######## design 1 ########
Fig. 1: design 1, power grid
Pins as bars on the die edge.
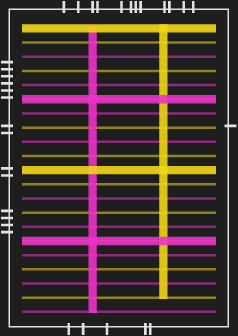

<file path="src/rtl/multi_cycle_controller.sv">
`default_nettype none
// ============================================================================
// Module      : multi_cycle_controller
// Description : Control FSM for a multi-cycle MIPS-style datapath. Sequences
//               fetch/decode/execute/memory/writeback, aborts memory waits
//               after MEM_TIMEOUT cycles and flags unsupported opcodes.
//               Optional feature macro: ADDI_SUPPORT_EN (addi via states
//               ADDIEX/ADDIWB; when undefined, addi is an illegal opcode).
// Revision    : 1.0 - initial release
// ============================================================================
module multi_cycle_controller #(
  parameter int MEM_TIMEOUT = 15
) (
  input  logic       clk,
  input  logic       reset,
  input  logic [5:0] opcode,
  input  logic       mem_ready,
  output logic       PCWrite,
  output logic       Branch,
  output logic       IorD,
  output logic       MemRead,
  output logic       MemWrite,
  output logic       IRWrite,
  output logic       MemtoReg,
  output logic       RegDst,
  output logic       RegWrite,
  output logic       ALUSrcA,
  output logic [1:0] ALUSrcB,
  output logic [1:0] ALUop,
  output logic [1:0] PCSource,
  output logic [3:0] state,
  output logic       instr_done,
  output logic       illegal_op,
  output logic       mem_err
);

`ifdef ADDI_SUPPORT_EN
  localparam bit ADDI_EN = 1'b1;
`else
  localparam bit ADDI_EN = 1'b0;
`endif

  typedef enum logic [3:0] {
    S_FETCH  = 4'd0,
    S_DECODE = 4'd1,
    S_MEMADR = 4'd2,
    S_MEMRD  = 4'd3,
    S_MEMWB  = 4'd4,
    S_MEMWR  = 4'd5,
    S_EXEC   = 4'd6,
    S_ALUWB  = 4'd7,
    S_BRANCH = 4'd8,
    S_JUMP   = 4'd9,
    S_ADDIEX = 4'd10,
    S_ADDIWB = 4'd11
  } state_t;

  localparam logic [5:0] OP_RTYPE = 6'b000000;
  localparam logic [5:0] OP_LW    = 6'b100011;
  localparam logic [5:0] OP_SW    = 6'b101011;
  localparam logic [5:0] OP_BEQ   = 6'b000100;
  localparam logic [5:0] OP_J     = 6'b000010;
  localparam logic [5:0] OP_ADDI  = 6'b001000;

  // Counter only has to hold 0..MEM_TIMEOUT-1; the abort fires on the
  // cycle that would have taken it to MEM_TIMEOUT.
  localparam int              CNT_W    = (MEM_TIMEOUT > 1) ? $clog2(MEM_TIMEOUT) : 1;
  localparam logic [CNT_W-1:0] CNT_LAST = CNT_W'(MEM_TIMEOUT - 1);

  state_t           cur_state;
  state_t           next_state;
  logic [CNT_W-1:0] wait_cnt;
  logic             waiting;
  logic             timeout;
  logic             op_legal;
  logic             decode_illegal;

  assign state = cur_state;

  // Next-state selection, memory-wait detection and opcode legality.
  always_comb begin
    waiting        = 1'b0;
    timeout        = 1'b0;
    op_legal       = 1'b0;
    decode_illegal = 1'b0;
    next_state     = S_FETCH;

    case (opcode)
      OP_RTYPE, OP_LW, OP_SW, OP_BEQ, OP_J: op_legal = 1'b1;
      OP_ADDI:                             op_legal = ADDI_EN;
      default:                             op_legal = 1'b0;
    endcase

    if ((cur_state == S_FETCH || cur_state == S_MEMRD || cur_state == S_MEMWR) && !mem_ready)
      waiting = 1'b1;
    timeout = waiting && (wait_cnt >= CNT_LAST);

    case (cur_state)
      S_FETCH:  next_state = mem_ready ? S_DECODE : S_FETCH;
      S_DECODE: begin
        case (opcode)
          OP_LW, OP_SW: next_state = S_MEMADR;
          OP_RTYPE:     next_state = S_EXEC;
          OP_BEQ:       next_state = S_BRANCH;
          OP_J:         next_state = S_JUMP;
          OP_ADDI:      next_state = ADDI_EN ? S_ADDIEX : S_FETCH;
          default:      next_state = S_FETCH;
        endcase
        decode_illegal = !op_legal;
      end
      S_MEMADR: next_state = (opcode == OP_LW) ? S_MEMRD : S_MEMWR;
      S_MEMRD:  next_state = mem_ready ? S_MEMWB : S_MEMRD;
      S_MEMWB:  next_state = S_FETCH;
      S_MEMWR:  next_state = mem_ready ? S_FETCH : S_MEMWR;
      S_EXEC:   next_state = S_ALUWB;
      S_ALUWB:  next_state = S_FETCH;
      S_BRANCH: next_state = S_FETCH;
      S_JUMP:   next_state = S_FETCH;
      S_ADDIEX: next_state = ADDI_EN ? S_ADDIWB : S_FETCH;
      S_ADDIWB: next_state = S_FETCH;
      default:  next_state = S_FETCH;
    endcase

    if (timeout)
      next_state = S_FETCH;
  end

  // State register, wait counter and the one-cycle error flags.
  always_ff @(posedge clk) begin
    if (reset) begin
      cur_state  <= S_FETCH;
      wait_cnt   <= '0;
      illegal_op <= 1'b0;
      mem_err    <= 1'b0;
    end else begin
      cur_state  <= next_state;
      // Staying in a wait state keeps counting; any exit, ready or abort clears.
      wait_cnt   <= (waiting && !timeout) ? wait_cnt + 1'b1 : '0;
      illegal_op <= decode_illegal;
      mem_err    <= timeout;
    end
  end

  // Datapath controls decoded from the current state; strobes held off in reset.
  always_comb begin
    PCWrite    = 1'b0;
    Branch     = 1'b0;
    IorD       = 1'b0;
    MemRead    = 1'b0;
    MemWrite   = 1'b0;
    IRWrite    = 1'b0;
    MemtoReg   = 1'b0;
    RegDst     = 1'b0;
    RegWrite   = 1'b0;
    ALUSrcA    = 1'b0;
    ALUSrcB    = 2'b00;
    ALUop      = 2'b00;
    PCSource   = 2'b00;
    instr_done = 1'b0;

    case (cur_state)
      S_FETCH: begin
        MemRead = 1'b1;
        ALUSrcB = 2'b01;
        IRWrite = mem_ready;
        PCWrite = mem_ready;
      end
      S_DECODE: ALUSrcB = 2'b11;
      S_MEMADR: begin
        ALUSrcA = 1'b1;
        ALUSrcB = 2'b10;
      end
      S_MEMRD: begin
        IorD    = 1'b1;
        MemRead = 1'b1;
      end
      S_MEMWB: begin
        MemtoReg   = 1'b1;
        RegWrite   = 1'b1;
        instr_done = 1'b1;
      end
      S_MEMWR: begin
        IorD       = 1'b1;
        MemWrite   = 1'b1;
        instr_done = mem_ready;
      end
      S_EXEC: begin
        ALUSrcA = 1'b1;
        ALUop   = 2'b10;
      end
      S_ALUWB: begin
        RegDst     = 1'b1;
        RegWrite   = 1'b1;
        instr_done = 1'b1;
      end
      S_BRANCH: begin
        ALUSrcA    = 1'b1;
        ALUop      = 2'b01;
        PCSource   = 2'b01;
        Branch     = 1'b1;
        instr_done = 1'b1;
      end
      S_JUMP: begin
        PCSource   = 2'b10;
        PCWrite    = 1'b1;
        instr_done = 1'b1;
      end
      S_ADDIEX: begin
        ALUSrcA = ADDI_EN;
        ALUSrcB = ADDI_EN ? 2'b10 : 2'b00;
      end
      S_ADDIWB: begin
        RegWrite   = ADDI_EN;
        instr_done = ADDI_EN;
      end
      default: ;
    endcase

    // An instruction interrupted by reset must not commit anything.
    if (reset) begin
      PCWrite    = 1'b0;
      IRWrite    = 1'b0;
      MemWrite   = 1'b0;
      RegWrite   = 1'b0;
      instr_done = 1'b0;
    end
  end

endmodule
`default_nettype wire

</file>
<file path="config.mk">
export PLATFORM = sky130hd
export DESIGN_NAME = multi_cycle_controller
export DESIGN_NICKNAME = d
export VERILOG_FILES = /design/src/rtl/multi_cycle_controller.sv
export SDC_FILE = /design/constraint.sdc
export NUM_CORES = 1
export LEC_CHECK = 0
export CORE_ASPECT_RATIO = 1.5
export CORE_MARGIN = 2
export CORE_UTILIZATION = 38
export DETAILED_ROUTE_END_ITERATION = 10
export PLACE_DENSITY_LB_ADDON = 0.08
export SLEW_MARGIN = 20
export SYNTH_ARGS = -nofsm -noshare
export SYNTH_HDL_FRONTEND = slang
export SYNTH_SLANG_ARGS = --single-unit
export TNS_END_PERCENT = 100
</file>
<file path="constraint.sdc">
create_clock -name clk -period 1.4 [get_ports clk]
set_input_delay 0.21 -clock clk [delete_from_list [all_inputs] [get_ports clk]]
set_output_delay 0.21 -clock clk [all_outputs]
set_load 0.02 [all_outputs]
</file>
######## design 2 ########
[src/rtl/pc_gen_pipe_if.sv]
// Fetch-side bundle for the PC generator: redirect/stall
// requests in, fetch address, history and status out.
interface pc_gen_pipe_if #(
  parameter int ADDR_W     = 32,
  parameter int HIST_DEPTH = 2,
  parameter int CNT_W      = 16
) ();
  logic                         next_sel;
  logic                         branch_result;
  logic                         jalr;
  logic [ADDR_W-1:0]            next_address;
  logic                         load;
  logic                         dmem_valid;
  logic                         imem_ready;
  logic [ADDR_W-1:0]            pc_out;
  logic                         pc_valid;
  logic [HIST_DEPTH*ADDR_W-1:0] hist_out;
  logic                         flush;
  logic                         misalign_err;
  logic [CNT_W-1:0]             stall_cnt;

  modport master (
    output next_sel, branch_result, jalr,
    output next_address, load, dmem_valid,
    output imem_ready,
    input  pc_out, pc_valid, hist_out,
    input  flush, misalign_err, stall_cnt
  );

  modport slave (
    input  next_sel, branch_result, jalr,
    input  next_address, load, dmem_valid,
    input  imem_ready,
    output pc_out, pc_valid, hist_out,
    output flush, misalign_err, stall_cnt
  );
endinterface

[src/rtl/pc_gen_pipe.sv]
// Program-counter generator: prioritised redirects, stall hold,
// PC history, flush pulse, misalignment trap and stall counter.
module pc_gen_pipe #(
  parameter int                ADDR_W     = 32,
  parameter logic [ADDR_W-1:0] RESET_VEC  = '0,
  parameter int                INC        = 4,
  parameter int                HIST_DEPTH = 2,
  parameter int                ALIGN_BITS = 2,
  parameter int                CNT_W      = 16
) (
  input logic          clk,
  input logic          rst,
  pc_gen_pipe_if.slave bus
);

  typedef enum logic [1:0] {
    IDLE,
    RUN,
    HALT
  } state_t;

  state_t r_state;
  state_t w_state_nx;

  logic [ADDR_W-1:0] r_pc;
  logic [ADDR_W-1:0] r_hist [HIST_DEPTH];
  logic              r_valid;
  logic              r_flush;
  logic              r_err;
  logic [CNT_W-1:0]  r_cnt;

  logic              w_run;
  logic              w_redir;
  logic              w_take;
  logic [ADDR_W-1:0] w_tgt;
  logic              w_mis;
  logic              w_stall;
  logic              w_adv;
  logic              w_shift;
  logic [ADDR_W-1:0] w_pc_inc;

  logic [HIST_DEPTH*ADDR_W-1:0] w_hist_flat;

  assign w_run    = (r_state == RUN);
  assign w_redir  = bus.next_sel | bus.branch_result;
  assign w_take   = w_run & (w_redir | bus.jalr);
  assign w_pc_inc = r_pc + ADDR_W'(INC);

  // Plain redirects outrank jalr; only jalr drops bit 0.
  assign w_tgt = w_redir
               ? bus.next_address
               : {bus.next_address[ADDR_W-1:1], 1'b0};

  assign w_mis   = w_take & (|w_tgt[ALIGN_BITS-1:0]);
  assign w_stall = w_run & ~w_take &
                   ((bus.load & ~bus.dmem_valid) |
                    ~bus.imem_ready);
  assign w_adv   = w_run & ~w_take & ~w_stall;
  assign w_shift = w_adv | (w_take & ~w_mis);

  always_comb begin
    w_state_nx = r_state;
    unique case (r_state)
      IDLE:    w_state_nx = RUN;
      RUN:     if (w_mis) w_state_nx = HALT;
      HALT:    w_state_nx = HALT;
      default: w_state_nx = IDLE;
    endcase
  end

  always_ff @(posedge clk) begin
    if (rst) r_state <= IDLE;
    else     r_state <= w_state_nx;
  end

  always_ff @(posedge clk) begin
    if (rst) begin
      r_pc    <= RESET_VEC;
      r_valid <= 1'b0;
      r_flush <= 1'b0;
      r_err   <= 1'b0;
      r_cnt   <= '0;
      for (int k = 0; k < HIST_DEPTH; k++)
        r_hist[k] <= '0;
    end else begin
      r_flush <= 1'b0;
      if (r_state == IDLE)
        r_valid <= 1'b1;
      if (w_take && !w_mis) begin
        r_pc    <= w_tgt;
        r_flush <= 1'b1;
      end else if (w_take) begin
        r_err   <= 1'b1;
        r_valid <= 1'b0;
      end else if (w_stall) begin
        if (r_cnt != '1)
          r_cnt <= r_cnt + 1'b1;
      end else if (w_adv) begin
        r_pc <= w_pc_inc;
      end
      if (w_shift) begin
        r_hist[0] <= r_pc;
        for (int k = 1; k < HIST_DEPTH; k++)
          r_hist[k] <= r_hist[k-1];
      end
    end
  end

  always_comb begin
    w_hist_flat = '0;
    for (int k = 0; k < HIST_DEPTH; k++)
      w_hist_flat[k*ADDR_W +: ADDR_W] = r_hist[k];
  end

  assign bus.pc_out       = r_pc;
  assign bus.pc_valid     = r_valid;
  assign bus.hist_out     = w_hist_flat;
  assign bus.flush        = r_flush;
  assign bus.misalign_err = r_err;
  assign bus.stall_cnt    = r_cnt;

endmodule

[src/flat_wrapper.sv]
// flat-port wrapper written by rule: the top's interface ports become plain ports
module pc_gen_pipe_flat 
#(
  parameter int                ADDR_W     = 32,
  parameter logic [ADDR_W-1:0] RESET_VEC  = '0,
  parameter int                INC        = 4,
  parameter int                HIST_DEPTH = 2,
  parameter int                ALIGN_BITS = 2,
  parameter int                CNT_W      = 16
)
  (clk, rst, bus_next_sel, bus_branch_result, bus_jalr, bus_next_address, bus_load, bus_dmem_valid, bus_imem_ready, bus_pc_out, bus_pc_valid, bus_hist_out, bus_flush, bus_misalign_err, bus_stall_cnt);
  pc_gen_pipe_if #(.ADDR_W(ADDR_W), .HIST_DEPTH(HIST_DEPTH), .CNT_W(CNT_W)) bus_i ();
  input logic clk;
  input logic rst;
  input wire logic [$bits(bus_i.next_sel)-1:0] bus_next_sel;
  input wire logic [$bits(bus_i.branch_result)-1:0] bus_branch_result;
  input wire logic [$bits(bus_i.jalr)-1:0] bus_jalr;
  input wire logic [$bits(bus_i.next_address)-1:0] bus_next_address;
  input wire logic [$bits(bus_i.load)-1:0] bus_load;
  input wire logic [$bits(bus_i.dmem_valid)-1:0] bus_dmem_valid;
  input wire logic [$bits(bus_i.imem_ready)-1:0] bus_imem_ready;
  output wire logic [$bits(bus_i.pc_out)-1:0] bus_pc_out;
  output wire logic [$bits(bus_i.pc_valid)-1:0] bus_pc_valid;
  output wire logic [$bits(bus_i.hist_out)-1:0] bus_hist_out;
  output wire logic [$bits(bus_i.flush)-1:0] bus_flush;
  output wire logic [$bits(bus_i.misalign_err)-1:0] bus_misalign_err;
  output wire logic [$bits(bus_i.stall_cnt)-1:0] bus_stall_cnt;
  assign bus_i.next_sel = bus_next_sel;
  assign bus_i.branch_result = bus_branch_result;
  assign bus_i.jalr = bus_jalr;
  assign bus_i.next_address = bus_next_address;
  assign bus_i.load = bus_load;
  assign bus_i.dmem_valid = bus_dmem_valid;
  assign bus_i.imem_ready = bus_imem_ready;
  assign bus_pc_out = bus_i.pc_out;
  assign bus_pc_valid = bus_i.pc_valid;
  assign bus_hist_out = bus_i.hist_out;
  assign bus_flush = bus_i.flush;
  assign bus_misalign_err = bus_i.misalign_err;
  assign bus_stall_cnt = bus_i.stall_cnt;
  pc_gen_pipe #(.ADDR_W(ADDR_W), .RESET_VEC(RESET_VEC), .INC(INC), .HIST_DEPTH(HIST_DEPTH), .ALIGN_BITS(ALIGN_BITS), .CNT_W(CNT_W)) u_core (.clk(clk), .rst(rst), .bus(bus_i));
endmodule
[config.mk]
export PLATFORM = sky130hd
export DESIGN_NAME = pc_gen_pipe_flat
export DESIGN_NICKNAME = d
export VERILOG_FILES = /design/src/rtl/pc_gen_pipe_if.sv /design/src/rtl/pc_gen_pipe.sv /design/src/flat_wrapper.sv
export SDC_FILE = /design/constraint.sdc
export NUM_CORES = 1
export LEC_CHECK = 0
export CAP_MARGIN = 25
export CORE_ASPECT_RATIO = 0.5
export CORE_MARGIN = 5
export CORE_UTILIZATION = 47
export DETAILED_ROUTE_END_ITERATION = 10
export HOLD_SLACK_MARGIN = 0.08
export PLACE_DENSITY = 0.85
export SYNTH_ARGS = -nofsm -noshare
export SYNTH_HDL_FRONTEND = slang
export SYNTH_SLANG_ARGS = --single-unit
[constraint.sdc]
create_clock -name clk -period 4.3 [get_ports clk]
set_input_delay 1.075 -clock clk [delete_from_list [all_inputs] [get_ports clk]]
set_output_delay 1.075 -clock clk [all_outputs]
set_load 0.005 [all_outputs]
######## design 3 ########
[config.mk]
export PLATFORM = sky130hd
export DESIGN_NAME = xmpl_flt_in
export DESIGN_NICKNAME = d
export VERILOG_FILES = /design/src/rtl/xmpl_dsp_pkg.sv /design/src/rtl/xmpl_sync_fifo.sv /design/src/rtl/xmpl_flt_in.sv
export SDC_FILE = /design/constraint.sdc
export NUM_CORES = 1
export LEC_CHECK = 0
export ABC_AREA = 1
export CELL_PAD_IN_SITES_DETAIL_PLACEMENT = 1
export CELL_PAD_IN_SITES_GLOBAL_PLACEMENT = 1
export CORE_MARGIN = 2
export CORE_UTILIZATION = 54
export DETAILED_ROUTE_END_ITERATION = 8
export DONT_BUFFER_PORTS = 1
export MAX_ROUTING_LAYER = met4
export PLACE_DENSITY_LB_ADDON = 0.1
export RECOVER_POWER = 50
export SYNTH_ARGS = -nofsm -noshare
export SYNTH_HDL_FRONTEND = slang
export SYNTH_HIERARCHICAL = 1
export SYNTH_SLANG_ARGS = --single-unit
[constraint.sdc]
create_clock -name clk_i -period 5.9 [get_ports clk_i]
set_clock_uncertainty 0.1 [all_clocks]
set_input_delay 1.18 -clock clk_i [delete_from_list [all_inputs] [get_ports clk_i]]
set_output_delay 1.18 -clock clk_i [all_outputs]
set_load 0.01 [all_outputs]
[src/rtl/xmpl_dsp_pkg.sv]
// ----------------------------------------------------------------------------
// xmpl_dsp_pkg
// Shared definitions for the xmpl_dsp_core input path.
//   XMPL_SMP_W     : sample width the filter consumes
//   XMPL_SAT_IN_W  : width saturation inputs are sign-extended to
//   sat_res_t      : {clamped flag, saturated sample}
//   sat_to_w()     : clamp a signed value into XMPL_SMP_W bits
// ----------------------------------------------------------------------------
package xmpl_dsp_pkg;

    localparam int XMPL_SMP_W    = 12;
    localparam int XMPL_SAT_IN_W = 32;
    localparam int XMPL_SMP_MAX  = (1 << (XMPL_SMP_W - 1)) - 1;
    localparam int XMPL_SMP_MIN  = -(1 << (XMPL_SMP_W - 1));

    typedef struct packed {
        logic                  clamped;
        logic [XMPL_SMP_W-1:0] value;
    } sat_res_t;

    // Callers sign-extend their sample to XMPL_SAT_IN_W bits first, so a
    // single signed compare against the two limits covers any input width.
    function automatic sat_res_t sat_to_w(input logic signed [XMPL_SAT_IN_W-1:0] din);
        sat_res_t res;
        if (din > XMPL_SMP_MAX) begin
            res.clamped = 1'b1;
            res.value   = XMPL_SMP_W'(XMPL_SMP_MAX);
        end else if (din < XMPL_SMP_MIN) begin
            res.clamped = 1'b1;
            res.value   = XMPL_SMP_W'(XMPL_SMP_MIN);
        end else begin
            res.clamped = 1'b0;
            res.value   = din[XMPL_SMP_W-1:0];
        end
        return res;
    endfunction

endpackage

[src/rtl/xmpl_sync_fifo.sv]
// ----------------------------------------------------------------------------
// xmpl_sync_fifo
// Single-clock FIFO with registered occupancy count. The head entry is
// presented combinationally on rdata; there is no write-to-read bypass, so a
// word pushed in one cycle is visible at the head from the next cycle.
//   clk    in   clock
//   rst_n  in   asynchronous reset, active low
//   flush  in   synchronous clear of pointers and count
//   push   in   write wdata (ignored when full)
//   pop    in   advance head (ignored when empty)
//   wdata  in   WIDTH  write data
//   rdata  out  WIDTH  current head entry
//   count  out  occupancy, 0..DEPTH
//   empty  out  count == 0
// DEPTH must be a power of two so the pointers wrap naturally.
// ----------------------------------------------------------------------------
module xmpl_sync_fifo #(
    parameter int DEPTH = 8,
    parameter int WIDTH = 12
) (
    input  logic                     clk,
    input  logic                     rst_n,
    input  logic                     flush,
    input  logic                     push,
    input  logic                     pop,
    input  logic [WIDTH-1:0]         wdata,
    output logic [WIDTH-1:0]         rdata,
    output logic [$clog2(DEPTH):0]   count,
    output logic                     empty
);

    localparam int PTR_W = $clog2(DEPTH);

    logic [WIDTH-1:0] mem [DEPTH];
    logic [PTR_W-1:0] wr_ptr;
    logic [PTR_W-1:0] rd_ptr;
    logic             full;
    logic             do_push;
    logic             do_pop;

    assign empty   = (count == '0);
    assign full    = (count == (PTR_W + 1)'(DEPTH));
    assign do_push = push && !full;
    assign do_pop  = pop && !empty;
    assign rdata   = mem[rd_ptr];

    // Storage array is not reset; contents are only meaningful below count.
    always_ff @(posedge clk) begin
        if (do_push && !flush) begin
            mem[wr_ptr] <= wdata;
        end
    end

    always_ff @(posedge clk or negedge rst_n) begin
        if (!rst_n) begin
            wr_ptr <= '0;
            rd_ptr <= '0;
            count  <= '0;
        end else if (flush) begin
            wr_ptr <= '0;
            rd_ptr <= '0;
            count  <= '0;
        end else begin
            if (do_push) begin
                wr_ptr <= wr_ptr + 1'b1;
            end
            if (do_pop) begin
                rd_ptr <= rd_ptr + 1'b1;
            end
            case ({do_push, do_pop})
                2'b10:   count <= count + 1'b1;
                2'b01:   count <= count - 1'b1;
                default: count <= count;
            endcase
        end
    end

endmodule

[src/rtl/xmpl_flt_in.sv]
// ----------------------------------------------------------------------------
// xmpl_flt_in
// Input conditioning ahead of xmpl_flt: accepts wide signed samples over
// valid/ready, keeps 1 of (decim_i+1), saturates to OUT_W bits, buffers in a
// FIFO and paces them out no closer than SPACING cycles apart. The filter has
// no backpressure, so all rate mismatch is absorbed here.
//   clk_i         in   clock
//   reset_n_i     in   asynchronous reset, active low
//   enable_i      in   0 = flush and hold idle
//   decim_i       in   4      keep 1 of (decim_i+1) accepted samples
//   s_valid_i     in   input sample valid
//   s_ready_o     out  input sample ready (registered)
//   s_data_i      in   IN_W   signed input sample
//   xmpl_flt_a_o  out  one-cycle sample strobe to the filter
//   xmpl_flt_b_o  out  OUT_W  sample to the filter, held between strobes
//   level_o       out  FIFO fill level
//   sat_cnt_o     out  CNT_W  clamped-sample count, sticks at all-ones
// ----------------------------------------------------------------------------
module xmpl_flt_in
    import xmpl_dsp_pkg::*;
#(
    parameter int IN_W    = 16,
    parameter int OUT_W   = XMPL_SMP_W,
    parameter int DEPTH   = 8,
    parameter int SPACING = 4,
    parameter int CNT_W   = 16
) (
    input  logic                     clk_i,
    input  logic                     reset_n_i,
    input  logic                     enable_i,
    input  logic [3:0]               decim_i,
    input  logic                     s_valid_i,
    output logic                     s_ready_o,
    input  logic [IN_W-1:0]          s_data_i,
    output logic                     xmpl_flt_a_o,
    output logic [OUT_W-1:0]         xmpl_flt_b_o,
    output logic [$clog2(DEPTH):0]   level_o,
    output logic [CNT_W-1:0]         sat_cnt_o
);

    localparam int LVL_W = $clog2(DEPTH) + 1;
    localparam int SPC_W = (SPACING > 1) ? $clog2(SPACING) : 1;
    localparam logic [SPC_W-1:0] SPC_LOAD = SPC_W'(SPACING - 1);

    logic                            flush;
    logic                            accept;
    logic                            write_sel;
    logic                            push;
    logic                            pop;
    logic [3:0]                      phase;
    logic [SPC_W-1:0]                spacing;
    logic [LVL_W-1:0]                count;
    logic [LVL_W-1:0]                level_nxt;
    logic                            fifo_empty;
    logic [OUT_W-1:0]                head;
    logic signed [XMPL_SAT_IN_W-1:0] s_data_ext;
    sat_res_t                        sat_res;

    assign flush = !enable_i;

    // enable_i also gates accept so that a sample offered during the flush
    // cycle is refused even though the registered ready is still high.
    assign accept = enable_i && s_valid_i && s_ready_o;

    // A phase beyond decim_i can only happen after decim_i shrank on the
    // fly; it is handled as a wrap so the stream resynchronises at once.
    assign write_sel = (phase == 4'd0) || (phase > decim_i);
    assign push      = accept && write_sel;
    assign pop       = enable_i && !fifo_empty && (spacing == '0);

    assign s_data_ext = {{(XMPL_SAT_IN_W - IN_W){s_data_i[IN_W-1]}}, s_data_i};
    assign sat_res    = sat_to_w(s_data_ext);

    xmpl_sync_fifo #(
        .DEPTH (DEPTH),
        .WIDTH (OUT_W)
    ) u_fifo (
        .clk   (clk_i),
        .rst_n (reset_n_i),
        .flush (flush),
        .push  (push),
        .pop   (pop),
        .wdata (sat_res.value),
        .rdata (head),
        .count (count),
        .empty (fifo_empty)
    );

    assign level_o = count;

    // Mirror of the FIFO's next count, used only to register ready so that
    // ready in any cycle reflects exactly the occupancy seen in that cycle.
    always_comb begin
        level_nxt = count;
        if (flush) begin
            level_nxt = '0;
        end else if (push && !pop) begin
            level_nxt = count + 1'b1;
        end else if (pop && !push) begin
            level_nxt = count - 1'b1;
        end
    end

    always_ff @(posedge clk_i or negedge reset_n_i) begin
        if (!reset_n_i) begin
            s_ready_o <= 1'b0;
        end else begin
            s_ready_o <= enable_i && (level_nxt < LVL_W'(DEPTH));
        end
    end

    // Decimation phase: counts accepted samples, 0 marks the kept one.
    always_ff @(posedge clk_i or negedge reset_n_i) begin
        if (!reset_n_i) begin
            phase <= 4'd0;
        end else if (flush) begin
            phase <= 4'd0;
        end else if (accept) begin
            if (write_sel) begin
                phase <= (decim_i == 4'd0) ? 4'd0 : 4'd1;
            end else begin
                phase <= (phase == decim_i) ? 4'd0 : phase + 4'd1;
            end
        end
    end

    // Spacing counter: reloaded on each pop, so the next pop is SPACING
    // cycles later at the earliest.
    always_ff @(posedge clk_i or negedge reset_n_i) begin
        if (!reset_n_i) begin
            spacing <= '0;
        end else if (flush) begin
            spacing <= '0;
        end else if (pop) begin
            spacing <= SPC_LOAD;
        end else if (spacing != '0) begin
            spacing <= spacing - 1'b1;
        end
    end

    // Output strobe and held sample; pop is already low while disabled, and
    // the sample deliberately survives a flush.
    always_ff @(posedge clk_i or negedge reset_n_i) begin
        if (!reset_n_i) begin
            xmpl_flt_a_o <= 1'b0;
            xmpl_flt_b_o <= '0;
        end else begin
            xmpl_flt_a_o <= pop;
            if (pop) begin
                xmpl_flt_b_o <= head;
            end
        end
    end

    // Clamp events are counted only for samples that reach the FIFO.
    always_ff @(posedge clk_i or negedge reset_n_i) begin
        if (!reset_n_i) begin
            sat_cnt_o <= '0;
        end else if (push && sat_res.clamped && (sat_cnt_o != '1)) begin
            sat_cnt_o <= sat_cnt_o + 1'b1;
        end
    end

endmodule

==> screenshots <==
Selected gate families.
image #1
The bar under the picture is 10 um long.
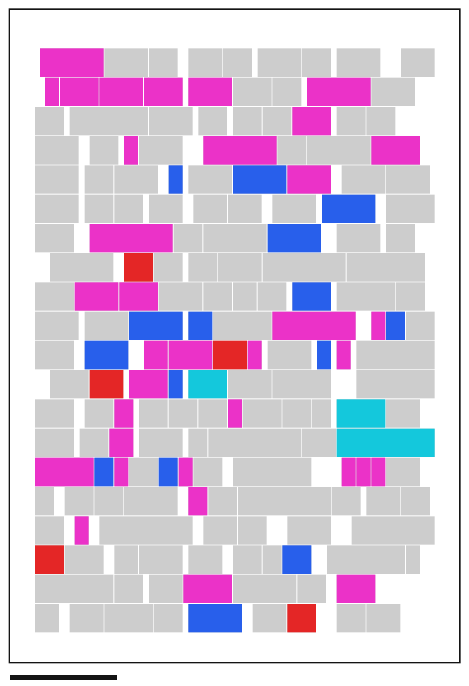
image #2
The bar under the picture is 20 um long.
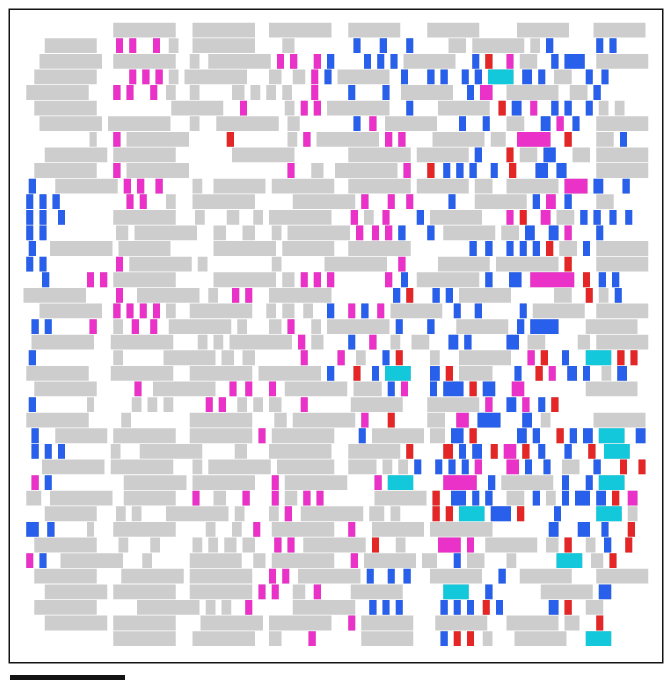
image #3
The bar under the picture is 50 um long.
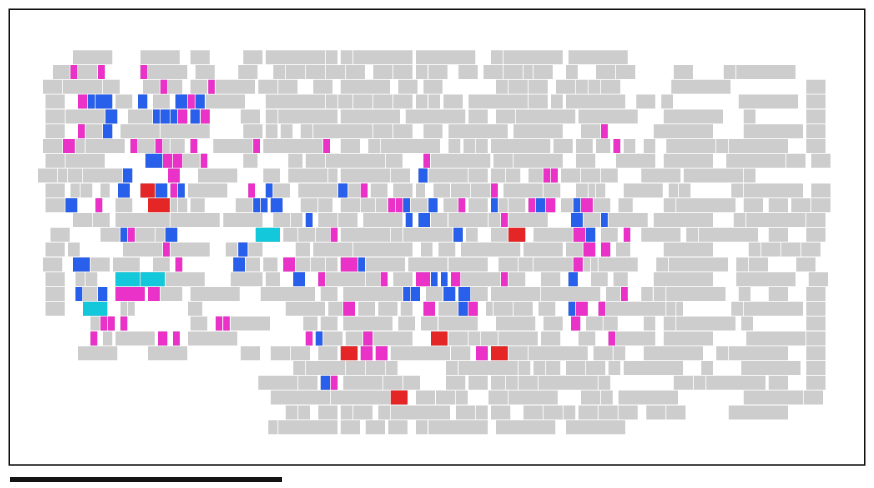
| picture | from |
|---|---|
| image #2 | design 3 |
| image #3 | design 2 |
| image #1 | design 1 |

Fig. 2: design 2, congestion heat map
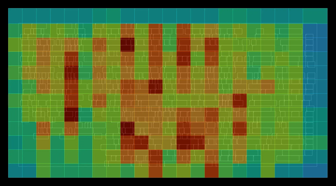
total track usage: 0.2016
average wire per standard cell: 17.15 um
met3 Track Usage GR: 0.04557
Final Util: 0.7063

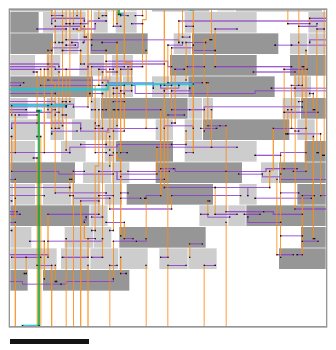
Fig. 3. Zoomed window (design 2).
The bar under the picture is 10 um long. Region (98, 1) to (138, 41) um. Cells in grey, sequential cells in the stronger grey; small squares are vias.
[met3] cyan
[met1] purple
[met2] orange
[met4] green
cells with their middle in the window: 77
most frequent: and2_1 (18), clkdlybuf4s50_1 (15), edfxtp_1 (15)
sequential cells in the window: 18
netlist names of flops here include: `u_core.r_hist` (15), `u_core.bus.pc_out` (3)

==> results.toml, design 2 <==
# yosys + openroad results
[floorplan]
taps = 140
die_w_um = 157.0

[critical_path]
cp.arrival_ps = 3470
timing.rr.start = "u_core.r_state[1]"
max_stage_delay_ps = 610

[clocking]
clk_latency_ps = 410
clock_sinks = 117

[finish]
clock_area_frac = 0.07375
logic_gate_count = 312
nets = 660

[pwr]
pg_seq_w = 0.00136
switching_share = 0.2456
peakVddDrop_mv = 0.3217

[synthesis]
synth_stat.cells = 459

[sta]
period_minus_slack_ps = 3152

[outcome]
status = "completed"
[design 2: placed cells by master (no fill, tap or decap), drive strengths merged, types with 13 or more instances in the layout]
| cell type | n |
|---|---|
| clkdlybuf4s50 | 153 |
| and2 | 66 |
| edfxtp | 64 |
| dfxtp | 53 |
| nor2 | 48 |
| nand2 | 22 |
| a211oi | 21 |
| xnor2 | 19 |
| nand3 | 18 |
| clkbuf | 18 |
| xor2 | 15 |
| nor3 | 13 |
[design 2: kinds of logic (layout without fill, tap and decap cells)]
| logic type | after synthesis | count (layout) | synth area share |
|---|---|---|---|
| and+or+nand+nor | 221 | 221 | 0.2406 |
| muxes | 2 | 2 | 0.004191 |
| AOI/OAI and AO/OA | 51 | 51 | 0.07643 |
| buffers and inverters | 30 | 200 | 0.02244 |
| xor gates and xnor gates | 34 | 34 | 0.05868 |
| DFF | 117 | 117 | 0.5878 |
| adders and majority gates | 4 | 4 | 0.009862 |
[design 2: layer usage]
metal	GRT usage	vias up	part of all wire
met3	0.04557	33	0.055
met5	0	-	0
li1	-	1991	-
met1	0.2459	1945	0.42
met2	0.3379	157	0.50
met4	0.09685	0	0.028
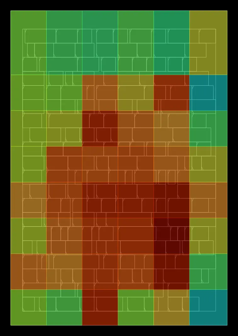
Fig. 4. Congestion heat map (design 1).
met3 Track Usage GR: 0.03869
total track usage: 0.2257
most used routing layer: met2
Final Util: 0.8994
average wire per standard cell: 20.32 um

About Fig. 1:
[VSS] magenta
[VDD] yellow
signal pins: 32
met4 straps: 2
met1 rails: 21
met5 straps: 4
rows: 20
area of the core: 2027 um^2
VDD IR max: 0.5827 mV
DIE HEIGHT: 60.66 um
Die X: 41.78 um

==> results.toml, design 1 <==
# yosys + openroad results
[critical_path]
reg2reg_depth = 6

[sta]
holdWs_ps = 520.8
setup_viol = 23
worstMarginPinSlew_ps = 373.2
postLayoutSetupSlackWorst_ps = -242.3

[finish]
clockBufferCount = 4
layout-drive-gt1-share = 0.6480
largest_class = "logic gates"
regArea_um2 = 214.0

[grt]
grt_max_degree = 11

[pwr]
seqPwrFrac = 0.356
power_frac_comb = 0.316

[synthesis]
topCellsByArea = "dfxtp_1, nor2_1, nor3_1"
numSynthFlops = 10
ff_type = "dfxtp_1"
yosys_area_um2 = 813.3
synthCells = 105
synthTopCellsByCount = "nor2_1, dfxtp_1, nor3_1, a21oi_1, nand2b_1"

[hold_path]
hold_depth = 2

[clocking]
cts_resized = 113
clock-root-buffer = "clkbuf_4"
post_cts.repair.setup_buffers = 7

[outcome]
violations = "negative setup slack"
status = "finished, violations left"

[placed_design]
place_area_um2 = 1419

[detailed_routing]
drt.antenna.violating_nets = 0

[floorplan]
taps = 22
## design 1: cell usage in the layout, fill, tap and decap left out, drive strengths merged, types with 4 or more instances in the layout
| cell type | Yosys | routed |
|---|---|---|
| nand2b | 6 | 6 |
| nor2 | 18 | 18 |
| clkdlybuf4s50 | 0 | 7 |
| nand2 | 4 | 4 |
| a21oi | 7 | 7 |
| dfxtp | 10 | 10 |
| nor3 | 10 | 10 |
| buf | 9 | 65 |
| nor4 | 4 | 4 |
| o21ai | 5 | 5 |
| clkbuf | 1 | 4 |
| nand3 | 4 | 4 |
| dlygate4sd2 | 0 | 4 |
## design 1: worst max-delay path, delay by kind of cell, from the launching register on
family | cells | cell delay, ps
AND-OR/OR-AND | 1 | 80
buffers and inverters | 2 | 320
flip-flops | 1 | 380
AND/OR/NAND/NOR | 2 | 380
## design 1: worst max path at each step
stage	start	end	slack [ps]	depth (start not counted)
CTS	state[1]	instr_done	-190	5
global route	state[3]	PCWrite	-290	5
global placement	mem_ready	PCWrite	-600	5
floorplan	state[0]	PCWrite	-20	5
finish	state[3]	PCWrite	-240	5
detailed placement	mem_ready	instr_done	-620	5
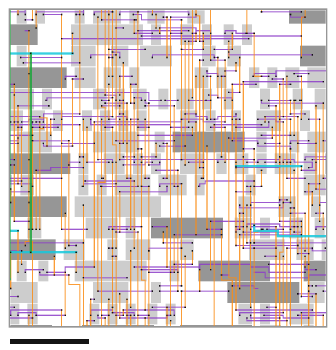
Fig. 5. Zoomed window (design 3).
The bar under the picture is 10 um long. Region (65, 8) to (105, 48) um. Cells in grey, sequential cells in the stronger grey; small squares are vias.
[met3] cyan
[met2] orange
[met1] purple
[met4] green
netlist names of flops here include: `u_fifo/rd_ptr` (3), `phase` (2), `u_fifo/count` (2)
most frequent: nand2_1 (36), inv_1 (14), dfrtp_1 (9)
sequential cells in the window: 9
cells with their middle in the window: 117

==> results.toml, design 3 <==
# yosys + openroad results
[outcome]
status = "completed"

[clocking]
cts_hold_buf = 0
clock-root-buffer = "clkbuf_16"
cts_resized = 0
htreeDepth = 4

[pwr]
total_power_w = 0.003005

[grt]
grt_pass1_vias = 4873
gr-usage-met2 = 0.4539
antenna_found_initial = 0
grt-ovfl-total = 0
grt_util_all_layers = 0.2856
met1_usage = 0.3566

[hold_path]
hp-class = "input port to async pin"

[critical_path]
cp-endpoint = "u_fifo/mem[6][4]"
cp.arrival_ps = 3680
cp-start-kind = "input port"
worstPathRequired_ps = 5840
ff2ff_setup_slack_ps = 2500

[floorplan]
initCoreUtil = 0.5475

[finish]
comb_area_um2 = 2158
num_antenna_cells = 0
instances_no_fill = 801
sh_comb_area = 0.2992
layout_top_cells = "nand2_1, nor2_1, edfxtp_1"
final_area_um2 = 7214
regArea_um2 = 4034

[synthesis]
ff_type = "edfxtp_1"
ys_sh_simple = 0.2002
topCombFamilyByArea = "simple AND/OR/NAND/NOR gates"
numSynthFlops = 142
yosys_area_um2 = 6494
edf_count = 96
synthTopCellsByCount = "nand2_1, nor2_1, edfxtp_1, o21ai_0, dfrtp_1"

[sta]
hold_viol_final = 0
fin_crit_sh = 0.6345
worstMarginPinSlew_ps = 1035
setup_tns_ps = 0
setup_viol = 0
holdWs_ps = 341.0
slew_violations = 0

[detailed_routing]
drt.antenna.violating_nets = 0
wl_met1_um = 7095
drc_errors = 0
[design 3: worst min-delay path by stage]
stage                          from               end  slack, ps  cells after the start
finish                    reset_n_i  u_fifo/rd_ptr[1]        340                      0
floorplan           xmpl_flt_b_o[0]   xmpl_flt_b_o[0]        410                      2
CTS                       reset_n_i   xmpl_flt_b_o[0]        330                      0
global placement    xmpl_flt_b_o[8]   xmpl_flt_b_o[8]        430                      2
global route              reset_n_i  u_fifo/rd_ptr[1]        320                      0
detailed placement  xmpl_flt_b_o[9]   xmpl_flt_b_o[9]        440                      2
[design 3: report_power, final]
group          internal [W]  switching (W)  total, W
Combinational      0.000190       0.000425  0.000614
Sequential          0.00116       0.000117   0.00127
Clock              0.000713       0.000404   0.00112
[design 3: flip-flops by register name (all words and copies together) (netlist names)]
signal / count
u_fifo/count: 4
s_ready_o: 1
u_fifo/rd_ptr: 3
u_fifo/mem: 96
phase: 4
xmpl_flt_a_o: 1
spacing: 2
xmpl_flt_b_o: 12
u_fifo/wr_ptr: 3
sat_cnt_o: 16
[design 3: logic make-up after synthesis]
group                      count (synthesis)
and+or+nand+nor                          301
DFF                                      142
AOI/OAI and AO/OA                         98
buffers and inverters                     71
xor gates and xnor gates                  19
adders and majority gates                 12

######## design 4 ########
Fig. 6: design 4, selected gate families
The bar under the picture is 20 um long.
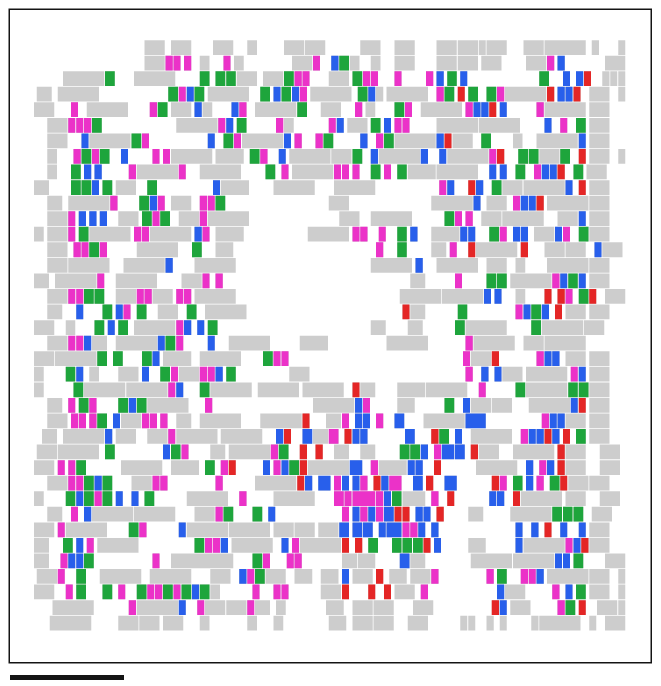

File: config.mk
export PLATFORM = sky130hd
export DESIGN_NAME = adder_axi_sequencer_flat
export DESIGN_NICKNAME = d
export VERILOG_FILES = /design/src/rtl/adder_axi_sequencer_if.sv /design/src/rtl/adder_axi_sequencer.sv /design/src/flat_wrapper.sv
export SDC_FILE = /design/constraint.sdc
export NUM_CORES = 1
export LEC_CHECK = 0
export ABC_AREA = 1
export CAP_MARGIN = 30
export CORE_AREA = 4 4 108 110
export CTS_CLUSTER_SIZE = 28
export DETAILED_ROUTE_END_ITERATION = 10
export DIE_AREA = 0 0 112 114
export PLACE_DENSITY_LB_ADDON = 0.25
export SLEW_MARGIN = 10
export SYNTH_ARGS = -nofsm -noshare
export SYNTH_HDL_FRONTEND = slang
export SYNTH_SLANG_ARGS = --single-unit
export TNS_END_PERCENT = 5
File: constraint.sdc
create_clock -name clk -period 2.4 [get_ports clk]
set_input_delay 0.72 -clock clk [delete_from_list [all_inputs] [get_ports clk]]
set_output_delay 0.72 -clock clk [all_outputs]
set_load 0.02 [all_outputs]
File: src/rtl/adder_axi_sequencer_if.sv
// AXI4-Lite bundle between the adder sequencer (master) and the adder register slave.
interface adder_axi_sequencer_if #(
  parameter int unsigned DATA_WIDTH = 32,
  parameter int unsigned ADDR_WIDTH = 8
);
  logic [ADDR_WIDTH-1:0]   awaddr;
  logic                    awvalid;
  logic                    awready;
  logic [DATA_WIDTH-1:0]   wdata;
  logic [DATA_WIDTH/8-1:0] wstrb;
  logic                    wvalid;
  logic                    wready;
  logic [1:0]              bresp;
  logic                    bvalid;
  logic                    bready;
  logic [ADDR_WIDTH-1:0]   araddr;
  logic                    arvalid;
  logic                    arready;
  logic [DATA_WIDTH-1:0]   rdata;
  logic [1:0]              rresp;
  logic                    rvalid;
  logic                    rready;

  modport master (
    output awaddr, awvalid, wdata, wstrb, wvalid, bready, araddr, arvalid, rready,
    input  awready, wready, bresp, bvalid, arready, rdata, rresp, rvalid
  );

  modport slave (
    input  awaddr, awvalid, wdata, wstrb, wvalid, bready, araddr, arvalid, rready,
    output awready, wready, bresp, bvalid, arready, rdata, rresp, rvalid
  );
endinterface

File: src/rtl/adder_axi_sequencer.sv
// AXI4-Lite master running one add operation: write A, write B, read sum, read overflow.
// Define ADDSEQ_TIMEOUT_EN to abort any transaction stalled for TIMEOUT_CYCLES cycles.
module adder_axi_sequencer #(
  parameter int unsigned           DATA_WIDTH     = 32,
  parameter int unsigned           ADDR_WIDTH     = 8,
  parameter logic [ADDR_WIDTH-1:0] BASE_ADDR      = '0,
  parameter int unsigned           TIMEOUT_CYCLES = 256
) (
  input  logic                  clk,
  input  logic                  rstn,
  input  logic                  req_valid,
  output logic                  req_ready,
  input  logic [DATA_WIDTH-1:0] req_a,
  input  logic [DATA_WIDTH-1:0] req_b,
  output logic                  res_valid,
  input  logic                  res_ready,
  output logic [DATA_WIDTH-1:0] res_sum,
  output logic                  res_ovf,
  output logic                  res_err,
  output logic                  res_timeout,
  adder_axi_sequencer_if.master m_axi
);

  typedef enum logic [2:0] {StIdle, StWrite, StWresp, StRead, StRdata, StDone} state_e;

  state_e                state_q, state_d;
  logic                  step_q, step_d;
  logic [DATA_WIDTH-1:0] a_q, a_d;
  logic [DATA_WIDTH-1:0] b_q, b_d;
  logic [DATA_WIDTH-1:0] sum_q, sum_d;
  logic                  ovf_q, ovf_d;
  logic                  err_q, err_d;
  logic                  aw_done_q, aw_done_d;
  logic                  w_done_q, w_done_d;

  logic aw_pend, w_pend, aw_hs, w_hs;

`ifdef ADDSEQ_TIMEOUT_EN
  localparam int unsigned CntW = (TIMEOUT_CYCLES > 1) ? $clog2(TIMEOUT_CYCLES) : 1;
  logic [CntW-1:0] cnt_q, cnt_d;
  logic            tmo_q, tmo_d;
  logic            busy;
`else
  logic unused_timeout;
  assign unused_timeout = ^TIMEOUT_CYCLES;
`endif

  // Each write channel valid is held only until its own handshake.
  assign aw_pend = (state_q == StWrite) && !aw_done_q;
  assign w_pend  = (state_q == StWrite) && !w_done_q;
  assign aw_hs   = aw_pend && m_axi.awready;
  assign w_hs    = w_pend && m_axi.wready;

  always_ff @(posedge clk) begin
    if (!rstn) begin
      state_q   <= StIdle;
      step_q    <= 1'b0;
      a_q       <= '0;
      b_q       <= '0;
      sum_q     <= '0;
      ovf_q     <= 1'b0;
      err_q     <= 1'b0;
      aw_done_q <= 1'b0;
      w_done_q  <= 1'b0;
`ifdef ADDSEQ_TIMEOUT_EN
      cnt_q     <= '0;
      tmo_q     <= 1'b0;
`endif
    end else begin
      state_q   <= state_d;
      step_q    <= step_d;
      a_q       <= a_d;
      b_q       <= b_d;
      sum_q     <= sum_d;
      ovf_q     <= ovf_d;
      err_q     <= err_d;
      aw_done_q <= aw_done_d;
      w_done_q  <= w_done_d;
`ifdef ADDSEQ_TIMEOUT_EN
      cnt_q     <= cnt_d;
      tmo_q     <= tmo_d;
`endif
    end
  end

  always_comb begin
    state_d   = state_q;
    step_d    = step_q;
    a_d       = a_q;
    b_d       = b_q;
    sum_d     = sum_q;
    ovf_d     = ovf_q;
    err_d     = err_q;
    aw_done_d = aw_done_q;
    w_done_d  = w_done_q;
`ifdef ADDSEQ_TIMEOUT_EN
    tmo_d     = tmo_q;
`endif

    unique case (state_q)
      StIdle: begin
        if (req_valid) begin
          a_d       = req_a;
          b_d       = req_b;
          sum_d     = '0;
          ovf_d     = 1'b0;
          err_d     = 1'b0;
          step_d    = 1'b0;
          aw_done_d = 1'b0;
          w_done_d  = 1'b0;
`ifdef ADDSEQ_TIMEOUT_EN
          tmo_d     = 1'b0;
`endif
          state_d   = StWrite;
        end
      end
      StWrite: begin
        if (aw_hs) aw_done_d = 1'b1;
        if (w_hs)  w_done_d  = 1'b1;
        if ((aw_done_q || aw_hs) && (w_done_q || w_hs)) begin
          aw_done_d = 1'b0;
          w_done_d  = 1'b0;
          state_d   = StWresp;
        end
      end
      StWresp: begin
        if (m_axi.bvalid) begin
          if (m_axi.bresp != 2'b00) begin
            err_d   = 1'b1;
            state_d = StDone;
          end else if (!step_q) begin
            step_d  = 1'b1;
            state_d = StWrite;
          end else begin
            step_d  = 1'b0;
            state_d = StRead;
          end
        end
      end
      StRead: begin
        if (m_axi.arready) state_d = StRdata;
      end
      StRdata: begin
        if (m_axi.rvalid) begin
          if (m_axi.rresp != 2'b00) begin
            err_d   = 1'b1;
            state_d = StDone;
          end else if (!step_q) begin
            sum_d   = m_axi.rdata;
            step_d  = 1'b1;
            state_d = StRead;
          end else begin
            ovf_d   = m_axi.rdata[0];
            state_d = StDone;
          end
        end
      end
      StDone: begin
        if (res_ready) state_d = StIdle;
      end
      default: state_d = StIdle;
    endcase

`ifdef ADDSEQ_TIMEOUT_EN
    busy  = (state_q == StWrite) || (state_q == StWresp) ||
            (state_q == StRead)  || (state_q == StRdata);
    cnt_d = '0;
    if (busy && (state_d == state_q)) begin
      if (cnt_q == CntW'(TIMEOUT_CYCLES - 1)) begin
        // Stalled for the full budget in one state: abandon the operation.
        state_d   = StDone;
        err_d     = 1'b1;
        tmo_d     = 1'b1;
        aw_done_d = 1'b0;
        w_done_d  = 1'b0;
      end else begin
        cnt_d = cnt_q + CntW'(1);
      end
    end
`endif
  end

  always_comb begin
    req_ready     = (state_q == StIdle);
    res_valid     = (state_q == StDone);
    res_sum       = sum_q;
    res_ovf       = ovf_q;
    res_err       = err_q;
`ifdef ADDSEQ_TIMEOUT_EN
    res_timeout   = tmo_q;
`else
    res_timeout   = 1'b0;
`endif

    m_axi.awvalid = aw_pend;
    m_axi.wvalid  = w_pend;
    m_axi.wstrb   = '1;
    m_axi.awaddr  = '0;
    m_axi.wdata   = '0;
    if (state_q == StWrite) begin
      m_axi.awaddr = step_q ? (BASE_ADDR + ADDR_WIDTH'(4)) : BASE_ADDR;
      m_axi.wdata  = step_q ? b_q : a_q;
    end
    m_axi.bready  = (state_q == StWresp);

    m_axi.arvalid = (state_q == StRead);
    m_axi.araddr  = '0;
    if (state_q == StRead) begin
      m_axi.araddr = step_q ? (BASE_ADDR + ADDR_WIDTH'(12)) : (BASE_ADDR + ADDR_WIDTH'(8));
    end
    m_axi.rready  = (state_q == StRdata);
  end

endmodule

File: src/flat_wrapper.sv
// flat-port wrapper written by rule: the top's interface ports become plain ports
module adder_axi_sequencer_flat 
#(
  parameter int unsigned           DATA_WIDTH     = 32,
  parameter int unsigned           ADDR_WIDTH     = 8,
  parameter logic [ADDR_WIDTH-1:0] BASE_ADDR      = '0,
  parameter int unsigned           TIMEOUT_CYCLES = 256
)
  (clk, rstn, req_valid, req_ready, req_a, req_b, res_valid, res_ready, res_sum, res_ovf, res_err, res_timeout, m_axi_awaddr, m_axi_awvalid, m_axi_wdata, m_axi_wstrb, m_axi_wvalid, m_axi_bready, m_axi_araddr, m_axi_arvalid, m_axi_rready, m_axi_awready, m_axi_wready, m_axi_bresp, m_axi_bvalid, m_axi_arready, m_axi_rdata, m_axi_rresp, m_axi_rvalid);
  adder_axi_sequencer_if #(.DATA_WIDTH(DATA_WIDTH), .ADDR_WIDTH(ADDR_WIDTH)) m_axi_i ();
  input  logic clk;
  input  logic rstn;
  input  logic req_valid;
  output logic req_ready;
  input  logic [DATA_WIDTH-1:0] req_a;
  input  logic [DATA_WIDTH-1:0] req_b;
  output logic res_valid;
  input  logic res_ready;
  output logic [DATA_WIDTH-1:0] res_sum;
  output logic res_ovf;
  output logic res_err;
  output logic res_timeout;
  output wire logic [$bits(m_axi_i.awaddr)-1:0] m_axi_awaddr;
  output wire logic [$bits(m_axi_i.awvalid)-1:0] m_axi_awvalid;
  output wire logic [$bits(m_axi_i.wdata)-1:0] m_axi_wdata;
  output wire logic [$bits(m_axi_i.wstrb)-1:0] m_axi_wstrb;
  output wire logic [$bits(m_axi_i.wvalid)-1:0] m_axi_wvalid;
  output wire logic [$bits(m_axi_i.bready)-1:0] m_axi_bready;
  output wire logic [$bits(m_axi_i.araddr)-1:0] m_axi_araddr;
  output wire logic [$bits(m_axi_i.arvalid)-1:0] m_axi_arvalid;
  output wire logic [$bits(m_axi_i.rready)-1:0] m_axi_rready;
  input wire logic [$bits(m_axi_i.awready)-1:0] m_axi_awready;
  input wire logic [$bits(m_axi_i.wready)-1:0] m_axi_wready;
  input wire logic [$bits(m_axi_i.bresp)-1:0] m_axi_bresp;
  input wire logic [$bits(m_axi_i.bvalid)-1:0] m_axi_bvalid;
  input wire logic [$bits(m_axi_i.arready)-1:0] m_axi_arready;
  input wire logic [$bits(m_axi_i.rdata)-1:0] m_axi_rdata;
  input wire logic [$bits(m_axi_i.rresp)-1:0] m_axi_rresp;
  input wire logic [$bits(m_axi_i.rvalid)-1:0] m_axi_rvalid;
  assign m_axi_awaddr = m_axi_i.awaddr;
  assign m_axi_awvalid = m_axi_i.awvalid;
  assign m_axi_wdata = m_axi_i.wdata;
  assign m_axi_wstrb = m_axi_i.wstrb;
  assign m_axi_wvalid = m_axi_i.wvalid;
  assign m_axi_bready = m_axi_i.bready;
  assign m_axi_araddr = m_axi_i.araddr;
  assign m_axi_arvalid = m_axi_i.arvalid;
  assign m_axi_rready = m_axi_i.rready;
  assign m_axi_i.awready = m_axi_awready;
  assign m_axi_i.wready = m_axi_wready;
  assign m_axi_i.bresp = m_axi_bresp;
  assign m_axi_i.bvalid = m_axi_bvalid;
  assign m_axi_i.arready = m_axi_arready;
  assign m_axi_i.rdata = m_axi_rdata;
  assign m_axi_i.rresp = m_axi_rresp;
  assign m_axi_i.rvalid = m_axi_rvalid;
  adder_axi_sequencer #(.DATA_WIDTH(DATA_WIDTH), .ADDR_WIDTH(ADDR_WIDTH), .BASE_ADDR(BASE_ADDR), .TIMEOUT_CYCLES(TIMEOUT_CYCLES)) u_core (.clk(clk), .rstn(rstn), .req_valid(req_valid), .req_ready(req_ready), .req_a(req_a), .req_b(req_b), .res_valid(res_valid), .res_ready(res_ready), .res_sum(res_sum), .res_ovf(res_ovf), .res_err(res_err), .res_timeout(res_timeout), .m_axi(m_axi_i));
endmodule
######## design 5 ########
<file path="config.mk">
export PLATFORM = sky130hd
export DESIGN_NAME = tdm_mux_16_1_flat
export DESIGN_NICKNAME = d
export VERILOG_FILES = /design/src/rtl/tdm_mux_16_1_if.sv /design/src/rtl/tdm_mux_16_1.sv /design/src/flat_wrapper.sv
export SDC_FILE = /design/constraint.sdc
export NUM_CORES = 1
export LEC_CHECK = 0
export CAP_MARGIN = 20
export CORE_MARGIN = 2
export CORE_UTILIZATION = 35
export CTS_CLUSTER_DIAMETER = 80
export DETAILED_ROUTE_END_ITERATION = 16
export GPL_ROUTABILITY_DRIVEN = 0
export GPL_TIMING_DRIVEN = 0
export HOLD_SLACK_MARGIN = 0.1
export PLACE_DENSITY = 0.74
export SLEW_MARGIN = 20
export SYNTH_ARGS = -nofsm -noshare
export SYNTH_HDL_FRONTEND = slang
export SYNTH_SLANG_ARGS = --single-unit
</file>
<file path="constraint.sdc">
create_clock -name Clock_In -period 2.9 [get_ports Clock_In]
set_clock_uncertainty 0.2 [all_clocks]
set_input_delay 0.87 -clock Clock_In [delete_from_list [all_inputs] [get_ports Clock_In]]
set_output_delay 0.87 -clock Clock_In [all_outputs]
set_load 0.01 [all_outputs]
</file>
<file path="src/rtl/tdm_mux_16_1_if.sv">
// ---------------------------------------------------------------------------
// tdm_mux_16_1_if
//   Bundles the channel-side inputs and the serial-line outputs of the
//   16:1 TDM multiplexer.
//   slave  : the multiplexer (consumes Enable/Data/Request, drives the line)
//   master : whoever feeds the channels and watches the line
//   Signals:
//     Enable_In        1   run / freeze
//     Data_In          16  channel data, bit k = channel k
//     Request_In       16  per-channel request (round-robin mode only)
//     Data_Out         1   serialised bit of the current channel
//     Select_Out       4   current channel index (far-end DEMUX select)
//     Valid_Out        1   line carries a live slot
//     Frame_Start_Out  1   first cycle of a channel-0 slot (scan mode)
//     Ack_Out          16  one-hot, last cycle of a channel slot
// ---------------------------------------------------------------------------
interface tdm_mux_16_1_if;
  logic        Enable_In;
  logic [15:0] Data_In;
  logic [15:0] Request_In;
  logic        Data_Out;
  logic [3:0]  Select_Out;
  logic        Valid_Out;
  logic        Frame_Start_Out;
  logic [15:0] Ack_Out;

  modport slave (
    input  Enable_In, Data_In, Request_In,
    output Data_Out, Select_Out, Valid_Out, Frame_Start_Out, Ack_Out
  );

  modport master (
    output Enable_In, Data_In, Request_In,
    input  Data_Out, Select_Out, Valid_Out, Frame_Start_Out, Ack_Out
  );
endinterface

</file>
<file path="src/rtl/tdm_mux_16_1.sv">
// ---------------------------------------------------------------------------
// tdm_mux_16_1
//   Transmit end of a 1:16 TDM link. Serialises 16 single-bit channels onto
//   one line (Data_Out + Select_Out + Valid_Out) for a far-end DEMUX.
//   Each channel owns a slot of DWELL_CYCLES consecutive output cycles.
//   SKIP_IDLE=0 : fixed scan 0..15, continuously valid while enabled.
//   SKIP_IDLE=1 : round-robin over Request_In, idle when nobody requests.
//   Ports:
//     Clock_In   in  single clock, rising edge
//     Reset_In   in  synchronous, active-high
//     bus        slave modport of tdm_mux_16_1_if (channels in, line out)
//   All outputs are registered; Data_Out shows Data_In[k] sampled at the
//   edge that produced the slot cycle (one-cycle latency).
// ---------------------------------------------------------------------------
module tdm_mux_16_1 #(
  parameter int DWELL_CYCLES = 1,    // 1..256
  parameter bit SKIP_IDLE    = 1'b0
) (
  input  logic           Clock_In,
  input  logic           Reset_In,
  tdm_mux_16_1_if.slave  bus
);

  localparam int CW = (DWELL_CYCLES > 1) ? $clog2(DWELL_CYCLES) : 1;
  localparam logic [CW-1:0] LAST_CNT = CW'(DWELL_CYCLES - 1);

  typedef enum logic [1:0] {
    SCAN  = 2'd0,
    IDLE  = 2'd1,
    DWELL = 2'd2
  } state_t;

  localparam state_t RESET_STATE = SKIP_IDLE ? IDLE : SCAN;

  // First requesting channel after 'last', wrapping mod 16. 'last' itself is
  // checked last, so a requester held through its ack waits for the others.
  function automatic logic [3:0] rr_pick(input logic [15:0] req,
                                         input logic [3:0]  last);
    logic [3:0] pick;
    logic [3:0] idx;
    pick = last;
    for (int i = 15; i >= 0; i--) begin
      idx = last + 4'(i + 1);
      if (req[idx]) pick = idx;
    end
    return pick;
  endfunction

  state_t        state_reg;
  logic [3:0]    ch_reg;     // channel of the next slot cycle to emit
  logic [CW-1:0] cnt_reg;    // position of the next slot cycle within its slot
  logic [3:0]    ptr_reg;    // last granted channel
  logic          data_out_reg;
  logic [3:0]    select_reg;
  logic          valid_reg;
  logic          frame_reg;
  logic [15:0]   ack_reg;

  logic          any_req;
  logic [3:0]    first_grant;
  logic          slot_live;
  logic [3:0]    cur_ch;
  logic [CW-1:0] cur_cnt;
  logic          last_cycle;
  logic [3:0]    next_grant;

  // In IDLE the grant and the first slot cycle happen on the same edge, so
  // the cycle being emitted now comes either from the held slot or from a
  // fresh arbitration. A second arbiter, seeded with that channel, picks the
  // follower when this cycle closes the slot (covers DWELL_CYCLES=1 too).
  always_comb begin
    any_req     = |bus.Request_In;
    first_grant = rr_pick(bus.Request_In, ptr_reg);
    slot_live   = (state_reg != IDLE) || any_req;
    cur_ch      = (state_reg == IDLE) ? first_grant : ch_reg;
    cur_cnt     = (state_reg == IDLE) ? '0 : cnt_reg;
    last_cycle  = (cur_cnt == LAST_CNT);
    next_grant  = rr_pick(bus.Request_In, cur_ch);
  end

  always_ff @(posedge Clock_In) begin
    if (Reset_In) begin
      state_reg    <= RESET_STATE;
      ch_reg       <= 4'd0;
      cnt_reg      <= '0;
      ptr_reg      <= 4'd15;
      data_out_reg <= 1'b0;
      select_reg   <= 4'd0;
      valid_reg    <= 1'b0;
      frame_reg    <= 1'b0;
      ack_reg      <= 16'h0000;
    end else if (!bus.Enable_In || !slot_live) begin
      // Paused or idle: slot state frozen, line quiet, select holds.
      data_out_reg <= 1'b0;
      valid_reg    <= 1'b0;
      frame_reg    <= 1'b0;
      ack_reg      <= 16'h0000;
    end else begin
      data_out_reg <= bus.Data_In[cur_ch];
      select_reg   <= cur_ch;
      valid_reg    <= 1'b1;
      ack_reg      <= last_cycle ? (16'd1 << cur_ch) : 16'h0000;
      // Tied to slot position, so a resumed slot never re-issues it.
      frame_reg    <= (SKIP_IDLE == 1'b0) && (cur_ch == 4'd0) && (cur_cnt == '0);
      if (!last_cycle) begin
        cnt_reg   <= cur_cnt + 1'b1;
        ch_reg    <= cur_ch;
        ptr_reg   <= cur_ch;
        state_reg <= SKIP_IDLE ? DWELL : SCAN;
      end else begin
        cnt_reg <= '0;
        if (SKIP_IDLE == 1'b0) begin
          ch_reg    <= cur_ch + 4'd1;
          state_reg <= SCAN;
        end else if (any_req) begin
          ch_reg    <= next_grant;
          ptr_reg   <= next_grant;
          state_reg <= DWELL;
        end else begin
          ch_reg    <= cur_ch;
          ptr_reg   <= cur_ch;
          state_reg <= IDLE;
        end
      end
    end
  end

  assign bus.Data_Out        = data_out_reg;
  assign bus.Select_Out      = select_reg;
  assign bus.Valid_Out       = valid_reg;
  assign bus.Frame_Start_Out = frame_reg;
  assign bus.Ack_Out         = ack_reg;

endmodule
</file>
<file path="src/flat_wrapper.sv">
// flat-port wrapper written by rule: the top's interface ports become plain ports
module tdm_mux_16_1_flat 
#(
  parameter int DWELL_CYCLES = 1,             
  parameter bit SKIP_IDLE    = 1'b0
)
  (Clock_In, Reset_In, bus_Enable_In, bus_Data_In, bus_Request_In, bus_Data_Out, bus_Select_Out, bus_Valid_Out, bus_Frame_Start_Out, bus_Ack_Out);
  tdm_mux_16_1_if bus_i ();
  input  logic Clock_In;
  input  logic Reset_In;
  input wire logic [$bits(bus_i.Enable_In)-1:0] bus_Enable_In;
  input wire logic [$bits(bus_i.Data_In)-1:0] bus_Data_In;
  input wire logic [$bits(bus_i.Request_In)-1:0] bus_Request_In;
  output wire logic [$bits(bus_i.Data_Out)-1:0] bus_Data_Out;
  output wire logic [$bits(bus_i.Select_Out)-1:0] bus_Select_Out;
  output wire logic [$bits(bus_i.Valid_Out)-1:0] bus_Valid_Out;
  output wire logic [$bits(bus_i.Frame_Start_Out)-1:0] bus_Frame_Start_Out;
  output wire logic [$bits(bus_i.Ack_Out)-1:0] bus_Ack_Out;
  assign bus_i.Enable_In = bus_Enable_In;
  assign bus_i.Data_In = bus_Data_In;
  assign bus_i.Request_In = bus_Request_In;
  assign bus_Data_Out = bus_i.Data_Out;
  assign bus_Select_Out = bus_i.Select_Out;
  assign bus_Valid_Out = bus_i.Valid_Out;
  assign bus_Frame_Start_Out = bus_i.Frame_Start_Out;
  assign bus_Ack_Out = bus_i.Ack_Out;
  tdm_mux_16_1 #(.DWELL_CYCLES(DWELL_CYCLES), .SKIP_IDLE(SKIP_IDLE)) u_core (.Clock_In(Clock_In), .Reset_In(Reset_In), .bus(bus_i));
endmodule
</file>
######## design 6 ########
File: src/rtl/nibbler_pkg.sv
// Shared definitions for the Nibbler sequencer slice: control-word bit
// indices, the commit mask and the sequencer state encoding.
package nibbler_pkg;

    localparam int CTRL_W = 13;

    // Control-word bit positions, MSB first.
    localparam int INC_PC      = 12;
    localparam int LOAD_PC     = 11;
    localparam int LOAD_A      = 10;
    localparam int LOAD_FLAGS  = 9;
    localparam int ALU_SEL_MSB = 8;
    localparam int ALU_SEL_LSB = 6;
    localparam int CS_RAM      = 5;
    localparam int WE_RAM      = 4;
    localparam int OE_ALU      = 3;
    localparam int OE_IN       = 2;
    localparam int OE_OPRND    = 1;
    localparam int LOAD_OUT    = 0;

    // Strobes that change architectural state; these are held off until
    // the final cycle of a phase. The rest are levels that may pass freely.
    localparam logic [CTRL_W-1:0] COMMIT_MASK = 13'b1111000010001;

    typedef enum logic [1:0] {
        ST_HALT     = 2'd0,
        ST_FETCH    = 2'd1,
        ST_EXEC     = 2'd2,
        ST_RAM_WAIT = 2'd3
    } seq_state_e;

    // Keep only the hold (non-committing) bits of a control word.
    function automatic logic [CTRL_W-1:0] hold_only(input logic [CTRL_W-1:0] word);
        return word & ~COMMIT_MASK;
    endfunction

endpackage

File: src/rtl/nibbler_sequencer_if.sv
// Bus between the board/microcode side (master) and the sequencer (slave).
// Breakpoint signals exist only when NIBBLER_BREAKPOINT_EN is defined.
interface nibbler_sequencer_if;
    import nibbler_pkg::*;

    logic              run;
    logic              step;
    logic [CTRL_W-1:0] ctrl_in;
    logic              phase;
    logic [CTRL_W-1:0] ctrl_out;
    logic              fetch_en;
    logic              halted;
    logic              busy;
`ifdef NIBBLER_BREAKPOINT_EN
    logic [11:0]       pc;
    logic [11:0]       bkpt_addr;
    logic              bkpt_en;
    logic              bkpt_hit;
`endif

    modport master (
        output run, step, ctrl_in,
`ifdef NIBBLER_BREAKPOINT_EN
        output pc, bkpt_addr, bkpt_en,
        input  bkpt_hit,
`endif
        input  phase, ctrl_out, fetch_en, halted, busy
    );

    modport slave (
        input  run, step, ctrl_in,
`ifdef NIBBLER_BREAKPOINT_EN
        input  pc, bkpt_addr, bkpt_en,
        output bkpt_hit,
`endif
        output phase, ctrl_out, fetch_en, halted, busy
    );

endinterface

File: src/rtl/nibbler_wait_counter.sv
// 4-bit loadable down-counter for RAM wait states. last_o flags the final
// wait cycle (count == 1), which is where the deferred commit happens.
module nibbler_wait_counter (
    input  logic       clk_i,
    input  logic       rst_i,
    input  logic       load_i,
    input  logic [3:0] load_val_i,
    input  logic       dec_i,
    output logic       last_o
);

    logic [3:0] count_q;
    logic [3:0] count_d;

    // Load has priority over decrement; the counter saturates at zero.
    always_comb begin
        count_d = count_q;
        if (load_i) begin
            count_d = load_val_i;
        end else if (dec_i && (count_q != 4'd0)) begin
            count_d = count_q - 4'd1;
        end
    end

    // Counter register, cleared by synchronous reset.
    always_ff @(posedge clk_i) begin
        if (rst_i) begin
            count_q <= 4'd0;
        end else begin
            count_q <= count_d;
        end
    end

    assign last_o = (count_q == 4'd1);

endmodule

File: src/rtl/nibbler_sequencer.sv
// Fetch/execute sequencer for the Nibbler 4-bit core: drives the microcode
// phase bit, defers commit strobes to the last cycle of each phase, inserts
// RAM wait states and provides run/halt/single-step control.
// Optional breakpoint support is enabled with NIBBLER_BREAKPOINT_EN.
//
// state       | meaning
// ST_HALT     | idle at an instruction boundary, control word forced to 0
// ST_FETCH    | phase 0, fetch register loads, word passes through
// ST_EXEC     | phase 1, commits unless a RAM access needs wait states
// ST_RAM_WAIT | phase 1, commit bits held off until the last wait cycle
module nibbler_sequencer
    import nibbler_pkg::*;
#(
    parameter int WAIT_STATES = 1,
    parameter int CTRL_W      = nibbler_pkg::CTRL_W
) (
    input  logic                clock,
    input  logic                reset,
    nibbler_sequencer_if.slave  bus
);

    localparam bit         HAS_WAIT  = (WAIT_STATES > 0);
    localparam logic [3:0] WAIT_LOAD = 4'(WAIT_STATES);

    seq_state_e        state_q, state_d;
    logic              step_q;
    logic              step_mode_q, step_mode_d;
    logic              step_edge;
    logic              enter_wait;
    logic              cnt_load, cnt_dec, cnt_last;
    logic              bkpt_stop;
    seq_state_e        done_state;
    logic [CTRL_W-1:0] ctrl_hold;

    assign step_edge  = bus.step & ~step_q;
    assign enter_wait = bus.ctrl_in[CS_RAM] & HAS_WAIT;
    assign ctrl_hold  = hold_only(bus.ctrl_in);

`ifdef NIBBLER_BREAKPOINT_EN
    logic [11:0] next_pc;
    logic        bkpt_hit_q, bkpt_hit_d;

    // The pc the next fetch would use, given this cycle's committed inc_pc.
    assign next_pc   = bus.ctrl_in[INC_PC] ? (bus.pc + 12'd1) : bus.pc;
    assign bkpt_stop = bus.bkpt_en && (next_pc == bus.bkpt_addr);
    assign bus.bkpt_hit = bkpt_hit_q;
`else
    assign bkpt_stop = 1'b0;
`endif

    // Where an instruction goes once its commit cycle is done.
    assign done_state = (bus.run && !step_mode_q && !bkpt_stop) ? ST_FETCH : ST_HALT;

    nibbler_wait_counter u_wait_counter (
        .clk_i      (clock),
        .rst_i      (reset),
        .load_i     (cnt_load),
        .load_val_i (WAIT_LOAD),
        .dec_i      (cnt_dec),
        .last_o     (cnt_last)
    );

    // State, step edge detector and step-mode registers.
    always_ff @(posedge clock) begin
        if (reset) begin
            state_q     <= ST_HALT;
            step_q      <= 1'b0;
            step_mode_q <= 1'b0;
`ifdef NIBBLER_BREAKPOINT_EN
            bkpt_hit_q  <= 1'b0;
`endif
        end else begin
            state_q     <= state_d;
            step_q      <= bus.step;
            step_mode_q <= step_mode_d;
`ifdef NIBBLER_BREAKPOINT_EN
            bkpt_hit_q  <= bkpt_hit_d;
`endif
        end
    end

    // Next-state decode.
    always_comb begin
        state_d     = state_q;
        step_mode_d = step_mode_q;
        case (state_q)
            ST_HALT: begin
                if (bus.run || step_edge) begin
                    state_d     = ST_FETCH;
                    step_mode_d = ~bus.run;
                end
            end
            ST_FETCH: begin
                state_d = ST_EXEC;
            end
            ST_EXEC: begin
                state_d = enter_wait ? ST_RAM_WAIT : done_state;
            end
            ST_RAM_WAIT: begin
                if (cnt_last) begin
                    state_d = done_state;
                end
            end
            default: begin
                state_d = ST_HALT;
            end
        endcase
    end

`ifdef NIBBLER_BREAKPOINT_EN
    // Breakpoint flag: set when a completing instruction is diverted to HALT
    // by the breakpoint, cleared when HALT is left.
    always_comb begin
        bkpt_hit_d = bkpt_hit_q;
        if ((state_q == ST_HALT) && (state_d != ST_HALT)) begin
            bkpt_hit_d = 1'b0;
        end else if (bus.run && !step_mode_q && bkpt_stop &&
                     (((state_q == ST_EXEC) && !enter_wait) ||
                      ((state_q == ST_RAM_WAIT) && cnt_last))) begin
            bkpt_hit_d = 1'b1;
        end
    end
`endif

    // Output decode from state, wait count and the raw control word.
    always_comb begin
        bus.phase    = 1'b0;
        bus.ctrl_out = '0;
        bus.fetch_en = 1'b0;
        bus.halted   = 1'b0;
        bus.busy     = 1'b0;
        cnt_load     = 1'b0;
        cnt_dec      = 1'b0;
        case (state_q)
            ST_HALT: begin
                bus.halted = 1'b1;
            end
            ST_FETCH: begin
                bus.ctrl_out = bus.ctrl_in;
                bus.fetch_en = 1'b1;
            end
            ST_EXEC: begin
                bus.phase = 1'b1;
                if (enter_wait) begin
                    bus.ctrl_out = ctrl_hold;
                    cnt_load     = 1'b1;
                end else begin
                    bus.ctrl_out = bus.ctrl_in;
                end
            end
            ST_RAM_WAIT: begin
                bus.phase    = 1'b1;
                bus.busy     = 1'b1;
                cnt_dec      = 1'b1;
                bus.ctrl_out = cnt_last ? bus.ctrl_in : ctrl_hold;
            end
            default: begin
                bus.halted = 1'b1;
            end
        endcase
    end

endmodule

File: src/flat_wrapper.sv
// flat-port wrapper written by rule: the top's interface ports become plain ports
module nibbler_sequencer_flat import nibbler_pkg::*;
#(
    parameter int WAIT_STATES = 1,
    parameter int CTRL_W      = nibbler_pkg::CTRL_W
)
  (clock, reset, bus_run, bus_step, bus_ctrl_in, bus_phase, bus_ctrl_out, bus_fetch_en, bus_halted, bus_busy);
  nibbler_sequencer_if bus_i ();
  input  logic clock;
  input  logic reset;
  input wire logic [$bits(bus_i.run)-1:0] bus_run;
  input wire logic [$bits(bus_i.step)-1:0] bus_step;
  input wire logic [$bits(bus_i.ctrl_in)-1:0] bus_ctrl_in;
  output wire logic [$bits(bus_i.phase)-1:0] bus_phase;
  output wire logic [$bits(bus_i.ctrl_out)-1:0] bus_ctrl_out;
  output wire logic [$bits(bus_i.fetch_en)-1:0] bus_fetch_en;
  output wire logic [$bits(bus_i.halted)-1:0] bus_halted;
  output wire logic [$bits(bus_i.busy)-1:0] bus_busy;
  assign bus_i.run = bus_run;
  assign bus_i.step = bus_step;
  assign bus_i.ctrl_in = bus_ctrl_in;
  assign bus_phase = bus_i.phase;
  assign bus_ctrl_out = bus_i.ctrl_out;
  assign bus_fetch_en = bus_i.fetch_en;
  assign bus_halted = bus_i.halted;
  assign bus_busy = bus_i.busy;
  nibbler_sequencer #(.WAIT_STATES(WAIT_STATES), .CTRL_W(CTRL_W)) u_core (.clock(clock), .reset(reset), .bus(bus_i));
endmodule
File: config.mk
export PLATFORM = sky130hd
export DESIGN_NAME = nibbler_sequencer_flat
export DESIGN_NICKNAME = d
export VERILOG_FILES = /design/src/rtl/nibbler_pkg.sv /design/src/rtl/nibbler_sequencer_if.sv /design/src/rtl/nibbler_wait_counter.sv /design/src/rtl/nibbler_sequencer.sv /design/src/flat_wrapper.sv
export SDC_FILE = /design/constraint.sdc
export NUM_CORES = 1
export LEC_CHECK = 0
export CORE_UTILIZATION = 33
export CTS_CLUSTER_SIZE = 8
export DETAILED_ROUTE_END_ITERATION = 16
export PLACE_DENSITY = 0.86
export SLEW_MARGIN = 0
export SYNTH_ARGS = -nofsm -noshare
export SYNTH_HDL_FRONTEND = slang
export SYNTH_SLANG_ARGS = --single-unit
File: constraint.sdc
create_clock -name clock -period 1.57 [get_ports clock]
set_input_delay 0.3925 -clock clock [delete_from_list [all_inputs] [get_ports clock]]
set_output_delay 0.3925 -clock clock [all_outputs]
set_load 0.02 [all_outputs]
Fig. 7: design 6, power grid
Pins as bars on the die edge.
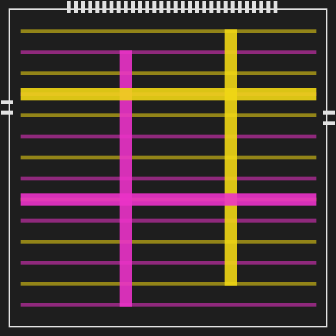
[VSS] magenta
[VDD] yellow
rows: 13
met4 straps: 2
met1 rails: 14
area of the core: 1350 um^2
Die X: 40.80 um
DIE HEIGHT: 40.80 um

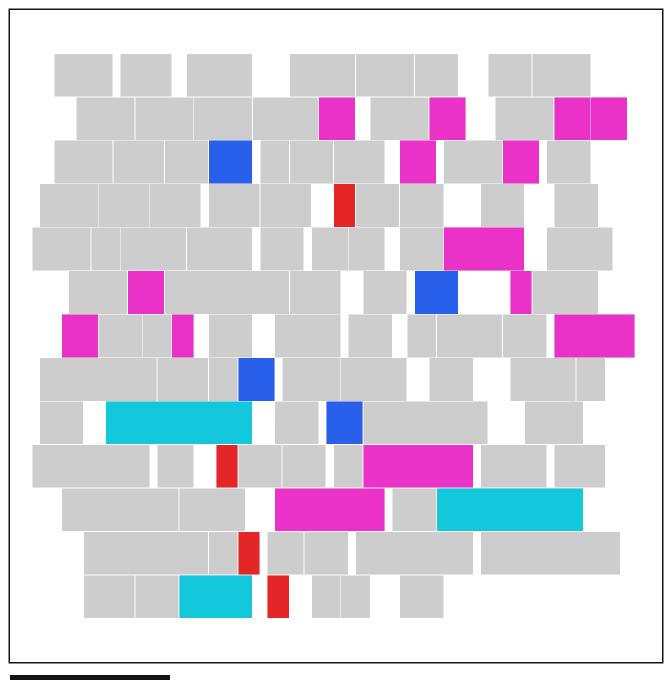
Fig. 8. Selected gate families (design 6).
The bar under the picture is 10 um long.
[inverters] red | cells: 4
[adder and majority cells] cyan | cells: 3 | most used: ha_4
[NOR gates] magenta | cells: 14 | most used: nor2b_1
[NAND gates] blue | cells: 4 | most used: nand3b_1 | where: centre

==> results.toml, design 6 <==
# yosys + openroad results
[placed_design]
place_area_um2 = 934.6
dpl.hpwl_um = 1293

[finish]
clockBufferCount = 3
final_area_um2 = 1070
instances_no_fill = 126
flops = 8

[grt]
grt_max_degree = 10

[detailed_routing]
wire_per_inst_um = 15.09

[sta]
postLayoutSetupSlackWorst_ps = -350.4
skew_ps = 12.73
setup_viol = 13
holdWs_ps = 525.3

[outcome]
status = "finished, violations left"
violations = "negative setup slack"

[clocking]
cts_resized = 103
post_cts.repair.setup_buffers = 3
cts_hold_buf = 0

[synthesis]
synth_stat.cells = 61
yosysMostFrequentCell = "nor2b_1"
avgSynthCellArea_um2 = 8.143

[pwr]
switching_share = 0.3335

[floorplan]
taps = 15
initCoreUtil = 0.3679

[critical_path]
cp_max_fo = 6
cp_top_family = "simple AND/OR/NAND/NOR gates"
worst_path_most_repeated_cell = "buf_6"
design 6: power groups by stage:
stage	logic [W]	clock network, W	registers, W
after floorplan	0.000156	0	0.000231
after global placement	0.000340	0	0.000230
after detailed placement	0.000349	0	0.000231
after CTS	0.000374	0.000161	0.000230
after global routing	0.000448	0.000173	0.000232
final	0.000419	0.000156	0.000232
design 6: metal layers:
metal,vias up,GRT usage,share of wire
li1,311,-,-
met1,299,0.2525,0.37
met4,0,0.2083,0.039
met5,-,0,0
met2,16,0.4023,0.56
met3,10,0.09783,0.033
design 6: cell families after synthesis:
kind of cell               share of synthesized area
AOI/OAI and AO/OA                             0.1688
adders and majority gates                    0.07557
buffers and inverters                        0.04783
DFF                                           0.3224
and+or+nand+nor                               0.3854
design 6: final timing paths:
path,endpoint,slack (ps),startpoint
worst min-delay path,u_core.step_mode_q,530,u_core.step_mode_q
worst max-delay path,bus_ctrl_out[10],-350,u_core.u_wait_counter.count_q[1]
worst max register to register,u_core.u_wait_counter.count_q[2],0,u_core.u_wait_counter.count_q[0]
worst min register to register,u_core.step_mode_q,530,u_core.step_mode_q
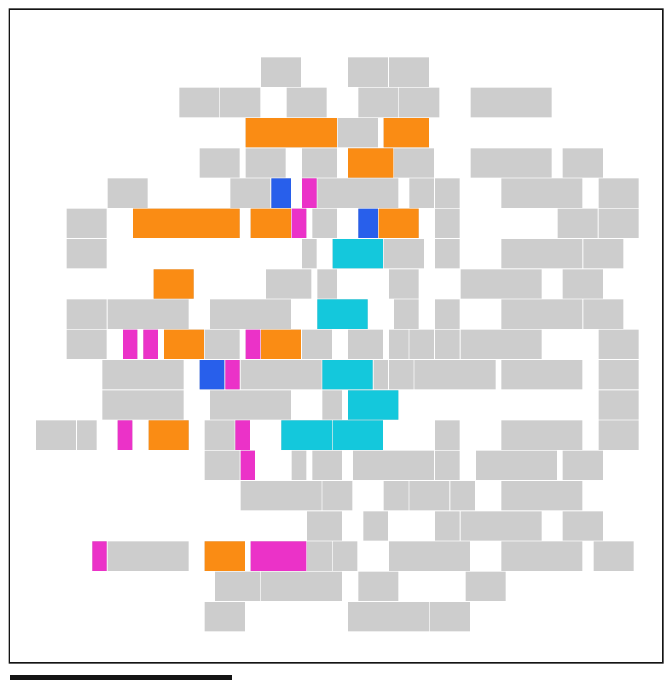
Fig. 9. Selected gate families (design 5).
The bar under the picture is 20 um long.
[NOR gates] magenta | cells: 11 | most used: nor2_1
[adder and majority cells] cyan | cells: 6 | most used: ha_1 | where: centre
[multiplexers] orange | cells: 11 | most used: mux2i_1
[NAND gates] blue | cells: 3 | most used: nand3_1

==> results.toml, design 5 <==
# yosys + openroad results
[critical_path]
cp_num_cells = 1
slowest_stage = "clkdlybuf4s50_1"
path_class = "flip-flop to output pin"
worstPathRequired_ps = 1830
cp-endpoint = "bus_Select_Out[1]"
critPathLaunch = "u_core.bus.Select_Out[1]"

[detailed_routing]
drc_errors = 4
dr.pass1.iters = 10
via_per_inst = 4.685
wirelength_um = 1921
top_layer = "met4"

[sta]
postLayoutSetupSlackWorst_ps = 610.6
timing.fmax_mhz = 436.8
hold_viol_final = 0
worstMarginPinSlew_ps = 363.4

[placed_design]
portBuffers = 39

[pwr]
peakVddDrop_mv = 0.1795
total_power_w = 0.0006500
power.group.top = "registers"
clkPwrFrac = 0.242

[synthesis]
ys_sh_xor = 0.01677
topCombFamilyByArea = "simple AND/OR/NAND/NOR gates"
edf_count = 0
synthTopCellsByCount = "dfxtp_1, and3_1, nor2_1, mux2i_1, ha_1"

[clocking]
clk_latency_ps = 320
numCtsBuffers = 3
path_clk_slew_ps = 140
clock_path_buffers = 2
htreeDepth = 1
cts_resized = 0

[outcome]
violations = "design-rule violations"
status = "finished, violations left"

[finish]
regArea_um2 = 540.5
largest_reg_flops = 16
comb_area_um2 = 455.4

[hold_path]
holdPathEnd = "u_core.bus.Select_Out[2]"

[flow_run]
tool_warnings = 46
max_cap_viol_count = 0

[floorplan]
initCoreUtil = 0.3724
die_y_um = 58.64

[grt]
grt_pass1_vias = 732
-- design 5: placed cells by master, fill, tap and decap left out, types with 2 or more instances in the layout --
cell type,synthesis,layout
and2_1,2,2
clkbuf_4,0,3
nand3_1,2,2
mux2i_1,7,7
inv_1,2,2
ha_1,6,6
buf_2,2,2
mux2_2,2,2
buf_6,2,2
nor2_1,10,10
clkdlybuf4s50_1,0,39
and3_1,15,15
dfxtp_1,27,27
o311ai_0,2,2
-- design 5: cell families (layout without fill, tap and decap cells) --
logic type | count (synthesis) | count (layout)
DFF | 27 | 27
muxes | 11 | 11
adders and majority gates | 6 | 6
buffers and inverters | 8 | 51
and+or+nand+nor | 33 | 33
xor gates and xnor gates | 2 | 2
AOI/OAI and AO/OA | 4 | 4
-- design 5: final cells by class --
type	count	area share
Clock buffer	3	0.01500
Timing Repair Buffer	39	0.2600
Tap cell	31	0.02583
Buffer	5	0.02500
Clock inverter	1	0.003333
Sequential cell	27	0.3600
Inverter	3	0.007500
Multi-Input combinational cell	56	0.3033
-- design 5: metal layers --
layer  up-vias  track usage
met5         -            0
met2        26       0.2039
li1        401            -
met1       341       0.1310
met4         0      0.05844
met3         5      0.02418
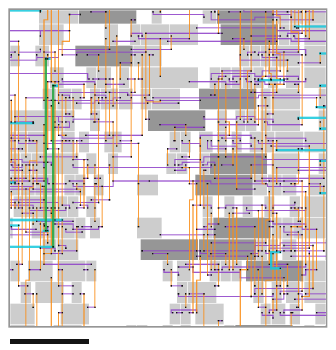
Fig. 10. Zoomed window (design 4).
The bar under the picture is 10 um long. Region (64, 8) to (104, 48) um. Cells in grey, sequential cells in the stronger grey; small squares are vias.
[met3] cyan
[met4] green
[met2] orange
[met1] purple
cells with their middle in the window: 158
most frequent: nand2_1 (36), clkdlybuf4s50_1 (24), inv_1 (22)
sequential cells in the window: 12
netlist names of flops here include: `u_core.res_sum` (11), `u_core.res_ovf` (1)

Notes on Fig. 6 above:
[NAND gates] blue | cells: 170 | most used: nand2_1 | where: widely spread
[NOR gates] magenta | cells: 187 | most used: nor2_1 | where: widely spread
[inverting AOI/OAI gates] green | cells: 138 | most used: a21oi_1 | where: widely spread
[inverters] red | cells: 57 | most used: inv_1
Comb/total area: 0.3177
non-filler cells, final: 1034

==> results.toml, design 4 <==
# yosys + openroad results
[synthesis]
ys_sh_adder = 0
largest_area_cell = "dfxtp_1"
avgSynthCellArea_um2 = 6.528
synth_area_um2 = 4720

[grt]
use_met3 = 0.06525
grt-ovfl-total = 0

[outcome]
status = "completed"

[sta]
timing.fmax_mhz = 434.3
postLayoutSetupSlackWorst_ps = 97.49
setup_viol = 0
holdWs_ps = 464.4
skew_ps = 13.96

[placed_design]
dpl.hpwl_um = 9591
portBuffers = 184

[flow_run]
max_cap_viol_count = 0

[pwr]
peakVddDrop_mv = 0.5453
p_leak_nw = 3.053
total_power_w = 0.007277
switching_share = 0.4225
power_frac_comb = 0.489

[clocking]
clock-root-buffer = "clkbuf_8"
clk_latency_ps = 370
cts_tree = "yes"

[detailed_routing]
routed-via-count = 5014

[critical_path]
cp_top_family = "buffers and inverters"
cp-end-kind = "output pin"
reg2reg_depth = 13
timing.rr.start = "u_core.state_q[1]"
cp.buffers_inverters = 5
cp-endpoint = "m_axi_wdata[26]"

[hold_path]
hold_depth = 2

[finish]
lay_top_count = "nor2_1"
final_core_util = 0.6306
syn2layout_area_growth_pct = 42.95
layout_top_cells = "nor2_1, nand2_1, clkdlybuf4s50_1"

[floorplan]
core_um2 = 10700
die-area_um2 = 12770
==> design 4: area by class of cell <==
| cell class | count | area, um^2 | area share |
|---|---|---|---|
| clock buffers | 10 | 137.6 | 0.02040 |
| repair buffers | 204 | 1921 | 0.2847 |
| inverters | 57 | 214.0 | 0.03171 |
| well taps | 140 | 175.2 | 0.02596 |
| clock inverters | 6 | 73.82 | 0.01094 |
| multi-input cells | 513 | 2143 | 0.3177 |
| flip-flops and latches | 104 | 2082 | 0.3086 |
==> design 4: power by group through the flow <==
stage	Combinational [W]	Clock, W	Sequential [W]
floorplan	0.00212	0	0.00272
global placement	0.00356	0	0.00257
detailed placement	0.00365	0	0.00259
CTS	0.00360	0.00119	0.00256
global route	0.00397	0.00127	0.00263
finish	0.00356	0.00116	0.00256
==> design 4: state kept, by name, summed over array words and instances (netlist names) <==
name              flops
u_core.res_ovf        1
u_core.res_sum       32
u_core.aw_done_q      1
u_core.w_done_q       1
u_core.b_q           32
u_core.step_q         1
u_core.a_q           32
u_core.state_q        3
u_core.res_err        1
==> design 4: what timing repair did <==
item,CTS,global route
hold buffers,0,0
endpoints found under the setup margin,42,34
gates resized,115,40

######## design 7 ########
Fig. 11: design 7, zoomed window
The bar under the picture is 10 um long. Region (165, 42) to (205, 82) um. Cells in grey, sequential cells in the stronger grey; small squares are vias.
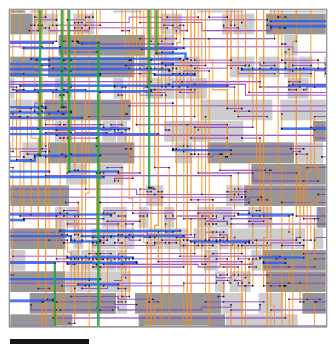

## src/rtl/ca_run_sequencer.sv

```systemverilog
// Run sequencer for a ca3 cellular-automaton array: seeds the array, snapshots
// a number of consecutive generations into a row buffer, then streams them out bytewise.
module ca_run_sequencer #(
  parameter int WIDTH = 32,
  parameter int DEPTH = 16,
  parameter int CW    = $clog2(DEPTH + 1)
) (
  input  logic             clk,
  input  logic             reset,
  input  logic             start,
  input  logic [WIDTH-1:0] seed,
  input  logic [7:0]       rule_in,
  input  logic             left_in,
  input  logic             right_in,
  input  logic [CW-1:0]    n_gens,
  output logic [WIDTH-1:0] ca_state,
  output logic             ca_set_state,
  output logic [7:0]       ca_rule,
  output logic             ca_left,
  output logic             ca_right,
  input  logic [WIDTH-1:0] ca_out,
  output logic [7:0]       m_data,
  output logic             m_valid,
  input  logic             m_ready,
  output logic             m_last,
  output logic             busy,
  output logic             done
);

  localparam int BPR = WIDTH / 8;
  localparam int CLW = (BPR > 1) ? $clog2(BPR) : 1;
  localparam int AW  = (DEPTH > 1) ? $clog2(DEPTH) : 1;

  typedef enum logic [2:0] {
    S_IDLE    = 3'd0,
    S_LOAD    = 3'd1,
    S_CAPTURE = 3'd2,
    S_DRAIN   = 3'd3,
    S_DONE    = 3'd4
  } state_t;

  state_t           state_r, state_s;
  logic [WIDTH-1:0] row_buf_r [DEPTH];

  logic [WIDTH-1:0] ca_state_r, ca_state_s;
  logic [7:0]       ca_rule_r, ca_rule_s;
  logic             ca_left_r, ca_left_s;
  logic             ca_right_r, ca_right_s;
  logic             ca_set_state_r, ca_set_state_s;
  logic [CW-1:0]    n_gens_r, n_gens_s;
  logic [CW-1:0]    cap_r, cap_s;
  logic [CW-1:0]    row_r, row_s;
  logic [CLW-1:0]   col_r, col_s;
  logic [7:0]       m_data_r, m_data_s;
  logic             m_valid_r, m_valid_s;
  logic             m_last_r, m_last_s;
  logic             busy_r, busy_s;
  logic             done_r, done_s;

  logic [CW-1:0]    n_clamp_s;
  logic             cap_last_s;
  logic             col_last_s;
  logic [CLW-1:0]   ncol_s;
  logic [CW-1:0]    nrow_s;
  logic [WIDTH-1:0] rd_word_s;
  logic [7:0]       first_byte_s;

  // Byte lane select, lane 0 is bits [7:0].
  function automatic logic [7:0] byte_of(input logic [WIDTH-1:0] word,
                                         input logic [CLW-1:0]   col);
    byte_of = word[{col, 3'b000} +: 8];
  endfunction

  assign n_clamp_s  = (n_gens > CW'(DEPTH)) ? CW'(DEPTH) : n_gens;
  assign cap_last_s = ((cap_r + CW'(1)) == n_gens_r);
  assign col_last_s = (col_r == CLW'(BPR - 1));
  assign ncol_s     = col_last_s ? {CLW{1'b0}} : (col_r + CLW'(1));
  assign nrow_s     = col_last_s ? (row_r + CW'(1)) : row_r;
  assign rd_word_s  = row_buf_r[nrow_s[AW-1:0]];
  // Row 0 may be written on the very edge that presents its first byte.
  assign first_byte_s = (cap_r == {CW{1'b0}}) ? ca_out[7:0] : row_buf_r[0][7:0];

  // State register and all registered outputs.
  always_ff @(posedge clk) begin
    if (reset) begin
      state_r        <= S_IDLE;
      ca_state_r     <= {WIDTH{1'b0}};
      ca_rule_r      <= 8'd0;
      ca_left_r      <= 1'b0;
      ca_right_r     <= 1'b0;
      ca_set_state_r <= 1'b0;
      n_gens_r       <= {CW{1'b0}};
      cap_r          <= {CW{1'b0}};
      row_r          <= {CW{1'b0}};
      col_r          <= {CLW{1'b0}};
      m_data_r       <= 8'd0;
      m_valid_r      <= 1'b0;
      m_last_r       <= 1'b0;
      busy_r         <= 1'b0;
      done_r         <= 1'b0;
    end else begin
      state_r        <= state_s;
      ca_state_r     <= ca_state_s;
      ca_rule_r      <= ca_rule_s;
      ca_left_r      <= ca_left_s;
      ca_right_r     <= ca_right_s;
      ca_set_state_r <= ca_set_state_s;
      n_gens_r       <= n_gens_s;
      cap_r          <= cap_s;
      row_r          <= row_s;
      col_r          <= col_s;
      m_data_r       <= m_data_s;
      m_valid_r      <= m_valid_s;
      m_last_r       <= m_last_s;
      busy_r         <= busy_s;
      done_r         <= done_s;
    end
  end

  // Generation snapshot buffer; contents are don't-care outside a run.
  always_ff @(posedge clk) begin
    if (state_r == S_CAPTURE) begin
      row_buf_r[cap_r[AW-1:0]] <= ca_out;
    end
  end

  // Next-state logic.
  always_comb begin
    state_s = state_r;
    case (state_r)
      S_IDLE: begin
        if (start) begin
          state_s = S_LOAD;
        end else begin
          state_s = S_IDLE;
        end
      end
      S_LOAD: begin
        if (n_gens_r == {CW{1'b0}}) begin
          state_s = S_DONE;
        end else begin
          state_s = S_CAPTURE;
        end
      end
      S_CAPTURE: begin
        if (cap_last_s) begin
          state_s = S_DRAIN;
        end else begin
          state_s = S_CAPTURE;
        end
      end
      S_DRAIN: begin
        if (m_valid_r && m_ready && m_last_r) begin
          state_s = S_DONE;
        end else begin
          state_s = S_DRAIN;
        end
      end
      S_DONE:  state_s = S_IDLE;
      default: state_s = S_IDLE;
    endcase
  end

  // Next values for the registered outputs and counters.
  always_comb begin
    ca_state_s     = ca_state_r;
    ca_rule_s      = ca_rule_r;
    ca_left_s      = ca_left_r;
    ca_right_s     = ca_right_r;
    n_gens_s       = n_gens_r;
    cap_s          = cap_r;
    row_s          = row_r;
    col_s          = col_r;
    m_data_s       = m_data_r;
    m_valid_s      = m_valid_r;
    m_last_s       = m_last_r;
    ca_set_state_s = 1'b0;
    done_s         = 1'b0;
    busy_s         = (state_s != S_IDLE);
    case (state_r)
      S_IDLE: begin
        if (start) begin
          ca_state_s     = seed;
          ca_rule_s      = rule_in;
          ca_left_s      = left_in;
          ca_right_s     = right_in;
          n_gens_s       = n_clamp_s;
          ca_set_state_s = 1'b1;
          cap_s          = {CW{1'b0}};
          row_s          = {CW{1'b0}};
          col_s          = {CLW{1'b0}};
          m_data_s       = 8'd0;
          m_valid_s      = 1'b0;
          m_last_s       = 1'b0;
        end else begin
          m_valid_s      = 1'b0;
          m_last_s       = 1'b0;
        end
      end
      S_LOAD: begin
        if (n_gens_r == {CW{1'b0}}) begin
          done_s = 1'b1;
        end else begin
          cap_s  = {CW{1'b0}};
        end
      end
      S_CAPTURE: begin
        cap_s = cap_r + CW'(1);
        if (cap_last_s) begin
          m_valid_s = 1'b1;
          row_s     = {CW{1'b0}};
          col_s     = {CLW{1'b0}};
          m_data_s  = first_byte_s;
          m_last_s  = (n_gens_r == CW'(1)) && (BPR == 1);
        end else begin
          m_valid_s = 1'b0;
        end
      end
      S_DRAIN: begin
        if (m_valid_r && m_ready) begin
          if (m_last_r) begin
            m_valid_s = 1'b0;
            m_last_s  = 1'b0;
            done_s    = 1'b1;
          end else begin
            row_s    = nrow_s;
            col_s    = ncol_s;
            m_data_s = byte_of(rd_word_s, ncol_s);
            m_last_s = ((nrow_s + CW'(1)) == n_gens_r) && (ncol_s == CLW'(BPR - 1));
          end
        end else begin
          m_valid_s = m_valid_r;
        end
      end
      S_DONE: begin
        m_valid_s = 1'b0;
        m_last_s  = 1'b0;
      end
      default: begin
        m_valid_s = 1'b0;
        m_last_s  = 1'b0;
      end
    endcase
  end

  assign ca_state     = ca_state_r;
  assign ca_set_state = ca_set_state_r;
  assign ca_rule      = ca_rule_r;
  assign ca_left      = ca_left_r;
  assign ca_right     = ca_right_r;
  assign m_data       = m_data_r;
  assign m_valid      = m_valid_r;
  assign m_last       = m_last_r;
  assign busy         = busy_r;
  assign done         = done_r;

endmodule

```

## config.mk

```make
export PLATFORM = sky130hd
export DESIGN_NAME = ca_run_sequencer
export DESIGN_NICKNAME = d
export VERILOG_FILES = /design/src/rtl/ca_run_sequencer.sv
export SDC_FILE = /design/constraint.sdc
export NUM_CORES = 1
export LEC_CHECK = 0
export CAP_MARGIN = 20
export CORE_UTILIZATION = 45
export CTS_CLUSTER_DIAMETER = 100
export DETAILED_ROUTE_END_ITERATION = 12
export SYNTH_ARGS = -nofsm -noshare
export SYNTH_HDL_FRONTEND = slang
export SYNTH_SLANG_ARGS = --single-unit
```

## constraint.sdc

```tcl
create_clock -name clk -period 9.12 [get_ports clk]
set_clock_uncertainty 0.05 [all_clocks]
set_input_delay 1.824 -clock clk [delete_from_list [all_inputs] [get_ports clk]]
set_output_delay 1.824 -clock clk [all_outputs]
set_load 0.1 [all_outputs]
```

######## design 8 ########
File: src/rtl/pipe_reg_chain.sv
// Stallable, flushable WIDTH x STAGES pipeline register chain with valid/ready handshake.
// Define PIPE_REG_CHAIN_DATA_CLEAR_EN to reload RESET_VALUE into every stage that goes empty.
module pipe_reg_chain #(
  parameter int unsigned WIDTH = 32,
  parameter int unsigned STAGES = 2,
  parameter logic [WIDTH-1:0] RESET_VALUE = '0
) (
  input  logic                             clk,
  input  logic                             rst,
  input  logic                             flush,
  input  logic                             in_valid,
  output logic                             in_ready,
  input  logic [WIDTH-1:0]                 in_data,
  output logic                             out_valid,
  input  logic                             out_ready,
  output logic [WIDTH-1:0]                 out_data,
  output logic [$clog2(STAGES+1)-1:0]      count
);

  localparam int unsigned CW = $clog2(STAGES + 1);

`ifdef PIPE_REG_CHAIN_DATA_CLEAR_EN
  localparam bit ClearEn = 1'b1;
`else
  localparam bit ClearEn = 1'b0;
`endif

  logic [WIDTH-1:0]  data_q [STAGES];
  logic [WIDTH-1:0]  data_d [STAGES];
  logic [STAGES-1:0] valid_q;
  logic [STAGES-1:0] valid_d;
  logic [CW-1:0]     count_q;
  logic [CW-1:0]     count_d;
  logic [STAGES-1:0] rdy;
  logic              acceptIn;
  logic              outXfer;

  // A stage can take a word if it is empty or its own word moves on; this
  // ripples from the consumer back, giving the out_ready -> in_ready path.
  always_comb begin
    logic chainRdy;
    chainRdy = !valid_q[STAGES-1] || out_ready;
    rdy = '0;
    rdy[STAGES-1] = chainRdy;
    for (int i = int'(STAGES) - 2; i >= 0; i--) begin
      chainRdy = !valid_q[i] || chainRdy;
      rdy[i] = chainRdy;
    end
  end

  assign in_ready  = rdy[0] && !flush;
  assign out_valid = valid_q[STAGES-1] && !flush;
  assign out_data  = data_q[STAGES-1];
  assign count     = count_q;
  assign acceptIn  = in_valid && in_ready;
  assign outXfer   = out_valid && out_ready;

  always_comb begin
    valid_d = valid_q;
    data_d  = data_q;
    count_d = count_q + CW'(acceptIn) - CW'(outXfer);
    if (flush) begin
      valid_d = '0;
      count_d = '0;
    end else begin
      if (acceptIn) begin
        valid_d[0] = 1'b1;
        data_d[0]  = in_data;
      end else if (rdy[0]) begin
        valid_d[0] = 1'b0;
      end
      // A ready stage takes whatever its upstream neighbour holds, bubble or word.
      for (int i = 1; i < int'(STAGES); i++) begin
        if (rdy[i]) begin
          valid_d[i] = valid_q[i-1];
          if (valid_q[i-1]) begin
            data_d[i] = data_q[i-1];
          end
        end
      end
    end
    if (ClearEn) begin
      for (int i = 0; i < int'(STAGES); i++) begin
        if (!valid_d[i]) begin
          data_d[i] = RESET_VALUE;
        end
      end
    end
  end

  always_ff @(posedge clk) begin
    if (rst) begin
      for (int i = 0; i < int'(STAGES); i++) begin
        data_q[i] <= RESET_VALUE;
      end
      valid_q <= '0;
      count_q <= '0;
    end else begin
      data_q  <= data_d;
      valid_q <= valid_d;
      count_q <= count_d;
    end
  end

endmodule

File: config.mk
export PLATFORM = sky130hd
export DESIGN_NAME = pipe_reg_chain
export DESIGN_NICKNAME = d
export VERILOG_FILES = /design/src/rtl/pipe_reg_chain.sv
export SDC_FILE = /design/constraint.sdc
export NUM_CORES = 1
export LEC_CHECK = 0
export CORE_MARGIN = 3
export CORE_UTILIZATION = 45
export DETAILED_ROUTE_END_ITERATION = 6
export PLACE_DENSITY = 0.8
export SYNTH_ARGS = -nofsm -noshare
export SYNTH_HDL_FRONTEND = slang
export SYNTH_SLANG_ARGS = --single-unit
File: constraint.sdc
create_clock -name clk -period 2.66 [get_ports clk]
set_clock_uncertainty 0.2 [all_clocks]
set_input_delay 0.798 -clock clk [delete_from_list [all_inputs] [get_ports clk]]
set_output_delay 0.798 -clock clk [all_outputs]
set_load 0.01 [all_outputs]
Fig. 12: design 7, met3 routing
The bar under the picture is 50 um long.
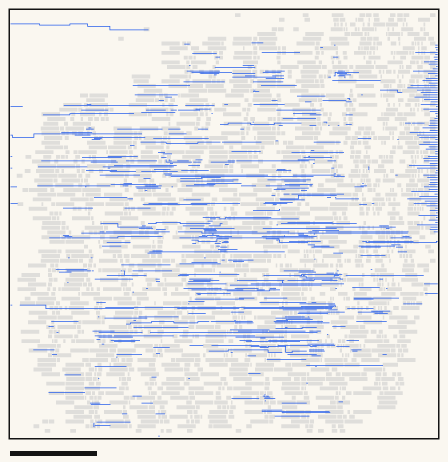
longest straight run: 131 um
wire length on this layer: 7240 um
DR vias: 19430
drt total wl: 78740 um
met3 Track Usage GR: 0.05240

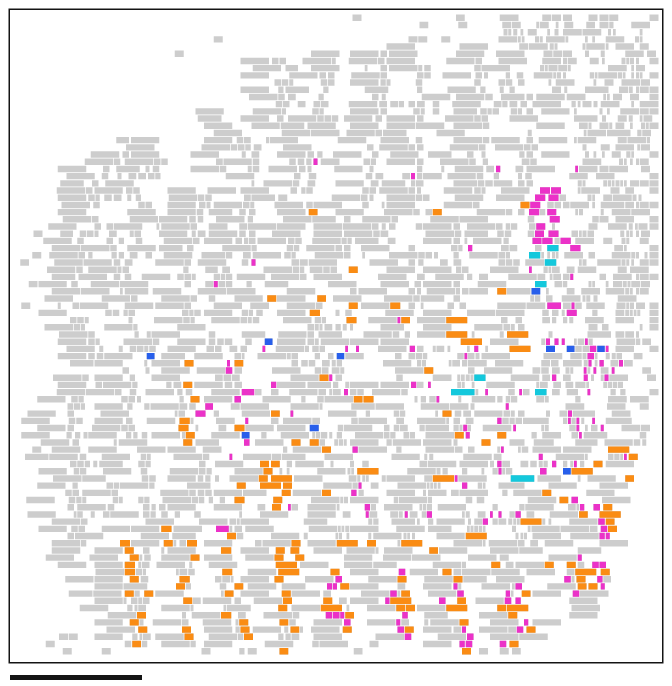
Fig. 13. Selected gate families (design 7).
The bar under the picture is 50 um long.
[AND-OR and OR-AND gates] blue | cells: 10 | most used: a211o_1
[adder and majority cells] cyan | cells: 8 | most used: ha_1 | where: east
[NOR gates] magenta | cells: 146 | most used: nor2_1
[multiplexers] orange | cells: 147 | most used: mux2i_1
non-filler cells, final: 2992
Top cell excl fill/tap: edfxtp_1
Comb/total area: 0.3020

## Picture notes: Fig. 11
[met2] orange
[met3] blue
[met1] purple
[met4] green
sequential cells in the window: 17
cells with their middle in the window: 87
most frequent: nand2_1 (17), edfxtp_1 (17)
netlist names of flops here include: `row_buf_r` (17)

==> results.toml, design 7 <==
# yosys + openroad results
[placed_design]
portBuffers = 137

[detailed_routing]
drc_errors = 0
via_per_inst = 6.494

[synthesis]
topCombFamilyByArea = "AND-OR/OR-AND gates"
ys_sh_xor = 0.007077
avgSynthCellArea_um2 = 12.78

[finish]
layout_top_cells = "edfxtp_1, a22oi_1, nand2_1"
fillCellCount = 4928

[outcome]
status = "completed"

[critical_path]
worstPathRequired_ps = 9660
cp_max_fo = 85

[clocking]
cts_resized = 0
clk_latency_ps = 640

[floorplan]
io_pins = 138

[grt]
antenna_found_initial = 3
## design 7: report_power, final
part           switching (W)  total (W)  internal, W
sequential         0.0000260    0.00297      0.00295
combinational       0.000283   0.000388     0.000104
clock                0.00103    0.00244      0.00141
total                0.00134    0.00580      0.00446
## design 7: state kept, by name, summed over array words and instances (netlist names)
name,flops
m_valid,1
col_r,2
row_buf_r,512
ca_right,1
row_r,5
ca_set_state,1
state_r,3
busy,1
m_last,1
cap_r,5
done,1
n_gens_r,5
ca_rule,8
ca_state,32
ca_left,1
m_data,8
## design 7: area by class of cell
cell class              instances  area, um^2  area share
diodes                          1       2.502  0.00008085
clock inverters                37       321.6     0.01039
clock buffers                  77        1637     0.05288
multi-input cells            1318        9348      0.3020
flip-flops and latches        587       16880      0.5455
repair buffers                182        1727     0.05579
well taps                     773       967.2     0.03125
inverters                      17       63.81    0.002062
## design 7: synth_stat cells (22+ instances only)
master       n
nor3b_1     29
buf_2       63
nand3_1     86
a22oi_1    302
a311oi_1    50
edfxtp_1   512
mux2i_1    107
clkbuf_1    90
a21oi_1     77
o21ai_0     32
o22ai_1     23
a2111oi_0   22
nor2_1      59
nand2_1    192
and3_1      53
mux4_2      23
dfxtp_1     75
nor3_1      38
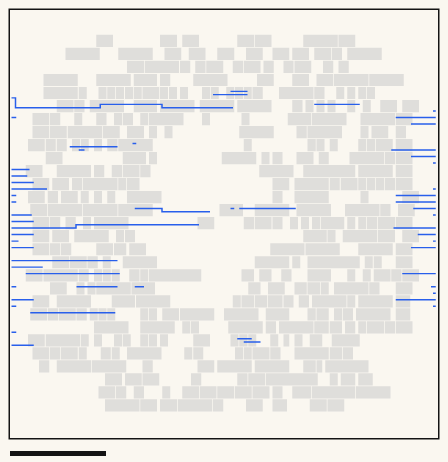
Fig. 14. Met3 routing (design 8).
The bar under the picture is 20 um long.
share of all routed wire: 5.6%
longest straight run: 25.5 um
wire length on this layer: 358 um
nets with wire on the layer: 52
drt total wl: 6395 um
met3 Track Usage GR: 0.04977
DR vias: 2340

==> results.toml, design 8 <==
# yosys + openroad results
[outcome]
status = "completed"

[placed_design]
place_congestion = 0.6882

[detailed_routing]
wire_per_inst_um = 13.96

[clocking]
cts_hold_buf = 0
clk_latency_ps = 330
path_clk_slew_ps = 70

[critical_path]
cp.buffers_inverters = 2
max_stage_delay_ps = 270
worstPathRequired_ps = 1660
worst_path_most_repeated_cell = "dlygate4sd2_1"
rr_endpoint = "count[1]"

[finish]
regArea_um2 = 1361
largest_class = "logic gates"
n_all_inverters = 2
final_area_um2 = 3948
clockBufferCount = 10

[pwr]
peakVddDrop_mv = 0.3231
pwr.group.clock_w = 0.00114
clkPwrFrac = 0.475

[sta]
timing.fmax_mhz = 391.6
worstMarginPinSlew_ps = 568.2

[grt]
grt_max_degree = 39

[synthesis]
ys_warn_count = 0
design 8: kinds of logic (layout without fill, tap and decap cells):
kind of cell	count (synthesis)	in the layout	share of synthesized area
AOI/OAI and AO/OA	67	67	0.1107
and+or+nand+nor	108	108	0.2018
DFF	68	68	0.4347
muxes	32	32	0.1023
adders and majority gates	2	2	0.007989
buffers and inverters	63	102	0.1370
xor gates and xnor gates	2	2	0.005594
design 8: routing by layer:
| metal | vias to the layer above | track usage | part of all wire |
|---|---|---|---|
| met1 | 1087 | 0.2014 | 0.45 |
| met2 | 68 | 0.2840 | 0.48 |
| met5 | - | 0 | 0 |
| li1 | 1180 | - | - |
| met4 | 0 | 0.06495 | 0.0080 |
| met3 | 5 | 0.04977 | 0.056 |
design 8: through the flow:
| step | setup TNS (ps) | cells | setup WS (ps) | total power, W |
|---|---|---|---|---|
| global placement | -8039 | 442 | -439.9 | 0.001278 |
| CTS | 0 | 458 | 99.95 | 0.002416 |
| global route | 0 | 458 | 58.29 | 0.002475 |
| detailed placement | -8560 | 442 | -438.1 | 0.001281 |
| floorplan | 0 | 342 | 8.276 | 0.001203 |
| finish | 0 | 458 | 106.4 | 0.002392 |

==> notes/layouts.md <==
Pictures saved along the way, in no particular order.

M1 wires.
(a)
The bar under the picture is 20 um long. Supply wires on this layer in grey.
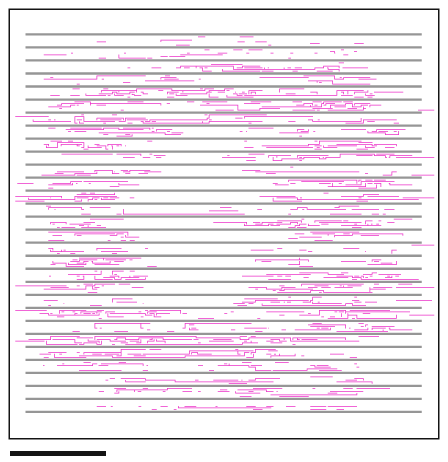
(b)
The bar under the picture is 50 um long. Supply wires on this layer in grey.
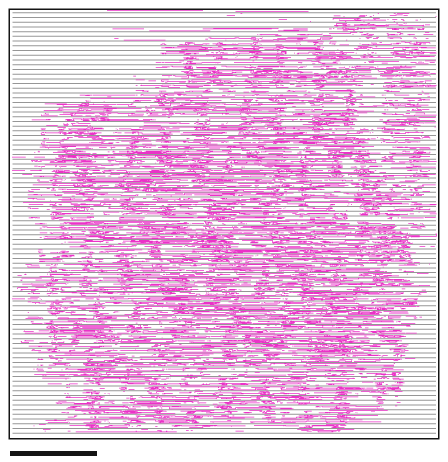
The one with the largest die is (b).
| picture | from |
|---|---|
| (a) | design 8 |
| (b) | design 7 |


######## design 9 ########
Fig. 15: design 9, met3 routing
The bar under the picture is 50 um long.
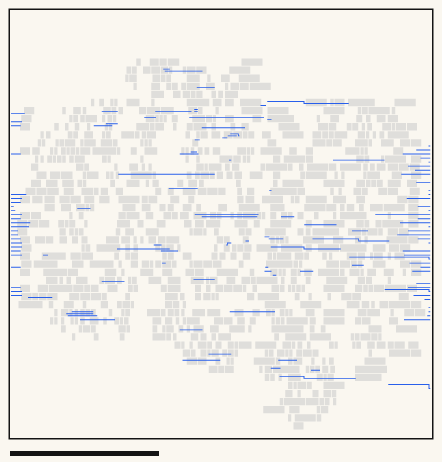

--- src/rtl/nco_phase_acc.sv ---
// Numerically controlled oscillator for a Costas loop: PI loop filter on the
// phase-error feedback, clamped frequency word, phase accumulator and lock detector.
module nco_phase_acc #(
  parameter int                      WIDTH       = 16,
  parameter logic signed [WIDTH-1:0] FREE_FREQ   = 16'h4000,
  parameter logic signed [WIDTH-1:0] FREQ_LIMIT  = 16'h1000,
  parameter logic signed [WIDTH-1:0] LOCK_THRESH = 16'h0040,
  parameter int                      LOCK_COUNT  = 64
) (
  input  logic                    clk,
  input  logic                    rst,
  input  logic [3:0]              KP_SHIFT,
  input  logic [3:0]              KI_SHIFT,
  input  logic [1:0]              mode,
  input  logic signed [WIDTH-1:0] feedback_tdata,
  input  logic                    feedback_tvalid,
  output logic [WIDTH-1:0]        freq_tdata,
  output logic [WIDTH-1:0]        phase_tdata,
  output logic                    phase_tvalid,
  output logic                    locked
);

  localparam int XW = WIDTH + 2;
  localparam int CW = $clog2(LOCK_COUNT + 1);

  localparam logic [1:0] MODE_CLOSED = 2'd0;
  localparam logic [1:0] MODE_HOLD   = 2'd2;

  localparam logic signed [XW-1:0] LIM_P     = XW'(FREQ_LIMIT);
  localparam logic signed [XW-1:0] LIM_N     = -LIM_P;
  localparam logic [CW-1:0]        LOCK_MAX  = CW'(LOCK_COUNT);
  localparam logic [WIDTH-1:0]     MOST_NEG  = {1'b1, {(WIDTH-1){1'b0}}};

  function automatic logic signed [XW-1:0] clamp(input logic signed [XW-1:0] x);
    if (x > LIM_P)      return LIM_P;
    else if (x < LIM_N) return LIM_N;
    else                return x;
  endfunction

  logic signed [XW-1:0] integ_q, integ_d;
  logic [WIDTH-1:0]     freq_q, freq_d;
  logic [WIDTH-1:0]     phase_q;
  logic                 s1_valid_q;
  logic                 phase_valid_q;
  logic [CW-1:0]        cnt_q, cnt_d;
  logic                 locked_q, locked_d;

  logic signed [XW-1:0] fb_x;
  logic signed [XW-1:0] prop;
  logic signed [XW-1:0] inc;
  logic signed [XW-1:0] integ_next;
  logic signed [WIDTH-1:0] dev;
  logic [WIDTH-1:0]     fb_abs;
  logic                 in_lock;

  // Loop filter: both branches are evaluated in WIDTH+2 bits so sums never wrap
  always_comb begin
    fb_x       = XW'(feedback_tdata);
    prop       = fb_x >>> KP_SHIFT;
    inc        = fb_x >>> KI_SHIFT;
    integ_next = clamp(integ_q + inc);
    integ_d    = integ_q;
    dev        = '0;
    case (mode)
      MODE_CLOSED: begin
        integ_d = integ_next;
        dev     = WIDTH'(clamp(integ_next + prop));
      end
      MODE_HOLD: begin
        dev     = WIDTH'(integ_q);
      end
      default: begin
        integ_d = '0;
        dev     = '0;
      end
    endcase
    freq_d = $unsigned(FREE_FREQ) + $unsigned(dev);
  end

  // Most-negative input negates to itself, so it is excluded explicitly
  always_comb begin
    fb_abs  = feedback_tdata[WIDTH-1] ? $unsigned(-feedback_tdata) : $unsigned(feedback_tdata);
    in_lock = ($unsigned(feedback_tdata) != MOST_NEG) && (fb_abs < $unsigned(LOCK_THRESH));
    cnt_d    = cnt_q;
    locked_d = locked_q;
    if (mode != MODE_CLOSED) begin
      cnt_d    = '0;
      locked_d = 1'b0;
    end else if (feedback_tvalid) begin
      if (in_lock) cnt_d = (cnt_q == LOCK_MAX) ? cnt_q : cnt_q + 1'b1;
      else         cnt_d = '0;
      locked_d = (cnt_d == LOCK_MAX);
    end
  end

  always_ff @(posedge clk) begin
    if (rst) begin
      integ_q       <= '0;
      freq_q        <= $unsigned(FREE_FREQ);
      s1_valid_q    <= 1'b0;
      phase_q       <= '0;
      phase_valid_q <= 1'b0;
      cnt_q         <= '0;
      locked_q      <= 1'b0;
    end else begin
      if (feedback_tvalid) begin
        integ_q <= integ_d;
        freq_q  <= freq_d;
      end
      s1_valid_q    <= feedback_tvalid;
      // Stage 2 consumes the frequency word registered by stage 1 one cycle earlier
      if (s1_valid_q) phase_q <= phase_q + freq_q;
      phase_valid_q <= s1_valid_q;
      cnt_q         <= cnt_d;
      locked_q      <= locked_d;
    end
  end

  assign freq_tdata   = freq_q;
  assign phase_tdata  = phase_q;
  assign phase_tvalid = phase_valid_q;
  assign locked       = locked_q;

endmodule

--- config.mk ---
export PLATFORM = sky130hd
export DESIGN_NAME = nco_phase_acc
export DESIGN_NICKNAME = d
export VERILOG_FILES = /design/src/rtl/nco_phase_acc.sv
export SDC_FILE = /design/constraint.sdc
export NUM_CORES = 1
export LEC_CHECK = 0
export ABC_CLOCK_PERIOD_IN_PS = 9800
export CAP_MARGIN = 10
export CORE_AREA = 2 2 140 142
export CTS_BUF_LIST = sky130_fd_sc_hd__clkbuf_8 sky130_fd_sc_hd__clkbuf_16
export CTS_CLUSTER_DIAMETER = 60
export CTS_CLUSTER_SIZE = 40
export DETAILED_ROUTE_END_ITERATION = 8
export DIE_AREA = 0 0 142 144
export MAX_ROUTING_LAYER = met4
export RECOVER_POWER = 50
export SLEW_MARGIN = 20
export SYNTH_ARGS = -nofsm -noshare
export SYNTH_HDL_FRONTEND = slang
export SYNTH_SLANG_ARGS = --single-unit
--- constraint.sdc ---
create_clock -name clk -period 9.8 [get_ports clk]
set_clock_uncertainty 0.2 [all_clocks]
set_input_delay 1.47 -clock clk [delete_from_list [all_inputs] [get_ports clk]]
set_output_delay 1.47 -clock clk [all_outputs]
set_load 0.1 [all_outputs]
######## design 10 ########
### src/rtl/prime_scan_controller.sv
// Prime scan controller: a seconds-tick divider plus a trial-division FSM that
// tests successive candidates and presents each result as stable registered outputs.
module prime_scan_controller #(
    parameter int DIV   = 10000000,
    parameter int WIDTH = 8
) (
    input  logic             clk,
    input  logic             rst_n,
    input  logic             run,
    input  logic             step,
    output logic [WIDTH-1:0] candidate,
    output logic             is_prime,
    output logic             result_valid,
    output logic             busy,
    output logic             sec_tick,
    output logic             overrun
);

    localparam int CW = (DIV > 1) ? $clog2(DIV) : 1;
    localparam int PW = 2 * WIDTH + 2;
    localparam logic [CW-1:0] LAST = CW'(DIV - 1);

    typedef enum logic [2:0] {IDLE, LOAD, SUB, NEXT, DONE} state_t;

    state_t           state, state_nxt;
    logic [CW-1:0]    count;
    logic [WIDTH-1:0] n;
    logic [WIDTH-1:0] rem;
    logic [WIDTH:0]   d;
    logic             flag;
    logic             start;
    logic             rem_ge_d;
    logic [WIDTH:0]   d_inc;
    logic [PW-1:0]    d_sq;

    // The tick is decoded from the registered count, so a run change mid-cycle
    // only takes effect at the next edge.
    assign sec_tick = (count == LAST);
    assign start    = sec_tick || (step && !run);
    assign busy     = (state != IDLE);
    assign rem_ge_d = ({1'b0, rem} >= d);
    assign d_inc    = d + 1'b1;
    assign d_sq     = PW'(d_inc) * PW'(d_inc);

    // NOTE: sequential state uses non-blocking assignments so every register
    // samples the pre-edge values, independent of statement order.
    always_ff @(posedge clk or negedge rst_n) begin
        if (!rst_n) begin
            count <= '0;
        end else if (!run || sec_tick) begin
            count <= '0;
        end else begin
            count <= count + 1'b1;
        end
    end

    always_ff @(posedge clk or negedge rst_n) begin
        if (!rst_n) begin
            state <= IDLE;
        end else begin
            state <= state_nxt;
        end
    end

    // NOTE: state_nxt gets a default before the case so no path leaves it
    // unassigned, which would otherwise infer a latch.
    always_comb begin
        state_nxt = state;
        case (state)
            IDLE: if (start) state_nxt = LOAD;
            LOAD: state_nxt = (n <= WIDTH'(3)) ? DONE : SUB;
            SUB: begin
                if (rem_ge_d)        state_nxt = SUB;
                else if (rem == '0)  state_nxt = DONE;
                else                 state_nxt = NEXT;
            end
            NEXT: state_nxt = (d_sq > PW'(n)) ? DONE : SUB;
            DONE: state_nxt = IDLE;
            default: state_nxt = IDLE;
        endcase
    end

    always_ff @(posedge clk or negedge rst_n) begin
        if (!rst_n) begin
            n            <= '0;
            rem          <= '0;
            d            <= '0;
            flag         <= 1'b0;
            candidate    <= '0;
            is_prime     <= 1'b0;
            result_valid <= 1'b0;
            overrun      <= 1'b0;
        end else begin
            result_valid <= (state == DONE);
            // Ticks seen outside IDLE (including DONE) are dropped, never queued.
            if (sec_tick && busy) overrun <= 1'b1;
            case (state)
                IDLE: if (start) n <= candidate + 1'b1;
                LOAD: begin
                    if (n < WIDTH'(2)) begin
                        flag <= 1'b0;
                    end else if (n <= WIDTH'(3)) begin
                        flag <= 1'b1;
                    end else begin
                        d   <= (WIDTH + 1)'(2);
                        rem <= n;
                    end
                end
                SUB: begin
                    if (rem_ge_d)       rem  <= rem - d[WIDTH-1:0];
                    else if (rem == '0) flag <= 1'b0;
                end
                NEXT: begin
                    d <= d_inc;
                    if (d_sq > PW'(n)) flag <= 1'b1;
                    else               rem  <= n;
                end
                DONE: begin
                    candidate <= n;
                    is_prime  <= flag;
                end
                default: ;
            endcase
        end
    end

endmodule

### config.mk
export PLATFORM = sky130hd
export DESIGN_NAME = prime_scan_controller
export DESIGN_NICKNAME = d
export VERILOG_FILES = /design/src/rtl/prime_scan_controller.sv
export SDC_FILE = /design/constraint.sdc
export NUM_CORES = 1
export LEC_CHECK = 0
export ABC_AREA = 1
export CELL_PAD_IN_SITES_DETAIL_PLACEMENT = 0
export CELL_PAD_IN_SITES_GLOBAL_PLACEMENT = 1
export CORE_MARGIN = 4
export CORE_UTILIZATION = 28
export CTS_BUF_LIST = sky130_fd_sc_hd__clkbuf_4
export DETAILED_ROUTE_END_ITERATION = 6
export PLACE_DENSITY = 0.53
export SLEW_MARGIN = 20
export SYNTH_ARGS = -nofsm -noshare
export SYNTH_HDL_FRONTEND = slang
export SYNTH_SLANG_ARGS = --single-unit
### constraint.sdc
create_clock -name clk -period 5.38 [get_ports clk]
set_input_delay 1.076 -clock clk [delete_from_list [all_inputs] [get_ports clk]]
set_output_delay 1.076 -clock clk [all_outputs]
set_load 0.02 [all_outputs]

==> screenshots <==
Congestion heat map.
panel A
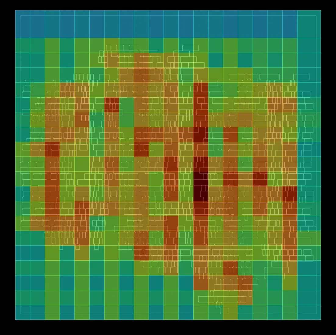
panel B
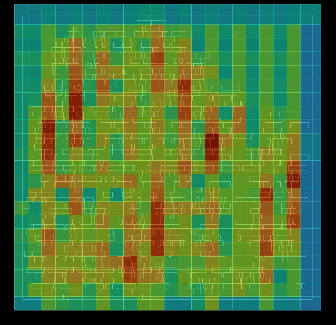
The one with the most wire per cell is panel A.
The one with the highest track usage is panel A.
Panel A comes from design 9.
Panel B comes from design 10.

Fig. 16: design 9, selected gate families
The bar under the picture is 50 um long.
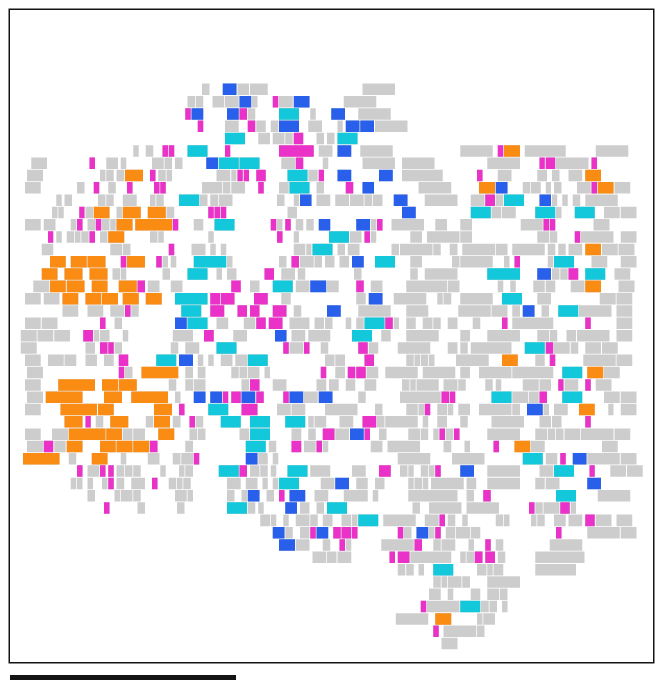
[adder and majority cells] cyan | cells: 54 | most used: ha_1
[NOR gates] magenta | cells: 146 | most used: nor2_1
[multiplexers] orange | cells: 56 | most used: mux2i_1
[AND-OR and OR-AND gates] blue | cells: 49 | most used: a22o_1

About Fig. 15:
longest straight run: 32.2 um
main direction: horizontal
drt total wl: 18510 um
met3 Track Usage GR: 0.02119
DR vias: 6277

==> results.toml, design 9 <==
# yosys + openroad results
[synthesis]
postSynth.asyncResetShare = 0
yosys_area_um2 = 6321
ys_sh_simple = 0.2298
fp_nets = 908
synth_stat.cells = 825
synth_area_um2 = 6321

[finish]
nets = 953
instances_no_fill = 1113

[clocking]
clk_latency_ps = 330
cts_hold_buf = 0

[sta]
hold_viol_final = 0
setup_viol = 0

[pwr]
power_frac_comb = 0.294
power_switching_w = 0.0002701
switching_share = 0.3158

[detailed_routing]
drtIter0Drc = 431
drc_errors = 0

[critical_path]
cp_max_fo = 18
cp_top_family = "AND-OR/OR-AND gates"
cp.arrival_ps = 8960

[outcome]
status = "completed"

[grt]
grt_max_degree = 31
design 9: metal layers:
metal  up-vias  GRT usage  wire length (um)
li1       3171          -                 -
met1      2910     0.2514              9073
met2       179     0.3071              8363
met3        17    0.02119               805
met4         0    0.04632               271
met5         -          -                 0
design 9: state kept, by name, summed over array words and instances, names as in the netlist:
register	flops
s1_valid_q	1
phase_tvalid	1
locked	1
freq_tdata	16
cnt_q	7
integ_q	18
phase_tdata	16
design 9: synth_stat cells (all sizes together) (4+ instances only):
library cell and number:
dfxtp 60, nand4 7, o22ai 7, buf 8, xnor2 18, o31ai 10, a31oi 5, nand3 16
mux2i 34, nor3 21, or3 7, a311oi 4, nor2 95, nand2b 8, inv 36, mux2 14
o21a 10, nor4 11, o211ai 5, and3 11, nand2 62, ha 51, mux4 8, a211oi 16
and2 14, o21bai 7, a22oi 10, a21oi 74, xor2 16, o21ai 59, a22o 15, nand4b 4
clkbuf 25, a21o 11, nor2b 15
design 9: area by class of cell:
class,instances,share of cell area
flip-flops and latches,60,0.1607
multi-input cells,694,0.6477
inverters,38,0.01909
repair buffers,67,0.08756
well taps,238,0.03985
clock buffers,12,0.03566
clock inverters,4,0.009376
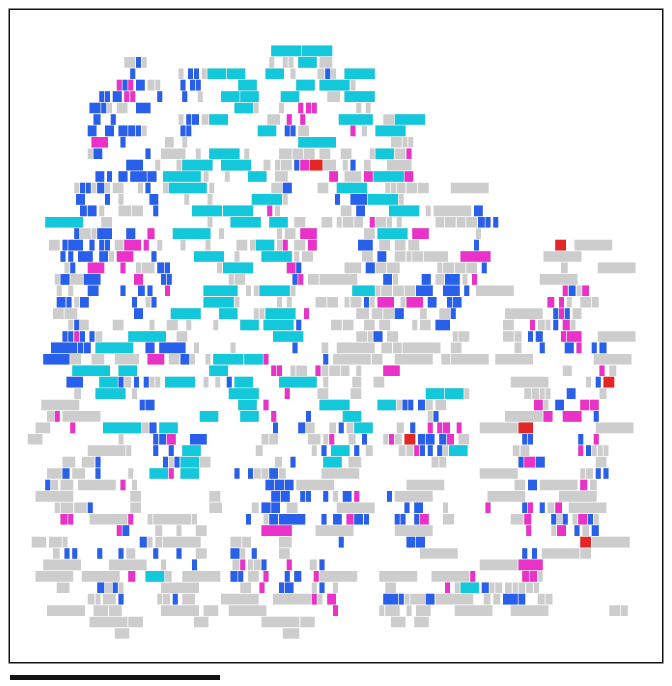
Fig. 17. Selected gate families (design 10).
The bar under the picture is 50 um long.
[NOR gates] magenta | cells: 109 | most used: nor2_1 | where: widely spread
[adder and majority cells] cyan | cells: 87 | most used: ha_1
[AND-OR and OR-AND gates] red | cells: 6 | most used: o21a_1
[NAND gates] blue | cells: 257 | most used: nand2_1 | where: widely spread

==> results.toml, design 10 <==
# yosys + openroad results
[finish]
instances_no_fill = 1194
final_core_util = 0.3635
fillCellCount = 2242
layout-drive-gt1-share = 0.2628

[sta]
timing.fmax_mhz = 187.8
period_minus_slack_ps = 5326
slew_violations = 0
holdWs_ps = 464.4

[clocking]
clock_sinks = 64
path_clk_slew_ps = 120
htreeDepth = 3

[synthesis]
mux_share = 0.001855
yosys.area.top_type_share = 0.2638
synth-compound-area-share = 0.09396
ys_sh_xor = 0.02885
synthCells = 813
ys_sh_adder = 0.2225

[grt]
grt_util_all_layers = 0.1440
grt_pass1_wl_um = 28130
grt-ovfl-total = 0

[critical_path]
cp-endpoint = "rem[3]"
cp_num_cells = 33
cp.arrival_ps = 5640
cp-start-kind = "flip-flop"

[hold_path]
holdPathEnd = "count[0]"
hold_depth = 1
hp-start = "count[0]"

[detailed_routing]
wire_per_inst_um = 13.80
drtIter0Drc = 209

[flow_run]
max_cap_viol_count = 0

[floorplan]
die-area_um2 = 24110
core_um2 = 21150

[outcome]
status = "completed"

[pwr]
pwr.group.clock_w = 0.000299
seqPwrFrac = 0.241
pg_comb_w = 0.00186
design 10: registers in the layout (all words and copies together), names as in the netlist:
name          flops
d                 9
state             3
result_valid      1
n                 8
rem               8
flag              1
candidate         8
count            24
is_prime          1
overrun           1
design 10: routing by layer:
layer | GRT usage | wire length (um) | up-vias | part of all wire
li1 | - | - | 2775 | -
met1 | 0.1961 | 7907 | 2613 | 0.48
met2 | 0.2384 | 8021 | 59 | 0.49
met3 | 0.02031 | 349 | 15 | 0.021
met4 | 0.04335 | 194 | 0 | 0.012
met5 | 0 | 0 | - | 0
design 10: per-stage QoR:
step	cell area [um^2]	worst slack [ps]	setup TNS (ps)
floorplan	6072	70.11	0
global placement	7005	-130.1	-1246
detailed placement	7005	-253.4	-2409
CTS	7386	4.944	0
global route	7690	-224.3	-2068
finish	7690	54.22	0
design 10: cell type report:
type	count	area [um^2]	area share
Inverter	163	616.8	0.08021
Timing Repair Buffer	95	755.7	0.09828
Clock inverter	5	33.78	0.004393
Sequential cell	64	1602	0.2083
Multi-Input combinational cell	579	4250	0.5527
Tap cell	275	344.1	0.04474
Clock buffer	11	82.58	0.01074
Antenna cell	2	5.005	0.0006508


==> screenshots <==
M1 wires.
picture 1
The bar under the picture is 20 um long. Supply wires on this layer in grey.
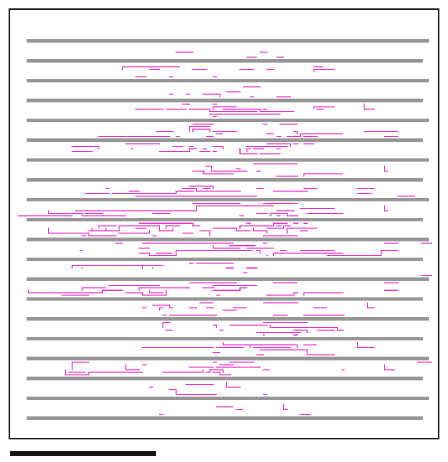
picture 2
The bar under the picture is 20 um long. Supply wires on this layer in grey.
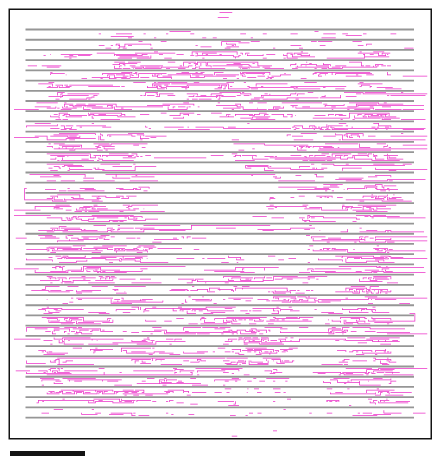
picture 3
The bar under the picture is 50 um long. Supply wires on this layer in grey.
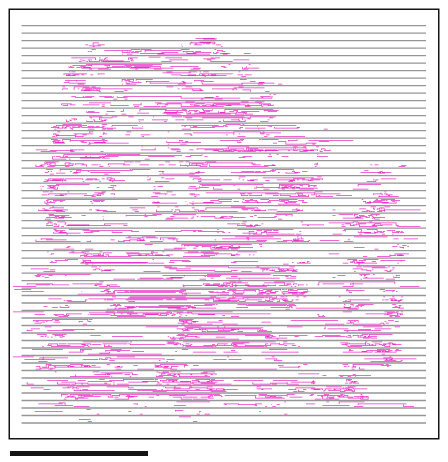
picture 4
The bar under the picture is 10 um long. Supply wires on this layer in grey.
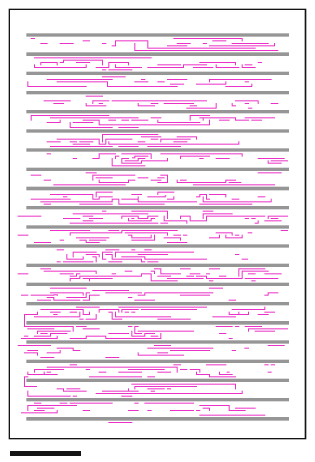
picture 5
The bar under the picture is 50 um long. Supply wires on this layer in grey.
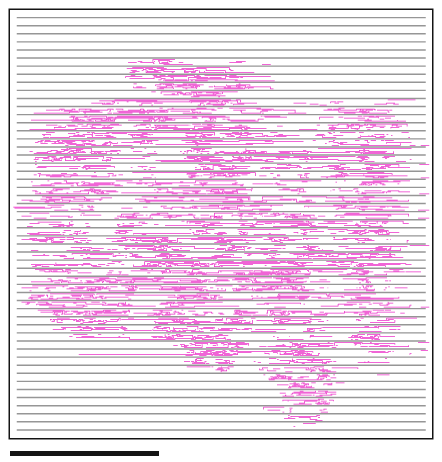
picture 6
The bar under the picture is 20 um long. Supply wires on this layer in grey.
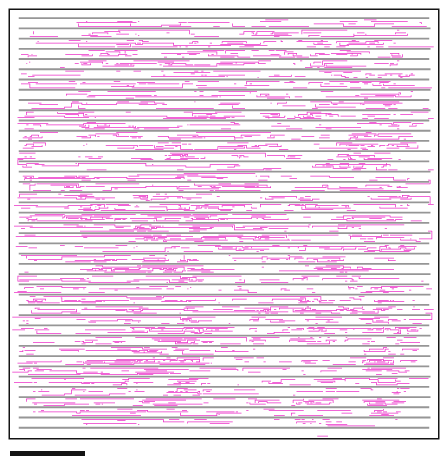
picture 5 -> design 9
picture 3 -> design 10
picture 6 -> design 3
picture 2 -> design 4
picture 4 -> design 1
picture 1 -> design 5
Of these, smallest die: picture 4


## Gallery

Zoomed window.
Plate I
The bar under the picture is 10 um long. Region (86, 16) to (126, 56) um. Cells in grey, sequential cells in the stronger grey; small squares are vias.
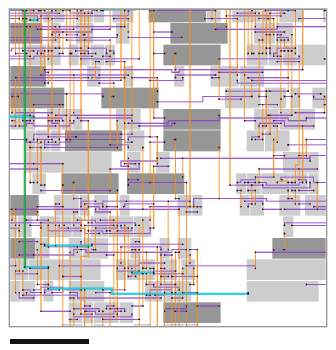
Plate II
The bar under the picture is 10 um long. Region (47, 2) to (87, 42) um. Cells in grey, sequential cells in the stronger grey; small squares are vias.
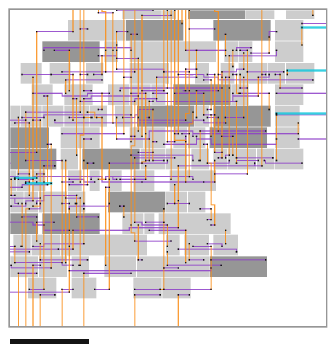
Plate III
The bar under the picture is 10 um long. Region (96, 19) to (136, 59) um. Cells in grey, sequential cells in the stronger grey; small squares are vias.
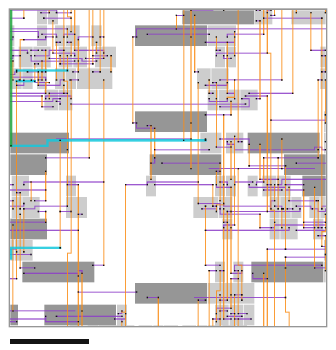
Plate III is design 10.
Plate II is design 8.
Plate I is design 9.
- smallest die: Plate II
- largest die: Plate III

Key to Plate I:
[met1] purple
[met3] cyan
[met4] green
[met2] orange
netlist names of flops here include: `freq_tdata` (6), `cnt_q` (3), `integ_q` (2)
cells with their middle in the window: 118
sequential cells in the window: 15
most frequent: dfxtp_1 (15), nand2_1 (14), nor2_1 (12)

No activity file was given, so power comes from the tool's default toggle rates.
